# ---- design 1 ----
==> src/rtl/mdu_pkg.sv <==
// Shared definitions for the multiply/divide unit: operation codes,
// controller states and the divide step count.
package mdu_pkg;

   typedef enum logic [2:0] {
      MD_NONE  = 3'b000,
      MD_MULT  = 3'b001,
      MD_MULTU = 3'b010,
      MD_DIV   = 3'b011,
      MD_DIVU  = 3'b100,
      MD_MTHI  = 3'b101,
      MD_MTLO  = 3'b110,
      MD_RSVD  = 3'b111
   } mdop_e;

   typedef enum logic [1:0] {
      S_IDLE = 2'd0,
      S_MUL  = 2'd1,
      S_DIV  = 2'd2,
      S_FIX  = 2'd3
   } mdu_state_e;

   localparam int DIV_STEPS = 32;
   localparam int DIV_CNT_W = $clog2(DIV_STEPS);

endpackage

==> src/rtl/mdu_if.sv <==
// Pipeline-side bus of the multiply/divide unit.
//   EX_MDOp/EX_start/EX_A/EX_B : operation request from the EX stage
//   flush                      : kill any in-flight operation
//   isbusy/done                : status back to the stall unit
//   HI/LO                      : architectural result registers
interface mdu_if;
   logic [2:0]  EX_MDOp;
   logic        EX_start;
   logic [31:0] EX_A;
   logic [31:0] EX_B;
   logic        flush;
   logic        isbusy;
   logic        done;
   logic [31:0] HI;
   logic [31:0] LO;

   modport master (
      output EX_MDOp, EX_start, EX_A, EX_B, flush,
      input  isbusy, done, HI, LO
   );

   modport slave (
      input  EX_MDOp, EX_start, EX_A, EX_B, flush,
      output isbusy, done, HI, LO
   );
endinterface

==> src/rtl/mdu_div_core.sv <==
// Restoring divider, one quotient bit per step on operand magnitudes.
//   start_i  : latch operands (signed_i selects DIV vs DIVU)
//   abort_i  : drop the operation, clear the step counter
//   step_i   : perform one restoring step
//   fix_i    : sign-corrected results are presented, valid_o pulses
//   last_o   : the current step is the final one
//   q_o/r_o  : corrected quotient / remainder
module mdu_div_core
   import mdu_pkg::*;
(
   input  logic        clk,
   input  logic        rst,
   input  logic        start_i,
   input  logic        abort_i,
   input  logic        signed_i,
   input  logic        step_i,
   input  logic        fix_i,
   input  logic [31:0] a_i,
   input  logic [31:0] b_i,
   output logic        last_o,
   output logic        valid_o,
   output logic [31:0] q_o,
   output logic [31:0] r_o
);

   logic [DIV_CNT_W-1:0] cnt_q, cnt_d;
   logic [31:0]          quo_q, quo_d;
   logic [31:0]          rem_q, rem_d;
   logic [31:0]          b_q, b_d;
   logic [31:0]          a_raw_q, a_raw_d;
   logic                 neg_q_q, neg_q_d;
   logic                 neg_r_q, neg_r_d;
   logic                 div0_q, div0_d;

   logic                 a_neg, b_neg;
   logic [32:0]          rem_sh, trial;

   assign a_neg  = signed_i & a_i[31];
   assign b_neg  = signed_i & b_i[31];
   // Dividend bits shift out of the top of quo_q into the partial remainder.
   assign rem_sh = {rem_q, quo_q[31]};
   assign trial  = rem_sh - {1'b0, b_q};

   always_comb begin
      cnt_d   = cnt_q;
      quo_d   = quo_q;
      rem_d   = rem_q;
      b_d     = b_q;
      a_raw_d = a_raw_q;
      neg_q_d = neg_q_q;
      neg_r_d = neg_r_q;
      div0_d  = div0_q;
      if (abort_i) begin
         cnt_d = '0;
      end else if (start_i) begin
         cnt_d   = '0;
         quo_d   = a_neg ? -a_i : a_i;
         rem_d   = '0;
         b_d     = b_neg ? -b_i : b_i;
         a_raw_d = a_i;
         neg_q_d = a_neg ^ b_neg;
         neg_r_d = a_neg;
         div0_d  = (b_i == 32'd0);
      end else if (step_i) begin
         cnt_d = cnt_q + 1'b1;
         if (!trial[32]) begin
            rem_d = trial[31:0];
            quo_d = {quo_q[30:0], 1'b1};
         end else begin
            rem_d = rem_sh[31:0];
            quo_d = {quo_q[30:0], 1'b0};
         end
      end
   end

   always_ff @(posedge clk) begin
      if (rst) begin
         cnt_q   <= '0;
         quo_q   <= '0;
         rem_q   <= '0;
         b_q     <= '0;
         a_raw_q <= '0;
         neg_q_q <= 1'b0;
         neg_r_q <= 1'b0;
         div0_q  <= 1'b0;
      end else begin
         cnt_q   <= cnt_d;
         quo_q   <= quo_d;
         rem_q   <= rem_d;
         b_q     <= b_d;
         a_raw_q <= a_raw_d;
         neg_q_q <= neg_q_d;
         neg_r_q <= neg_r_d;
         div0_q  <= div0_d;
      end
   end

   assign last_o  = step_i && (cnt_q == DIV_CNT_W'(DIV_STEPS - 1));
   assign valid_o = fix_i & ~abort_i;
   // Divide by zero bypasses sign fix-up: all-ones quotient, raw dividend.
   // 0x8000_0000 / -1 needs no special case: negating 0x8000_0000 wraps to itself.
   assign q_o = div0_q ? 32'hFFFF_FFFF : (neg_q_q ? -quo_q : quo_q);
   assign r_o = div0_q ? a_raw_q       : (neg_r_q ? -rem_q : rem_q);

endmodule

==> src/rtl/mdu.sv <==
// Multiply/divide unit owning HI/LO. MULT/MULTU finish one cycle after
// issue, DIV/DIVU take 32 restoring steps plus a sign fix-up cycle.
//   clk, rst : clock, synchronous active-high reset
//   bus      : mdu_if slave (request, flush, status, HI/LO)
//
// state  | meaning
// IDLE   | accepting requests, MTHI/MTLO write here
// MUL    | product computed, HI/LO written at end of cycle
// DIV    | restoring divide step in progress
// FIX    | sign fix-up, HI/LO written at end of cycle
module mdu
   import mdu_pkg::*;
(
   input  logic   clk,
   input  logic   rst,
   mdu_if.slave   bus
);

   mdu_state_e  state_q, state_d;
   logic [31:0] hi_q, hi_d, lo_q, lo_d;
   logic [31:0] mul_a_q, mul_b_q;
   logic        mul_s_q;

   mdop_e       op;
   logic        accept, is_mul, is_div;
   logic        div_last, div_valid;
   logic [31:0] div_q, div_r;
   logic signed [65:0] prod;

   assign op     = mdop_e'(bus.EX_MDOp);
   assign accept = (state_q == S_IDLE) & bus.EX_start & ~bus.flush;
   assign is_mul = (op == MD_MULT) | (op == MD_MULTU);
   assign is_div = (op == MD_DIV)  | (op == MD_DIVU);

   // 33-bit extension lets one signed multiplier serve both MULT and MULTU.
   assign prod = $signed({mul_s_q & mul_a_q[31], mul_a_q})
               * $signed({mul_s_q & mul_b_q[31], mul_b_q});

   mdu_div_core u_div (
      .clk      (clk),
      .rst      (rst),
      .start_i  (accept & is_div),
      .abort_i  (bus.flush),
      .signed_i (op == MD_DIV),
      .step_i   (state_q == S_DIV),
      .fix_i    (state_q == S_FIX),
      .a_i      (bus.EX_A),
      .b_i      (bus.EX_B),
      .last_o   (div_last),
      .valid_o  (div_valid),
      .q_o      (div_q),
      .r_o      (div_r)
   );

   always_ff @(posedge clk) begin
      if (rst) state_q <= S_IDLE;
      else     state_q <= state_d;
   end

   always_comb begin
      state_d = state_q;
      case (state_q)
         S_IDLE: begin
            if (accept && is_mul)      state_d = S_MUL;
            else if (accept && is_div) state_d = S_DIV;
         end
         S_MUL:   state_d = S_IDLE;
         S_DIV:   if (div_last) state_d = S_FIX;
         S_FIX:   state_d = S_IDLE;
         default: state_d = S_IDLE;
      endcase
      if (bus.flush) state_d = S_IDLE;
   end

   always_comb begin
      hi_d     = hi_q;
      lo_d     = lo_q;
      bus.done = 1'b0;
      case (state_q)
         S_IDLE: begin
            if (accept && op == MD_MTHI) hi_d = bus.EX_A;
            if (accept && op == MD_MTLO) lo_d = bus.EX_A;
         end
         S_MUL: begin
            if (!bus.flush) begin
               {hi_d, lo_d} = prod[63:0];
               bus.done     = 1'b1;
            end
         end
         S_FIX: begin
            if (div_valid) begin
               hi_d     = div_r;
               lo_d     = div_q;
               bus.done = 1'b1;
            end
         end
         default: ;
      endcase
   end

   always_ff @(posedge clk) begin
      if (rst) begin
         hi_q    <= '0;
         lo_q    <= '0;
         mul_a_q <= '0;
         mul_b_q <= '0;
         mul_s_q <= 1'b0;
      end else begin
         hi_q <= hi_d;
         lo_q <= lo_d;
         if (accept && is_mul) begin
            mul_a_q <= bus.EX_A;
            mul_b_q <= bus.EX_B;
            mul_s_q <= (op == MD_MULT);
         end
      end
   end

   assign bus.isbusy = (state_q != S_IDLE);
   assign bus.HI     = hi_q;
   assign bus.LO     = lo_q;

endmodule

==> src/flat_wrapper.sv <==
// flat-port wrapper written by rule: the top's interface ports become plain ports
module mdu_flat import mdu_pkg::*;
  (clk, rst, bus_EX_MDOp, bus_EX_start, bus_EX_A, bus_EX_B, bus_flush, bus_isbusy, bus_done, bus_HI, bus_LO);
  mdu_if bus_i ();
  input  logic clk;
  input  logic rst;
  input wire logic [$bits(bus_i.EX_MDOp)-1:0] bus_EX_MDOp;
  input wire logic [$bits(bus_i.EX_start)-1:0] bus_EX_start;
  input wire logic [$bits(bus_i.EX_A)-1:0] bus_EX_A;
  input wire logic [$bits(bus_i.EX_B)-1:0] bus_EX_B;
  input wire logic [$bits(bus_i.flush)-1:0] bus_flush;
  output wire logic [$bits(bus_i.isbusy)-1:0] bus_isbusy;
  output wire logic [$bits(bus_i.done)-1:0] bus_done;
  output wire logic [$bits(bus_i.HI)-1:0] bus_HI;
  output wire logic [$bits(bus_i.LO)-1:0] bus_LO;
  assign bus_i.EX_MDOp = bus_EX_MDOp;
  assign bus_i.EX_start = bus_EX_start;
  assign bus_i.EX_A = bus_EX_A;
  assign bus_i.EX_B = bus_EX_B;
  assign bus_i.flush = bus_flush;
  assign bus_isbusy = bus_i.isbusy;
  assign bus_done = bus_i.done;
  assign bus_HI = bus_i.HI;
  assign bus_LO = bus_i.LO;
  mdu u_core (.clk(clk), .rst(rst), .bus(bus_i));
endmodule
==> config.mk <==
export PLATFORM = sky130hd
export DESIGN_NAME = mdu_flat
export DESIGN_NICKNAME = d
export VERILOG_FILES = /design/src/rtl/mdu_pkg.sv /design/src/rtl/mdu_if.sv /design/src/rtl/mdu_div_core.sv /design/src/rtl/mdu.sv /design/src/flat_wrapper.sv
export SDC_FILE = /design/constraint.sdc
export NUM_CORES = 2
export LEC_CHECK = 0
export ABC_AREA = 1
export CORE_ASPECT_RATIO = 1.25
export CORE_MARGIN = 1
export CORE_UTILIZATION = 50
export DETAILED_ROUTE_END_ITERATION = 7
export HOLD_SLACK_MARGIN = 0.06
export PLACE_DENSITY = 0.66
export SYNTH_ARGS = -nofsm -noshare
export SYNTH_HDL_FRONTEND = slang
export SYNTH_SLANG_ARGS = --single-unit
==> constraint.sdc <==
create_clock -name clk -period 9 [get_ports clk]
set_input_delay 1.35 -clock clk [delete_from_list [all_inputs] [get_ports clk]]
set_output_delay 1.35 -clock clk [all_outputs]
set_load 0.005 [all_outputs]
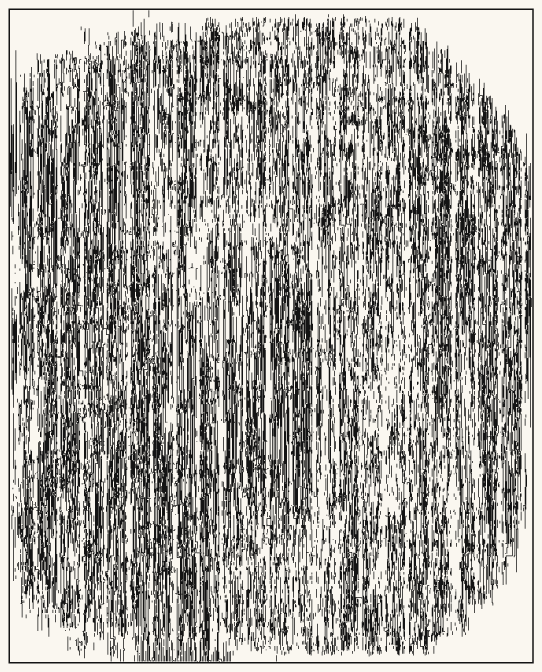
Fig. 1. Metal 2 (design 1).
The wires run mostly vertical. The layer holds 50% of the routed length. 7718 nets have wire on it. The layer carries 98.9 mm of wire. The longest straight run is 92.1 um.

==> flow_metrics.tcl <==
# flow metrics
set metrics [dict create \
    comb_area_um2 43030 \
    die_h_um 381.1 \
    dominant-cell-class "logic gates" \
    tapCellCount 1470 \
    setup_viol 0 \
    cts-buffers-inserted 31 \
    yosys-stat-area_um2 57490 \
    hold_start "u_core.u_div.a_raw_q[0]" \
    setup_tns_ps 0 \
    highest_layer "met5" \
    finish.net_count 9326 \
    p_comb_share_pct 28.7 \
    nonClkBufAreaFrac_pct 3.764 \
    power_switching_mw 1.483 \
    seqPwrFrac_pct 32.9 \
    r2r_cells 27 \
    status "complete, no violations" \
    finalHoldWorstSlack_ps 468.5 \
    clk_pin_slew_ps 70 \
    cp-endpoint "u_core.bus.HI[17]" \
    max_freq_mhz 120.0 \
    fp-row-count 138 \
    wl_met3_mm 12.25 \
    top_power_group "the clock network" \
]

# ---- design 2 ----
Fig. 2: design 2, register map, names as in the netlist
Bar = 20 um.
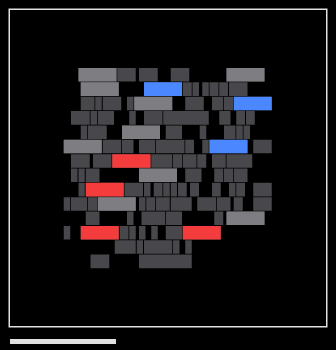
Fig. 3: design 2, drive-strength map
Bar = 20 um.
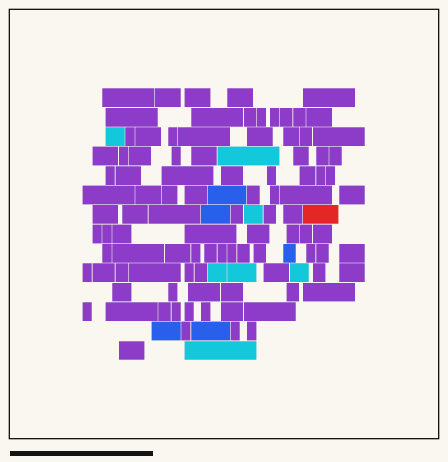
## config.mk

```make
export PLATFORM = sky130hd
export DESIGN_NAME = macro1_seq_flat
export DESIGN_NICKNAME = d
export VERILOG_FILES = /design/src/rtl/macro1_pkg.sv /design/src/rtl/macro1_seq_if.sv /design/src/rtl/macro1_gap_timer.sv /design/src/rtl/macro1_seq.sv /design/src/flat_wrapper.sv
export SDC_FILE = /design/constraint.sdc
export NUM_CORES = 1
export LEC_CHECK = 0
export CAP_MARGIN = 20
export CORE_MARGIN = 10
export CORE_UTILIZATION = 55
export CTS_BUF_LIST = sky130_fd_sc_hd__clkbuf_4 sky130_fd_sc_hd__clkbuf_8
export DETAILED_ROUTE_END_ITERATION = 10
export HOLD_SLACK_MARGIN = 0.05
export PLACE_DENSITY = 0.8
export SYNTH_ARGS = -nofsm -noshare
export SYNTH_HDL_FRONTEND = slang
export SYNTH_HIERARCHICAL = 1
export SYNTH_SLANG_ARGS = --single-unit
```

## constraint.sdc

```tcl
create_clock -name clk -period 5.9 [get_ports clk]
set_clock_uncertainty 0.05 [all_clocks]
set_input_delay 0.885 -clock clk [delete_from_list [all_inputs] [get_ports clk]]
set_output_delay 0.885 -clock clk [all_outputs]
set_load 0.02 [all_outputs]
```

## src/rtl/macro1_pkg.sv

```systemverilog
// Shared types and constants for the macro1 pin sequencer.
// Latency: n/a (declarations only).
// Backpressure: n/a.
package macro1_pkg;

  localparam int GAP_DEFAULT = 2;
  localparam int GAP_MIN     = 1;
  localparam int GAP_MAX     = 15;
  localparam int CNT_W       = $clog2(GAP_MAX + 1);

  // One state per pin phase; the spare encoding 3'd7 is recovered to IDLE.
  typedef enum logic [2:0] {
    ST_IDLE   = 3'd0,
    ST_C_UP   = 3'd1,
    ST_A_UP   = 3'd2,
    ST_B_SET  = 3'd3,
    ST_SAMPLE = 3'd4,
    ST_A_DN   = 3'd5,
    ST_C_DN   = 3'd6
  } state_t;

endpackage

```

## src/rtl/macro1_seq_if.sv

```systemverilog
// Handshake and macro pin bundle between the sequencer and its user/macro.
// Latency: n/a (wiring only).
// Backpressure: start is dropped while busy; there is no queueing.
interface macro1_seq_if;

  logic start;
  logic b_val;
  logic busy;
  logic done;
  logic result;
  logic err;
  logic mac_a;
  logic mac_b;
  logic mac_c;
  logic mac_y;

  // Requester and macro side: drives start/b_val and the macro Y return.
  modport master (
    output start, b_val, mac_y,
    input  busy, done, result, err, mac_a, mac_b, mac_c
  );

  // Sequencer side.
  modport slave (
    input  start, b_val, mac_y,
    output busy, done, result, err, mac_a, mac_b, mac_c
  );

endinterface

```

## src/rtl/macro1_gap_timer.sv

```systemverilog
// Down-counter that paces the sequencer phases: load N, expire N+1 cycles later.
// Latency: o_expire is high for exactly one cycle, i_load_val+1 cycles after i_load.
// Backpressure: none; a load while counting restarts the countdown.
module macro1_gap_timer
  import macro1_pkg::*;
(
  input  logic             clk,
  input  logic             rst,
  input  logic             i_load,
  input  logic [CNT_W-1:0] i_load_val,
  output logic             o_expire
);

  logic [CNT_W-1:0] r_cnt;
  logic             r_armed;

  // Count down while armed; disarm on reaching zero so expire is a single pulse.
  always_ff @(posedge clk) begin
    if (rst) begin
      r_cnt   <= '0;
      r_armed <= 1'b0;
    end else if (i_load) begin
      r_cnt   <= i_load_val;
      r_armed <= 1'b1;
    end else if (r_armed) begin
      if (r_cnt == '0) begin
        r_armed <= 1'b0;
      end else begin
        r_cnt <= r_cnt - 1'b1;
      end
    end
  end

  // Expire is decoded from flops only; i_load is not in the path, which keeps
  // the FSM's expire->load feedback free of combinational loops.
  assign o_expire = r_armed && (r_cnt == '0);

endmodule

```

## src/rtl/macro1_seq.sv

```systemverilog
// Sequences macro1 pins C^,A^,B=val,sample Y,Bv,Av,Cv with GAP cycles between edges.
// Latency: done pulses 5*GAP+1 cycles after the cycle start is accepted.
// Backpressure: start is only sampled in IDLE; requests while busy or in C_DN are dropped.
module macro1_seq
  import macro1_pkg::*;
#(
  parameter int GAP = GAP_DEFAULT
)(
  input  logic       clk,
  input  logic       rst,
  macro1_seq_if.slave bus
);

  localparam logic [CNT_W-1:0] LOAD_VAL = CNT_W'(GAP - 1);

  state_t r_state;
  logic   r_mac_a, r_mac_b, r_mac_c;
  logic   r_busy, r_done, r_result, r_err;
  logic   r_b_cap;
  logic   r_y_smp;

  state_t w_state_nxt;
  logic   w_mac_a_nxt, w_mac_b_nxt, w_mac_c_nxt;
  logic   w_busy_nxt, w_done_nxt, w_result_nxt, w_err_nxt;
  logic   w_b_cap_nxt, w_y_smp_nxt;
  logic   w_load;
  logic   w_expire;

  macro1_gap_timer u_timer (
    .clk        (clk),
    .rst        (rst),
    .i_load     (w_load),
    .i_load_val (LOAD_VAL),
    .o_expire   (w_expire)
  );

  // Next-state and next-output decode; every transition moves at most one pin.
  always_comb begin
    w_state_nxt  = r_state;
    w_mac_a_nxt  = r_mac_a;
    w_mac_b_nxt  = r_mac_b;
    w_mac_c_nxt  = r_mac_c;
    w_busy_nxt   = r_busy;
    w_done_nxt   = 1'b0;
    w_result_nxt = r_result;
    w_err_nxt    = r_err;
    w_b_cap_nxt  = r_b_cap;
    w_y_smp_nxt  = r_y_smp;
    w_load       = 1'b0;
    case (r_state)
      ST_IDLE: begin
        if (bus.start) begin
          w_state_nxt = ST_C_UP;
          w_mac_c_nxt = 1'b1;
          w_busy_nxt  = 1'b1;
          w_b_cap_nxt = bus.b_val;
          w_load      = 1'b1;
        end
      end
      ST_C_UP: begin
        if (w_expire) begin
          w_state_nxt = ST_A_UP;
          w_mac_a_nxt = 1'b1;
          w_load      = 1'b1;
        end
      end
      ST_A_UP: begin
        if (w_expire) begin
          w_state_nxt = ST_B_SET;
          w_mac_b_nxt = r_b_cap;
          w_load      = 1'b1;
        end
      end
      ST_B_SET: begin
        if (w_expire) begin
          // Y is sampled with A and B still applied; B releases on the same edge.
          w_state_nxt = ST_SAMPLE;
          w_y_smp_nxt = bus.mac_y;
          w_mac_b_nxt = 1'b0;
          w_load      = 1'b1;
        end
      end
      ST_SAMPLE: begin
        if (w_expire) begin
          w_state_nxt = ST_A_DN;
          w_mac_a_nxt = 1'b0;
          w_load      = 1'b1;
        end
      end
      ST_A_DN: begin
        if (w_expire) begin
          // Result and err are published together so both hold until the next done.
          w_state_nxt  = ST_C_DN;
          w_mac_c_nxt  = 1'b0;
          w_busy_nxt   = 1'b0;
          w_done_nxt   = 1'b1;
          w_result_nxt = r_y_smp;
          w_err_nxt    = (r_y_smp != r_b_cap);
        end
      end
      ST_C_DN: begin
        // Deliberately ignores start: one dead cycle before the next acceptance.
        w_state_nxt = ST_IDLE;
      end
      default: begin
        w_state_nxt = ST_IDLE;
        w_mac_a_nxt = 1'b0;
        w_mac_b_nxt = 1'b0;
        w_mac_c_nxt = 1'b0;
        w_busy_nxt  = 1'b0;
      end
    endcase
  end

  // State and output registers; reset drops every pin on the same edge.
  always_ff @(posedge clk) begin
    if (rst) begin
      r_state  <= ST_IDLE;
      r_mac_a  <= 1'b0;
      r_mac_b  <= 1'b0;
      r_mac_c  <= 1'b0;
      r_busy   <= 1'b0;
      r_done   <= 1'b0;
      r_result <= 1'b0;
      r_err    <= 1'b0;
      r_b_cap  <= 1'b0;
      r_y_smp  <= 1'b0;
    end else begin
      r_state  <= w_state_nxt;
      r_mac_a  <= w_mac_a_nxt;
      r_mac_b  <= w_mac_b_nxt;
      r_mac_c  <= w_mac_c_nxt;
      r_busy   <= w_busy_nxt;
      r_done   <= w_done_nxt;
      r_result <= w_result_nxt;
      r_err    <= w_err_nxt;
      r_b_cap  <= w_b_cap_nxt;
      r_y_smp  <= w_y_smp_nxt;
    end
  end

  assign bus.mac_a  = r_mac_a;
  assign bus.mac_b  = r_mac_b;
  assign bus.mac_c  = r_mac_c;
  assign bus.busy   = r_busy;
  assign bus.done   = r_done;
  assign bus.result = r_result;
  assign bus.err    = r_err;

endmodule

```

## src/flat_wrapper.sv

```systemverilog
// flat-port wrapper written by rule: the top's interface ports become plain ports
module macro1_seq_flat import macro1_pkg::*;
#(
  parameter int GAP = GAP_DEFAULT
)
  (clk, rst, bus_start, bus_b_val, bus_mac_y, bus_busy, bus_done, bus_result, bus_err, bus_mac_a, bus_mac_b, bus_mac_c);
  macro1_seq_if bus_i ();
  input  logic clk;
  input  logic rst;
  input wire logic [$bits(bus_i.start)-1:0] bus_start;
  input wire logic [$bits(bus_i.b_val)-1:0] bus_b_val;
  input wire logic [$bits(bus_i.mac_y)-1:0] bus_mac_y;
  output wire logic [$bits(bus_i.busy)-1:0] bus_busy;
  output wire logic [$bits(bus_i.done)-1:0] bus_done;
  output wire logic [$bits(bus_i.result)-1:0] bus_result;
  output wire logic [$bits(bus_i.err)-1:0] bus_err;
  output wire logic [$bits(bus_i.mac_a)-1:0] bus_mac_a;
  output wire logic [$bits(bus_i.mac_b)-1:0] bus_mac_b;
  output wire logic [$bits(bus_i.mac_c)-1:0] bus_mac_c;
  assign bus_i.start = bus_start;
  assign bus_i.b_val = bus_b_val;
  assign bus_i.mac_y = bus_mac_y;
  assign bus_busy = bus_i.busy;
  assign bus_done = bus_i.done;
  assign bus_result = bus_i.result;
  assign bus_err = bus_i.err;
  assign bus_mac_a = bus_i.mac_a;
  assign bus_mac_b = bus_i.mac_b;
  assign bus_mac_c = bus_i.mac_c;
  macro1_seq #(.GAP(GAP)) u_core (.clk(clk), .rst(rst), .bus(bus_i));
endmodule
```

==> flow_metrics.tcl <==
# flow metrics
set metrics [dict create \
    critPathBufInv 3 \
    compound_area_share_pct 20.74 \
    clk_pin_slew_ps 100 \
    dpl_worst_slack_ps 3002 \
    max_freq_mhz 412.8 \
    synth_seq_share_pct 36.62 \
    r2r_cells 11 \
    finalWirelength_mm 1.691 \
    synth_cell_types 36 \
    cell_internal_pwr_mw 0.1899 \
    inv_count 7 \
    cts_max_level 1 \
    tapCellCount 16 \
    design.die.area_um2 3585 \
    comb_area_um2 493.0 \
    hold_depth 2 \
    rsz0062_at_grt "false" \
    reg_top3 "u_core/u_timer/r_cnt: 4 flops, u_core/r_state: 3 flops" \
    status "complete, no violations" \
    comb_area_share_pct 48.40 \
    totalPowerFinal_mw 0.2772 \
    finalHoldWorstSlack_ps 431.6 \
    area_growth_pct 16.45 \
]
Notes on Fig. 2 above:
Key: blue = `u_core/r_state` [sequential cells 3]; red = `u_core/u_timer/r_cnt` [sequential cells 4]
Another 9 sequential cells are not colored.

Notes on Fig. 3 above:
Key: red = drive 6 and up [cells 1, share 0.90%, most used clkbuf_8]; cyan = drive 3 to 4 [cells 7, share 6.3%, most used clkbuf_4]; blue = drive 2 [cells 5, share 4.5%, most used nor4b_2]; purple = drive 1 or less [cells 98, share 88%, most used dfxtp_1]


# ---- design 3 ----
--- src/rtl/occupancy_display.sv ---
// Parking-lot occupancy display: 4-digit multiplexed 7-segment driver showing
// occupancy, free spaces and a 2-digit BCD entry total, blanking while full.
module occupancy_display #(
   parameter int REFRESH_DIV = 50000,
   parameter int BLINK_DIV   = 6000000
) (
   input  logic       clk,
   input  logic       reset,
   input  logic [2:0] count,
   input  logic       inc_pulse,
   output logic [6:0] seg,
   output logic [3:0] an,
   output logic       full_led
);

   localparam int RW = $clog2(REFRESH_DIV);
   localparam int BW = $clog2(BLINK_DIV);

   logic [RW-1:0] refresh_cnt;
   logic [BW-1:0] blink_cnt;
   logic          blink_phase;
   logic [1:0]    digit_idx;
   logic [3:0]    ones;
   logic [3:0]    tens;

   logic [3:0]    digit_val;
   logic [3:0]    an_next;
   logic          is_full;

   function automatic logic [6:0] seg_code(input logic [3:0] d);
      logic [6:0] s;
      case (d)
         4'd0:    s = 7'b1000000;
         4'd1:    s = 7'b1111001;
         4'd2:    s = 7'b0100100;
         4'd3:    s = 7'b0110000;
         4'd4:    s = 7'b0011001;
         4'd5:    s = 7'b0010010;
         4'd6:    s = 7'b0000010;
         4'd7:    s = 7'b1111000;
         4'd8:    s = 7'b0000000;
         4'd9:    s = 7'b0010000;
         default: s = 7'b1111111;
      endcase
      return s;
   endfunction

   assign is_full = (count == 3'd7);

   always_comb begin
      digit_val = 4'd0;
      an_next   = 4'b1111;
      case (digit_idx)
         2'd0: begin digit_val = {1'b0, count};         an_next = 4'b1110; end
         2'd1: begin digit_val = {1'b0, 3'd7 - count};  an_next = 4'b1101; end
         2'd2: begin digit_val = ones;                  an_next = 4'b1011; end
         default: begin digit_val = tens;               an_next = 4'b0111; end
      endcase
   end

   always_ff @(posedge clk or posedge reset) begin
      if (reset) begin
         refresh_cnt <= '0;
         blink_cnt   <= '0;
         blink_phase <= 1'b0;
         digit_idx   <= 2'd0;
         ones        <= 4'd0;
         tens        <= 4'd0;
         seg         <= 7'b1111111;
         an          <= 4'b1111;
         full_led    <= 1'b0;
      end else begin
         // Outputs use the pre-edge index/count/total, giving one cycle of latency.
         an       <= an_next;
         seg      <= (is_full && blink_phase) ? 7'b1111111 : seg_code(digit_val);
         full_led <= is_full;

         if (refresh_cnt == RW'(REFRESH_DIV - 1)) begin
            refresh_cnt <= '0;
            digit_idx   <= digit_idx + 2'd1;
         end else begin
            refresh_cnt <= refresh_cnt + 1'b1;
         end

         if (blink_cnt == BW'(BLINK_DIV - 1)) begin
            blink_cnt   <= '0;
            blink_phase <= ~blink_phase;
         end else begin
            blink_cnt <= blink_cnt + 1'b1;
         end

         // Every high cycle of inc_pulse is one entry, counted even while full.
         if (inc_pulse) begin
            if (ones == 4'd9) begin
               ones <= 4'd0;
               tens <= (tens == 4'd9) ? 4'd0 : tens + 4'd1;
            end else begin
               ones <= ones + 4'd1;
            end
         end
      end
   end

endmodule

--- config.mk ---
export PLATFORM = sky130hd
export DESIGN_NAME = occupancy_display
export DESIGN_NICKNAME = d
export VERILOG_FILES = /design/src/rtl/occupancy_display.sv
export SDC_FILE = /design/constraint.sdc
export NUM_CORES = 1
export LEC_CHECK = 0
export ABC_AREA = 0
export CAP_MARGIN = 20
export CORE_UTILIZATION = 40
export CTS_CLUSTER_DIAMETER = 120
export CTS_CLUSTER_SIZE = 30
export DETAILED_ROUTE_END_ITERATION = 12
export GPL_TIMING_DRIVEN = 0
export SKIP_LAST_GASP = 1
export SYNTH_ARGS = -nofsm -noshare
export SYNTH_HDL_FRONTEND = slang
export SYNTH_SLANG_ARGS = --single-unit
export TNS_END_PERCENT = 10
--- constraint.sdc ---
create_clock -name clk -period 1.8 [get_ports clk]
set_input_delay 0.27 -clock clk [delete_from_list [all_inputs] [get_ports clk]]
set_output_delay 0.27 -clock clk [all_outputs]
set_load 0.01 [all_outputs]
==> flow_metrics.tcl <==
# flow metrics
set metrics [dict create \
    status "complete, but fails checks" \
    violations "negative setup slack" \
    grt.overflow.total 0 \
    flop_area_um2 1572 \
    warnings 34 \
    dr.pass1.iters 4 \
    core_area_um2 7331 \
    dominant-cell-class "registers" \
    cts_buffer_depth 2 \
    max_freq_mhz 528.8 \
    ys_cells 295 \
    synthAdderAreaFrac_pct 3.690 \
    layout_setup_ws_ps -90.92 \
    antenna_left 0 \
    relSlewSlack_pct 48.48 \
    yosysWarningCount 0 \
    fp-row-count 31 \
    finalHoldViolCount 0 \
    final-max-slew-violation-count 0 \
    setup_viol 5 \
    r2r_slack_ps -90 \
    edf_count 0 \
    die_width_um 89.35 \
    async_flop_share_pct 100.0 \
    finish.net_count 353 \
]
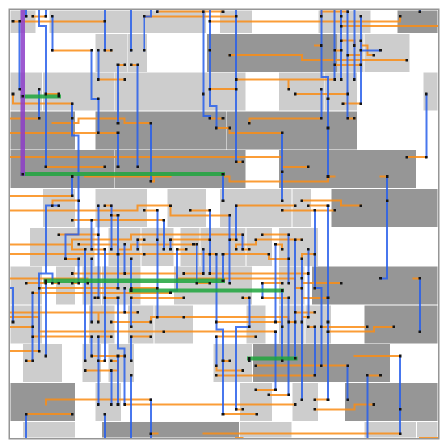
Fig. 4. Zoomed window (design 3).
Region (52, 7) to (82, 37) um. Cells in gray, sequential cells in the stronger gray; small squares are vias.
Key: purple = met4; blue = met2; green = met3; orange = met1
Most frequent: dfstp_2 (6), dfrtp_1 (4). 54 logic cells have their middle in the window. Sequential cells in the window: 11. Netlist names of flops here include `blink_cnt` (5), `seg` (5).

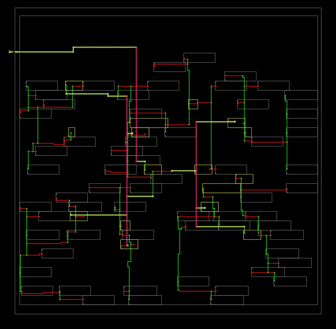
Fig. 5. The clock network (design 3).
Inserted Clock Buffers: 9
clk_skew: 7.102 ps
clk sinks: 62


# ---- design 4 ----
**src/rtl/tpu_pkg.sv**
```systemverilog
// Shared TPU types: instruction word, buffer/accumulator address types,
// the MATMUL opcode prefix and the matmul sequencer state encoding.
package tpu_pkg;

    typedef logic [23:0] buffer_addr_type;
    typedef logic [15:0] accumulator_addr_type;

    typedef struct packed {
        logic [7:0]           opcode;
        logic [31:0]          length;
        accumulator_addr_type acc_addr;
        buffer_addr_type      buffer_addr;
    } instr_type;

    localparam instr_type INIT_INSTR = '0;

    localparam logic [3:0] MATMUL_OPCODE_PREFIX = 4'b0010;

    typedef enum logic [1:0] {
        MM_IDLE,
        MM_ISSUE,
        MM_DRAIN
    } mm_state_t;

endpackage

```
**src/rtl/flow_delay_line.sv**
```systemverilog
// Enable-gated shift register with synchronous reset.
// Ports: clk, rst, en (shift advance), d (input word), q (word after DEPTH shifts).
module flow_delay_line #(
    parameter int WIDTH       = 1,
    parameter int DEPTH       = 1,
    parameter bit WITH_ENABLE = 1'b1
) (
    input  logic             clk,
    input  logic             rst,
    input  logic             en,
    input  logic [WIDTH-1:0] d,
    output logic [WIDTH-1:0] q
);

    logic [WIDTH-1:0] stage [DEPTH];
    logic             shift;

    assign shift = WITH_ENABLE ? en : 1'b1;

    always_ff @(posedge clk) begin
        if (rst) begin
            for (int i = 0; i < DEPTH; i++) begin
                stage[i] <= '0;
            end
        end else if (shift) begin
            stage[0] <= d;
            for (int i = 1; i < DEPTH; i++) begin
                stage[i] <= stage[i-1];
            end
        end
    end

    assign q = stage[DEPTH-1];

endmodule

```
**src/rtl/matmul_flow_controller.sv**
```systemverilog
// MATRIX_MULTIPLY sequencer: streams unified-buffer rows into the MMU and
// writes results to the accumulators RESULT_LATENCY enabled cycles later.
// Ports: clk, rst, enable (global stall), instr/instr_enable (issue),
//   buf_read_* (buffer port), mmu_* / activate_weight (MMU control),
//   acc_write_* / accumulate (accumulator port), busy, resource_busy.
module matmul_flow_controller
    import tpu_pkg::*;
#(
    parameter int MATRIX_WIDTH   = 14,
    parameter int RESULT_LATENCY = 2 * MATRIX_WIDTH + 1
) (
    input  logic                 clk,
    input  logic                 rst,
    input  logic                 enable,
    input  instr_type            instr,
    input  logic                 instr_enable,
    output buffer_addr_type      buf_read_addr,
    output logic                 buf_read_en,
    output logic                 mmu_sds_en,
    output logic                 mmu_signed,
    output logic                 activate_weight,
    output accumulator_addr_type acc_write_addr,
    output logic                 accumulate,
    output logic                 acc_write_en,
    output logic                 busy,
    output logic                 resource_busy
);

    mm_state_t            state;
    logic [31:0]          len_q;
    logic [31:0]          rd_cnt;
    logic [31:0]          wr_cnt;
    buffer_addr_type      buf_base;
    accumulator_addr_type acc_base;

    logic                 accept;
    logic                 last_rd;
    logic                 last_wr;
    logic [16:0]          res_d;
    logic [16:0]          res_q;
    logic [0:0]           sds_d;
    logic [0:0]           sds_q;
    logic                 unused_ok;

    // opcode[3:2] carry no meaning for MATMUL
    assign unused_ok = ^instr.opcode[3:2];

    // A zero-length MATMUL is dropped here so it never touches any output.
    assign accept = enable && instr_enable && (state == MM_IDLE)
                 && (instr.opcode[7:4] == MATMUL_OPCODE_PREFIX)
                 && (instr.length != 32'd0);

    assign last_rd = (rd_cnt == len_q - 32'd1);
    assign last_wr = (wr_cnt == len_q - 32'd1);

    // Strobes are gated by enable in the same cycle; state only moves on enable.
    assign buf_read_en     = enable && (state == MM_ISSUE);
    assign buf_read_addr   = buf_base + rd_cnt[23:0];
    assign activate_weight = buf_read_en && (rd_cnt == 32'd0);
    assign resource_busy   = (state == MM_ISSUE);
    assign busy            = (state != MM_IDLE);

    assign res_d = {buf_read_en, acc_base + rd_cnt[15:0]};
    assign sds_d = buf_read_en;

    assign acc_write_en   = enable && res_q[16];
    assign acc_write_addr = res_q[15:0];
    assign mmu_sds_en     = enable && sds_q[0];

    flow_delay_line #(
        .WIDTH       (17),
        .DEPTH       (RESULT_LATENCY),
        .WITH_ENABLE (1'b1)
    ) u_result_dl (
        .clk (clk),
        .rst (rst),
        .en  (enable),
        .d   (res_d),
        .q   (res_q)
    );

    flow_delay_line #(
        .WIDTH       (1),
        .DEPTH       (1),
        .WITH_ENABLE (1'b1)
    ) u_sds_dl (
        .clk (clk),
        .rst (rst),
        .en  (enable),
        .d   (sds_d),
        .q   (sds_q)
    );

    always_ff @(posedge clk) begin
        if (rst) begin
            state      <= MM_IDLE;
            len_q      <= '0;
            rd_cnt     <= '0;
            wr_cnt     <= '0;
            buf_base   <= '0;
            acc_base   <= '0;
            accumulate <= 1'b0;
            mmu_signed <= 1'b0;
        end else if (enable) begin
            unique case (state)
                MM_IDLE: begin
                    if (accept) begin
                        state      <= MM_ISSUE;
                        len_q      <= instr.length;
                        rd_cnt     <= '0;
                        wr_cnt     <= '0;
                        buf_base   <= instr.buffer_addr;
                        acc_base   <= instr.acc_addr;
                        accumulate <= instr.opcode[0];
                        mmu_signed <= instr.opcode[1];
                    end
                end
                MM_ISSUE: begin
                    rd_cnt <= rd_cnt + 32'd1;
                    if (last_rd) begin
                        state <= MM_DRAIN;
                    end
                end
                MM_DRAIN: begin
                end
                default: begin
                    state <= MM_IDLE;
                end
            endcase
            // Writes can begin while still issuing when length exceeds the latency.
            if (acc_write_en) begin
                wr_cnt <= wr_cnt + 32'd1;
                if (last_wr) begin
                    state <= MM_IDLE;
                end
            end
        end
    end

endmodule

```
**config.mk**
```make
export PLATFORM = sky130hd
export DESIGN_NAME = matmul_flow_controller
export DESIGN_NICKNAME = d
export VERILOG_FILES = /design/src/rtl/tpu_pkg.sv /design/src/rtl/flow_delay_line.sv /design/src/rtl/matmul_flow_controller.sv
export SDC_FILE = /design/constraint.sdc
export NUM_CORES = 1
export LEC_CHECK = 0
export CAP_MARGIN = 0
export CORE_MARGIN = 4
export CORE_UTILIZATION = 60
export DETAILED_ROUTE_END_ITERATION = 7
export GPL_ROUTABILITY_DRIVEN = 0
export GPL_TIMING_DRIVEN = 0
export PLACE_DENSITY = 0.83
export SLEW_MARGIN = 25
export SYNTH_ARGS = -nofsm -noshare
export SYNTH_HDL_FRONTEND = slang
export SYNTH_SLANG_ARGS = --single-unit
export TNS_END_PERCENT = 1
```
**constraint.sdc**
```tcl
create_clock -name clk -period 17.28 [get_ports clk]
set_input_delay 3.456 -clock clk [delete_from_list [all_inputs] [get_ports clk]]
set_output_delay 3.456 -clock clk [all_outputs]
set_load 0.01 [all_outputs]
```
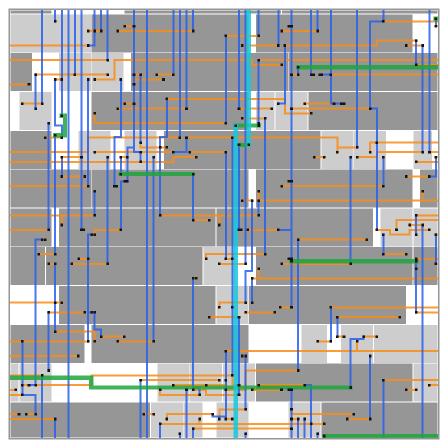
Fig. 6. Zoomed window (design 4).
Region (153, 41) to (183, 71) um. Cells in gray, sequential cells in the stronger gray; small squares are vias.
Key: blue = met2; orange = met1; green = met3; cyan = met4
46 logic cells have their middle in the window. Most frequent: nor2b_1 (21), edfxtp_1 (20), clkbuf_1 (3). Netlist names of flops here include `u_result_dl.stage` (20). Sequential cells in the window: 20.

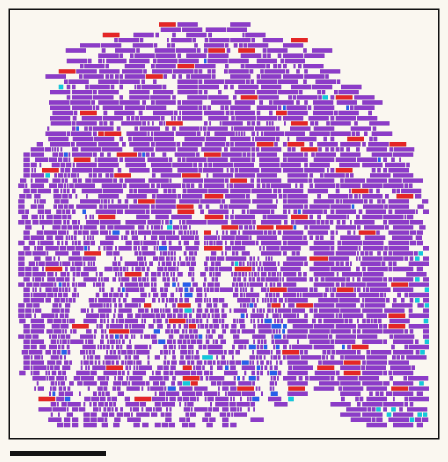
Fig. 7. Drive-strength map (design 4).
Bar = 50 um.
Key: cyan = drive 3 to 4 [cells 25, share 0.99%, most used buf_4]; red = drive 6 and up [cells 76, share 3.0%, most used clkbuf_16]; purple = drive 1 or less [cells 2380, share 94%, most used edfxtp_1]; blue = drive 2 [cells 48, share 1.9%, most used clkinv_2]

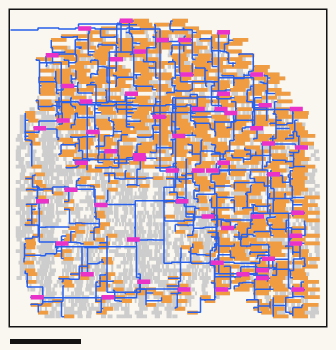
Fig. 8. Clock network drawn from the DEF (design 4).
Bar = 50 um.
Key: blue = clock wires [length 7040 um]; orange = flip-flops [count 634]; magenta = cells driving clock nets [count 60]
Position of the flops: all over the die.

==> flow_metrics.tcl <==
# flow metrics
set metrics [dict create \
    max_stage_delay_ps 760 \
    finalHoldWorstSlack_ps 476.2 \
    top_power_group "sequential cells" \
    synth_area_um2 27960 \
    comb_area_share_pct 29.83 \
    largest_reg_flops 493 \
    critPathBufInv 3 \
    max-cap-violations 0 \
    placed_area_um2 30150 \
    hold_start "u_result_dl.stage[6][16]" \
    edf_count 494 \
    final-max-slew-violation-count 0 \
    fp-row-count 78 \
    power_switching_mw 0.6852 \
    status "complete, no violations" \
    totalPowerFinal_mw 3.165 \
    top_usage_layer "met2" \
    grt_max_degree 98 \
    cts_tree "built" \
    synthAdderAreaFrac_pct 2.023 \
    finish.net_count 2607 \
    stdcell_count 3129 \
    ff_type "edfxtp_1" \
    cts_resized 0 \
]

# ---- design 5 ----
Fig. 9: design 5, zoomed window
Region (47, 6) to (77, 36) um. Cells in gray, sequential cells in the stronger gray; small squares are vias.
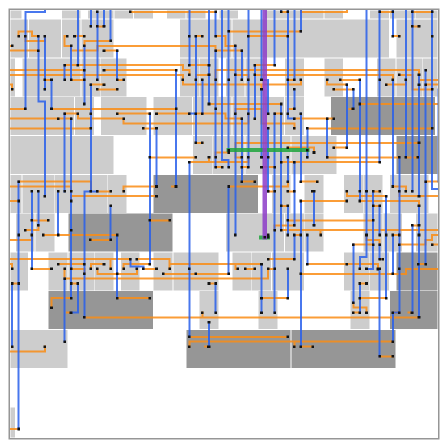
Fig. 10: design 5, register map, names as in the netlist
Bar = 20 um.
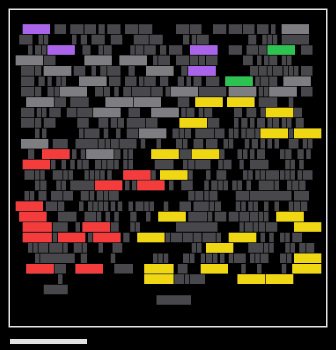
===== config.mk =====
export PLATFORM = sky130hd
export DESIGN_NAME = display_scan_flat
export DESIGN_NICKNAME = d
export VERILOG_FILES = /design/src/rtl/display_pkg.sv /design/src/rtl/display_scan_if.sv /design/src/rtl/tick_div.sv /design/src/rtl/display_scan.sv /design/src/flat_wrapper.sv
export SDC_FILE = /design/constraint.sdc
export NUM_CORES = 1
export LEC_CHECK = 0
export ABC_AREA = 1
export CORE_UTILIZATION = 45
export DETAILED_ROUTE_END_ITERATION = 8
export HOLD_SLACK_MARGIN = 0.03
export PLACE_DENSITY = 0.71
export SYNTH_ARGS = -nofsm -noshare
export SYNTH_HDL_FRONTEND = slang
export SYNTH_HIERARCHICAL = 1
export SYNTH_SLANG_ARGS = --single-unit

===== constraint.sdc =====
create_clock -name i_Clk -period 1.6 [get_ports i_Clk]
set_input_delay 0.32 -clock i_Clk [delete_from_list [all_inputs] [get_ports i_Clk]]
set_output_delay 0.32 -clock i_Clk [all_outputs]
set_load 0.03 [all_outputs]

===== src/rtl/display_pkg.sv =====
// display_pkg: shared constants and helpers for the display path.
// Edit-mode encoding, digit-enable masks and divider calculations.
package display_pkg;

   typedef enum logic [1:0] {
      EDIT_NONE    = 2'b00,
      EDIT_HOURS   = 2'b01,
      EDIT_MINUTES = 2'b10,
      EDIT_ALL     = 2'b11
   } edit_mode_e;

   // Digit-enable bit order: bit 3 = Dig1 (leftmost) ... bit 0 = Dig4
   localparam logic [3:0] DIG_MASK_ALL     = 4'b1111;
   localparam logic [3:0] DIG_MASK_NONE    = 4'b0000;
   localparam logic [3:0] DIG_MASK_HOURS   = 4'b1100;
   localparam logic [3:0] DIG_MASK_MINUTES = 4'b0011;

   // Clock cycles per digit slot
   function automatic int scan_div(input int clk_hz, input int rate_hz);
      return clk_hz / rate_hz;
   endfunction

   // Clock cycles per blink phase (half of the full blink period)
   function automatic int blink_div(input int clk_hz, input int blink_hz);
      return clk_hz / (2 * blink_hz);
   endfunction

endpackage


===== src/rtl/display_scan_if.sv =====
// display_scan_if: live digit/mode inputs and registered scan outputs
// between the scan stage and the 7-segment decoder.
// master = display_scan side, slave = the side supplying inputs and
// consuming outputs.
interface display_scan_if;

   logic [1:0] i_Edit_Mode;
   logic       i_Colon_Blink;
   logic [3:0] i_Data_Dig1;
   logic [3:0] i_Data_Dig2;
   logic [3:0] i_Data_Dig3;
   logic [3:0] i_Data_Dig4;

   logic [1:0] o_Select;
   logic [3:0] o_Enable_Digits;
   logic       o_Enable_Dot;
   logic [3:0] o_Data_Dig1;
   logic [3:0] o_Data_Dig2;
   logic [3:0] o_Data_Dig3;
   logic [3:0] o_Data_Dig4;
   logic       o_Frame_Start;

   modport master (
      input  i_Edit_Mode, i_Colon_Blink,
      input  i_Data_Dig1, i_Data_Dig2, i_Data_Dig3, i_Data_Dig4,
      output o_Select, o_Enable_Digits, o_Enable_Dot,
      output o_Data_Dig1, o_Data_Dig2, o_Data_Dig3, o_Data_Dig4,
      output o_Frame_Start
   );

   modport slave (
      output i_Edit_Mode, i_Colon_Blink,
      output i_Data_Dig1, i_Data_Dig2, i_Data_Dig3, i_Data_Dig4,
      input  o_Select, o_Enable_Digits, o_Enable_Dot,
      input  o_Data_Dig1, o_Data_Dig2, o_Data_Dig3, o_Data_Dig4,
      input  o_Frame_Start
   );

endinterface


===== src/rtl/tick_div.sv =====
// tick_div: counts 0 .. DIV-1 and wraps, with a synchronous clear.
// tick is high during the terminal count; a clear suppresses it and
// restarts the count from zero on the next edge.
module tick_div #(
   parameter int DIV = 2,
   parameter int W   = (DIV > 1) ? $clog2(DIV) : 1
) (
   input  logic         clk,
   input  logic         rst,
   input  logic         clr,
   output logic         tick,
   output logic [W-1:0] count
);

   localparam logic [W-1:0] LAST = W'(DIV - 1);

   assign tick = (count == LAST) && !clr;

   // Free-running count with wrap at the terminal value
   always_ff @(posedge clk) begin
      if (rst) begin
         count <= '0;
      end else if (clr || (count == LAST)) begin
         count <= '0;
      end else begin
         count <= count + 1'b1;
      end
   end

endmodule


===== src/rtl/display_scan.sv =====
// display_scan: digit multiplex select, blinking digit/dot enables and a
// frame-coherent BCD snapshot feeding the 7-segment decoder.
// Optional build macro DISPLAY_SCAN_BLANKING_EN: blank all enables for the
// first BLANK_CYCLES prescaler counts of every digit slot.
module display_scan
   import display_pkg::*;
#(
   parameter int CLK_FREQ_HZ  = 12_000_000,
   parameter int SCAN_RATE_HZ = 1000,
   parameter int BLINK_HZ     = 2,
   parameter int BLANK_CYCLES = 16
) (
   input  logic           i_Clk,
   input  logic           i_Reset,
   display_scan_if.master bus
);

   localparam int SCAN_DIV  = scan_div(CLK_FREQ_HZ, SCAN_RATE_HZ);
   localparam int BLINK_DIV = blink_div(CLK_FREQ_HZ, BLINK_HZ);
   localparam int SCAN_W    = (SCAN_DIV > 1) ? $clog2(SCAN_DIV) : 1;
   localparam int BLINK_W   = (BLINK_DIV > 1) ? $clog2(BLINK_DIV) : 1;

   localparam logic [SCAN_W-1:0] BLANK_LIM = SCAN_W'(BLANK_CYCLES);
`ifdef DISPLAY_SCAN_BLANKING_EN
   localparam bit BLANK_ON = 1'b1;
`else
   localparam bit BLANK_ON = 1'b0;
`endif

   logic               scan_tick;
   logic [SCAN_W-1:0]  scan_cnt;
   logic [SCAN_W-1:0]  scan_cnt_next;
   logic               blink_tick;
   logic [BLINK_W-1:0] blink_cnt_unused;

   logic [1:0] mode_q;
   logic       mode_change;
   logic       r_Visible;
   logic       vis_next;
   logic       r_Pending;
   logic       load;
   logic       blank;
   logic [3:0] mask_next;

   assign mode_change = (bus.i_Edit_Mode != mode_q);

   tick_div #(.DIV(SCAN_DIV), .W(SCAN_W)) u_scan_div (
      .clk   (i_Clk),
      .rst   (i_Reset),
      .clr   (1'b0),
      .tick  (scan_tick),
      .count (scan_cnt)
   );

   // A mode change restarts the blink phase so edited digits show at once
   tick_div #(.DIV(BLINK_DIV), .W(BLINK_W)) u_blink_div (
      .clk   (i_Clk),
      .rst   (i_Reset),
      .clr   (mode_change),
      .tick  (blink_tick),
      .count (blink_cnt_unused)
   );

   // Next-state values; enables are computed from them so the registered
   // enables line up with the registered visibility and slot position
   always_comb begin
      vis_next      = r_Visible;
      load          = r_Pending || (scan_tick && (bus.o_Select == 2'b11));
      scan_cnt_next = scan_tick ? '0 : scan_cnt + 1'b1;
      blank         = BLANK_ON && (scan_cnt_next < BLANK_LIM);
      if (mode_change) begin
         vis_next = 1'b1;
      end else if (blink_tick) begin
         vis_next = !r_Visible;
      end
   end

   // Digit mask: edited digits drop out during the hidden blink phase
   always_comb begin
      mask_next = DIG_MASK_ALL;
      if (!vis_next) begin
         case (edit_mode_e'(bus.i_Edit_Mode))
            EDIT_HOURS:   mask_next = DIG_MASK_ALL & ~DIG_MASK_HOURS;
            EDIT_MINUTES: mask_next = DIG_MASK_ALL & ~DIG_MASK_MINUTES;
            EDIT_ALL:     mask_next = DIG_MASK_NONE;
            default:      mask_next = DIG_MASK_ALL;
         endcase
      end
   end

   // Registered copy of the edit mode for change detection; it tracks the
   // input through reset so release does not look like a mode change
   always_ff @(posedge i_Clk) begin
      mode_q <= bus.i_Edit_Mode;
   end

   // Select, blink phase, enables and frame snapshot registers
   always_ff @(posedge i_Clk) begin
      if (i_Reset) begin
         bus.o_Select        <= 2'b00;
         bus.o_Enable_Digits <= DIG_MASK_NONE;
         bus.o_Enable_Dot    <= 1'b0;
         bus.o_Frame_Start   <= 1'b0;
         bus.o_Data_Dig1     <= 4'd0;
         bus.o_Data_Dig2     <= 4'd0;
         bus.o_Data_Dig3     <= 4'd0;
         bus.o_Data_Dig4     <= 4'd0;
         r_Visible           <= 1'b1;
         r_Pending           <= 1'b1;
      end else begin
         if (scan_tick) begin
            bus.o_Select <= bus.o_Select + 2'd1;
         end
         r_Visible           <= vis_next;
         r_Pending           <= 1'b0;
         bus.o_Frame_Start   <= load;
         bus.o_Enable_Digits <= blank ? DIG_MASK_NONE : mask_next;
         bus.o_Enable_Dot    <= blank ? 1'b0
                                      : (bus.i_Colon_Blink ? vis_next : 1'b1);
         if (load) begin
            bus.o_Data_Dig1 <= bus.i_Data_Dig1;
            bus.o_Data_Dig2 <= bus.i_Data_Dig2;
            bus.o_Data_Dig3 <= bus.i_Data_Dig3;
            bus.o_Data_Dig4 <= bus.i_Data_Dig4;
         end
      end
   end

endmodule

===== src/flat_wrapper.sv =====
// flat-port wrapper written by rule: the top's interface ports become plain ports
module display_scan_flat import display_pkg::*;
#(
   parameter int CLK_FREQ_HZ  = 12_000_000,
   parameter int SCAN_RATE_HZ = 1000,
   parameter int BLINK_HZ     = 2,
   parameter int BLANK_CYCLES = 16
)
  (i_Clk, i_Reset, bus_i_Edit_Mode, bus_i_Colon_Blink, bus_i_Data_Dig1, bus_i_Data_Dig2, bus_i_Data_Dig3, bus_i_Data_Dig4, bus_o_Select, bus_o_Enable_Digits, bus_o_Enable_Dot, bus_o_Data_Dig1, bus_o_Data_Dig2, bus_o_Data_Dig3, bus_o_Data_Dig4, bus_o_Frame_Start);
  display_scan_if bus_i ();
  input  logic i_Clk;
  input  logic i_Reset;
  input wire logic [$bits(bus_i.i_Edit_Mode)-1:0] bus_i_Edit_Mode;
  input wire logic [$bits(bus_i.i_Colon_Blink)-1:0] bus_i_Colon_Blink;
  input wire logic [$bits(bus_i.i_Data_Dig1)-1:0] bus_i_Data_Dig1;
  input wire logic [$bits(bus_i.i_Data_Dig2)-1:0] bus_i_Data_Dig2;
  input wire logic [$bits(bus_i.i_Data_Dig3)-1:0] bus_i_Data_Dig3;
  input wire logic [$bits(bus_i.i_Data_Dig4)-1:0] bus_i_Data_Dig4;
  output wire logic [$bits(bus_i.o_Select)-1:0] bus_o_Select;
  output wire logic [$bits(bus_i.o_Enable_Digits)-1:0] bus_o_Enable_Digits;
  output wire logic [$bits(bus_i.o_Enable_Dot)-1:0] bus_o_Enable_Dot;
  output wire logic [$bits(bus_i.o_Data_Dig1)-1:0] bus_o_Data_Dig1;
  output wire logic [$bits(bus_i.o_Data_Dig2)-1:0] bus_o_Data_Dig2;
  output wire logic [$bits(bus_i.o_Data_Dig3)-1:0] bus_o_Data_Dig3;
  output wire logic [$bits(bus_i.o_Data_Dig4)-1:0] bus_o_Data_Dig4;
  output wire logic [$bits(bus_i.o_Frame_Start)-1:0] bus_o_Frame_Start;
  assign bus_i.i_Edit_Mode = bus_i_Edit_Mode;
  assign bus_i.i_Colon_Blink = bus_i_Colon_Blink;
  assign bus_i.i_Data_Dig1 = bus_i_Data_Dig1;
  assign bus_i.i_Data_Dig2 = bus_i_Data_Dig2;
  assign bus_i.i_Data_Dig3 = bus_i_Data_Dig3;
  assign bus_i.i_Data_Dig4 = bus_i_Data_Dig4;
  assign bus_o_Select = bus_i.o_Select;
  assign bus_o_Enable_Digits = bus_i.o_Enable_Digits;
  assign bus_o_Enable_Dot = bus_i.o_Enable_Dot;
  assign bus_o_Data_Dig1 = bus_i.o_Data_Dig1;
  assign bus_o_Data_Dig2 = bus_i.o_Data_Dig2;
  assign bus_o_Data_Dig3 = bus_i.o_Data_Dig3;
  assign bus_o_Data_Dig4 = bus_i.o_Data_Dig4;
  assign bus_o_Frame_Start = bus_i.o_Frame_Start;
  display_scan #(.CLK_FREQ_HZ(CLK_FREQ_HZ), .SCAN_RATE_HZ(SCAN_RATE_HZ), .BLINK_HZ(BLINK_HZ), .BLANK_CYCLES(BLANK_CYCLES)) u_core (.i_Clk(i_Clk), .i_Reset(i_Reset), .bus(bus_i));
endmodule

==> flow_metrics.tcl <==
# flow metrics
set metrics [dict create \
    cts-buffers-inserted 9 \
    top_cells_by_count "nand2_1 (81), nor2_1 (79), dfxtp_1 (62)" \
    layout_setup_ws_ps 80.13 \
    dominant-cell-class "logic gates" \
    setup_tns_ps 0 \
    die_h_um 82.53 \
    p_seq_mw 1.61 \
    powerComb_mw 0.310 \
    drtIter0Drc 103 \
    die_width_um 82.53 \
    antenna_left 0 \
    edf_count 0 \
    status "complete, no violations" \
    top_power_group "sequential cells" \
    max_freq_mhz 658.0 \
    cp-endpoint "u_core/bus.o_Enable_Digits[2]" \
    seqPwrFrac_pct 47.1 \
    path_class "in2reg" \
    synthMuxAreaShare_pct 0 \
    cts_setup_buffers 0 \
    final_common_cell "nand2_1" \
    top_logic_kind "simple AND/OR/NAND/NOR gates" \
    grt_pass1_wl_mm 10.16 \
    synth_cell_types 31 \
    postLayoutCoreUtil_pct 62.52 \
    antenna_found_initial 0 \
    postLayoutCellArea_um2 3811 \
    hold_path_class "reg2reg" \
]
About Fig. 9:
Key: purple = met4; green = met3; orange = met1; blue = met2
71 logic cells have their middle in the window. Sequential cells in the window: 6. Netlist names of flops here include `u_core/u_blink_div/count` (6). Most frequent: nand2_1 (19), nor2_1 (11), dfxtp_1 (6).

About Fig. 10:
Key: purple = `u_core/bus.o_Data_Dig1` [sequential cells 4]; green = `u_core/mode_q` [sequential cells 2]; yellow = `u_core/u_blink_div/count` [sequential cells 22]; red = `u_core/u_scan_div/count` [sequential cells 14]


# ---- design 6 ----
Fig. 11: design 6, the clock network
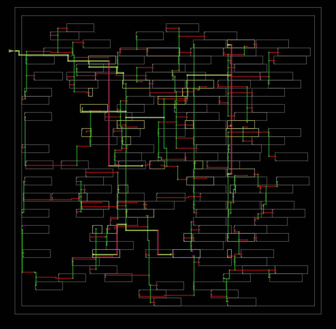
Fig. 12: design 6, drive-strength map
Bar = 20 um.
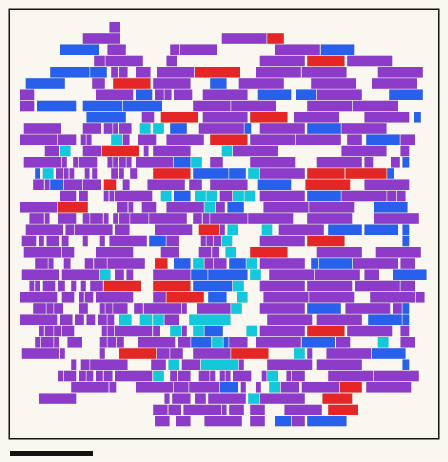
**config.mk**
```make
export PLATFORM = sky130hd
export DESIGN_NAME = ps2_rx_fifo_flat
export DESIGN_NICKNAME = d
export VERILOG_FILES = /design/src/rtl/ps2_rx_fifo_if.sv /design/src/rtl/ps2_rx_fifo.sv /design/src/flat_wrapper.sv
export SDC_FILE = /design/constraint.sdc
export NUM_CORES = 1
export LEC_CHECK = 0
export ABC_CLOCK_PERIOD_IN_PS = 2900
export CAP_MARGIN = 15
export CORE_MARGIN = 2
export CORE_UTILIZATION = 54
export CTS_CLUSTER_SIZE = 8
export DETAILED_ROUTE_END_ITERATION = 12
export PLACE_DENSITY = 0.75
export SYNTH_ARGS = -nofsm -noshare
export SYNTH_HDL_FRONTEND = slang
export SYNTH_SLANG_ARGS = --single-unit
```
**constraint.sdc**
```tcl
create_clock -name clk -period 2.9 [get_ports clk]
set_clock_uncertainty 0.2 [all_clocks]
set_input_delay 0.725 -clock clk [delete_from_list [all_inputs] [get_ports clk]]
set_output_delay 0.725 -clock clk [all_outputs]
set_load 0.01 [all_outputs]
```
**src/rtl/ps2_rx_fifo_if.sv**
```systemverilog
// Read-side bus of the PS/2 receiver: head byte, valid/ready handshake and occupancy.
interface ps2_rx_fifo_if #(
  parameter int unsigned FIFO_DEPTH = 8
);
  localparam int unsigned CW = $clog2(FIFO_DEPTH) + 1;

  logic [7:0]    rd_data;
  logic          rd_valid;
  logic          rd_ready;
  logic [CW-1:0] fifo_count;

  modport master (output rd_data, output rd_valid, output fifo_count, input rd_ready);
  modport slave  (input rd_data, input rd_valid, input fifo_count, output rd_ready);
endinterface

```
**src/rtl/ps2_rx_fifo.sv**
```systemverilog
// PS/2 device-to-host receiver: sync + glitch filter, frame decoder with
// parity/stop/timeout checks, and a scancode FIFO with a ready/valid read port.
module ps2_rx_fifo #(
  parameter int unsigned FILTER_LEN     = 4,
  parameter int unsigned FIFO_DEPTH     = 8,
  parameter int unsigned TIMEOUT_CYCLES = 50000,
  parameter bit          CHECK_PARITY   = 1'b1
) (
  input  logic          clk,
  input  logic          reset,
  input  logic          ps2_clk,
  input  logic          ps2_data,
  ps2_rx_fifo_if.master rd,
  output logic          parity_err,
  output logic          frame_err,
  output logic          timeout_err,
  output logic          overflow
);
  localparam int unsigned FCW = $clog2(FILTER_LEN + 1);
  localparam int unsigned AW  = $clog2(FIFO_DEPTH);
  localparam int unsigned CW  = AW + 1;
  localparam int unsigned TCW = $clog2(TIMEOUT_CYCLES + 1);

  typedef enum logic [1:0] {IDLE, DATA, PARITY, STOP} state_t;

  // index 0 carries the PS/2 clock line, index 1 the data line
  logic [1:0]     sync1, sync2, filt;
  logic [FCW-1:0] fcnt [2];
  logic           clk_d;

  state_t         state;
  logic [2:0]     bit_cnt;
  logic [7:0]     shreg;
  logic           par_bit;
  logic [TCW-1:0] to_cnt;

  logic [7:0]     mem [FIFO_DEPTH];
  logic [AW-1:0]  wr_ptr, rd_ptr;
  logic [CW-1:0]  count, count_nxt;
  logic           valid_q;

  logic sample, bit_in, tmo, stop_ev, bad_stop, bad_par, push, pop, full, do_push;

  // Synchroniser and persistence filter for both pins
  always_ff @(posedge clk or posedge reset) begin
    if (reset) begin
      sync1   <= 2'b11;
      sync2   <= 2'b11;
      filt    <= 2'b11;
      fcnt[0] <= '0;
      fcnt[1] <= '0;
      clk_d   <= 1'b1;
    end else begin
      sync1 <= {ps2_data, ps2_clk};
      sync2 <= sync1;
      clk_d <= filt[0];
      for (int i = 0; i < 2; i++) begin
        if (sync2[i] == filt[i]) begin
          fcnt[i] <= '0;
        end else if (fcnt[i] == FCW'(FILTER_LEN - 1)) begin
          filt[i] <= ~filt[i];
          fcnt[i] <= '0;
        end else begin
          fcnt[i] <= fcnt[i] + FCW'(1);
        end
      end
    end
  end

  // Frame evaluation and FIFO control decided in the same cycle as the stop sample
  always_comb begin
    sample    = clk_d & ~filt[0];
    bit_in    = filt[1];
    tmo       = (state != IDLE) && !sample && (to_cnt == TCW'(TIMEOUT_CYCLES - 1));
    stop_ev   = (state == STOP) && sample;
    bad_stop  = stop_ev && !bit_in;
    bad_par   = stop_ev && bit_in && CHECK_PARITY && !(^{shreg, par_bit});
    push      = stop_ev && bit_in && !bad_par;
    full      = (count == CW'(FIFO_DEPTH));
    pop       = valid_q && rd.rd_ready;
    do_push   = push && (!full || pop);
    count_nxt = count + CW'(do_push) - CW'(pop);
  end

  always_ff @(posedge clk or posedge reset) begin
    if (reset) begin
      state       <= IDLE;
      bit_cnt     <= '0;
      shreg       <= '0;
      par_bit     <= 1'b0;
      to_cnt      <= '0;
      parity_err  <= 1'b0;
      frame_err   <= 1'b0;
      timeout_err <= 1'b0;
    end else begin
      parity_err  <= bad_par;
      frame_err   <= bad_stop;
      timeout_err <= tmo;
      to_cnt      <= (state == IDLE || sample || tmo) ? '0 : to_cnt + TCW'(1);
      if (tmo) begin
        state <= IDLE;
      end else if (sample) begin
        case (state)
          IDLE: if (!bit_in) begin
            state   <= DATA;
            bit_cnt <= '0;
          end
          DATA: begin
            shreg   <= {bit_in, shreg[7:1]};
            bit_cnt <= bit_cnt + 3'd1;
            if (bit_cnt == 3'd7) state <= PARITY;
          end
          PARITY: begin
            par_bit <= bit_in;
            state   <= STOP;
          end
          default: state <= IDLE;
        endcase
      end
    end
  end

  always_ff @(posedge clk or posedge reset) begin
    if (reset) begin
      wr_ptr   <= '0;
      rd_ptr   <= '0;
      count    <= '0;
      valid_q  <= 1'b0;
      overflow <= 1'b0;
    end else begin
      if (do_push) wr_ptr <= wr_ptr + AW'(1);
      if (pop)     rd_ptr <= rd_ptr + AW'(1);
      count    <= count_nxt;
      valid_q  <= (count_nxt != '0);
      overflow <= push && full && !pop;
    end
  end

  // Storage needs no reset: the head is only visible while valid_q is set
  always_ff @(posedge clk) begin
    if (do_push) mem[wr_ptr] <= shreg;
  end

  assign rd.rd_data    = valid_q ? mem[rd_ptr] : 8'h00;
  assign rd.rd_valid   = valid_q;
  assign rd.fifo_count = count;
endmodule

```
**src/flat_wrapper.sv**
```systemverilog
// flat-port wrapper written by rule: the top's interface ports become plain ports
module ps2_rx_fifo_flat 
#(
  parameter int unsigned FILTER_LEN     = 4,
  parameter int unsigned FIFO_DEPTH     = 8,
  parameter int unsigned TIMEOUT_CYCLES = 50000,
  parameter bit          CHECK_PARITY   = 1'b1
)
  (clk, reset, ps2_clk, ps2_data, parity_err, frame_err, timeout_err, overflow, rd_rd_data, rd_rd_valid, rd_fifo_count, rd_rd_ready);
  ps2_rx_fifo_if #(.FIFO_DEPTH(FIFO_DEPTH)) rd_i ();
  input  logic clk;
  input  logic reset;
  input  logic ps2_clk;
  input  logic ps2_data;
  output logic parity_err;
  output logic frame_err;
  output logic timeout_err;
  output logic overflow;
  output wire logic [$bits(rd_i.rd_data)-1:0] rd_rd_data;
  output wire logic [$bits(rd_i.rd_valid)-1:0] rd_rd_valid;
  output wire logic [$bits(rd_i.fifo_count)-1:0] rd_fifo_count;
  input wire logic [$bits(rd_i.rd_ready)-1:0] rd_rd_ready;
  assign rd_rd_data = rd_i.rd_data;
  assign rd_rd_valid = rd_i.rd_valid;
  assign rd_fifo_count = rd_i.fifo_count;
  assign rd_i.rd_ready = rd_rd_ready;
  ps2_rx_fifo #(.FILTER_LEN(FILTER_LEN), .FIFO_DEPTH(FIFO_DEPTH), .TIMEOUT_CYCLES(TIMEOUT_CYCLES), .CHECK_PARITY(CHECK_PARITY)) u_core (.clk(clk), .reset(reset), .ps2_clk(ps2_clk), .ps2_data(ps2_data), .rd(rd_i), .parity_err(parity_err), .frame_err(frame_err), .timeout_err(timeout_err), .overflow(overflow));
endmodule
```
==> flow_metrics.tcl <==
# flow metrics
set metrics [dict create \
    seqPwrFrac_pct 35.6 \
    violations "negative setup slack" \
    async_flop_share_pct 47.54 \
    layout_top_cells "edfxtp_1 (64), dfrtp_1 (48), buf_4 (32)" \
    synth_cell_types 48 \
    layout-drive-gt1-share_pct 28.90 \
    grt.overflow.total 0 \
    cts.sinks 122 \
    p_seq_mw 2.37 \
    warnings 34 \
    status "complete, but fails checks" \
    antenna_left 0 \
    layout_setup_ws_ps -104.9 \
    finalWirelength_mm 10.03 \
    grt_max_degree 42 \
    cts_tree "built" \
    setup_viol 8 \
    irDropWorstVdd_mv 0.5481 \
    postLayoutCellArea_um2 6558 \
    synthAdderAreaFrac_pct 4.593 \
]
About Fig. 11:
Clock Latency Late Sink: 510 ps
Flops: 122
Inserted Clock Buffers: 17
# clk buffers: 17

About Fig. 12:
Key: red = drive 6 and up [cells 27, share 6.2%, most used clkbuf_16]; cyan = drive 3 to 4 [cells 41, share 9.4%, most used buf_4]; blue = drive 2 [cells 58, share 13%, most used mux4_2]; purple = drive 1 or less [cells 310, share 71%, most used edfxtp_1]



## Gallery

Zoomed window.
picture 1
Region (214, 80) to (244, 110) um. Cells in gray, sequential cells in the stronger gray; small squares are vias.
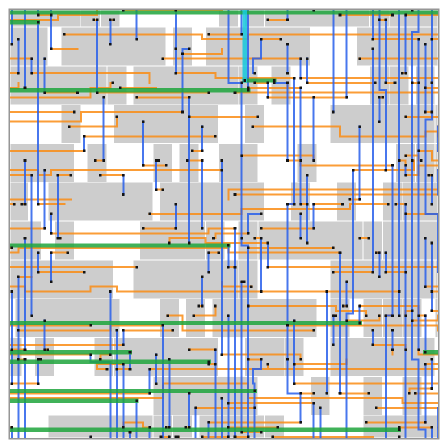
picture 2
Region (63, 11) to (93, 41) um. Cells in gray, sequential cells in the stronger gray; small squares are vias.
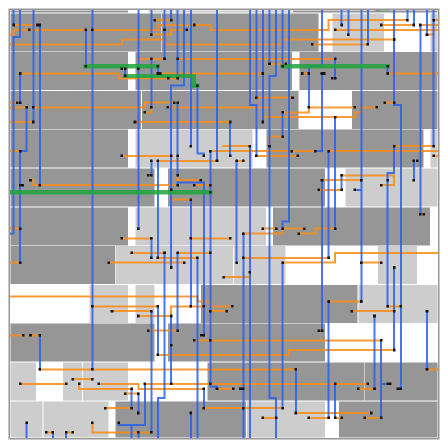
picture 3
Region (30, 0) to (60, 30) um. Cells in gray, sequential cells in the stronger gray; small squares are vias.
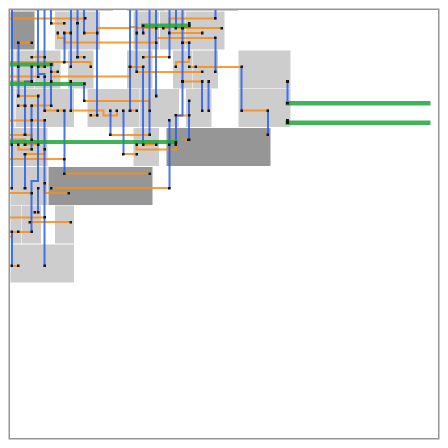
picture 1 -> design 1
picture 3 -> design 2
picture 2 -> design 6

Key to picture 2:
Key: purple = met4; green = met3; orange = met1; blue = met2
Netlist names of flops here include `u_core.mem` (20), `u_core.rd_ptr` (1). 37 logic cells have their middle in the window. Sequential cells in the window: 21. Most frequent: edfxtp_1 (20), mux4_2 (4), buf_4 (4).


==> gallery <==
Register map, names as in the netlist.
(a)
Bar = 20 um.
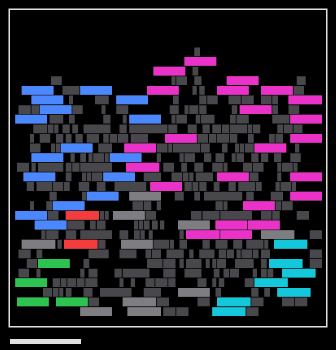
(b)
Bar = 20 um.
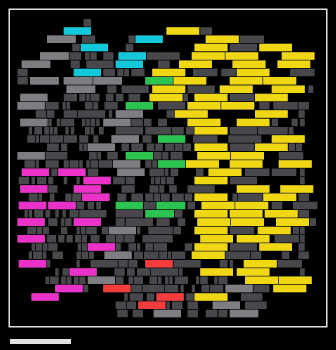
(c)
Bar = 50 um.
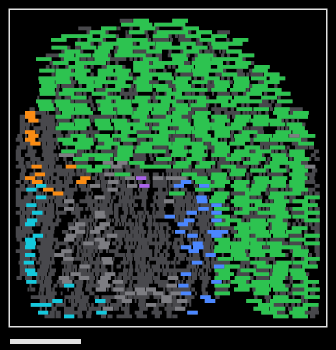
- (c) = design 4
- (b) = design 6
- (a) = design 3
Of these, fewest sequential cells: (a)

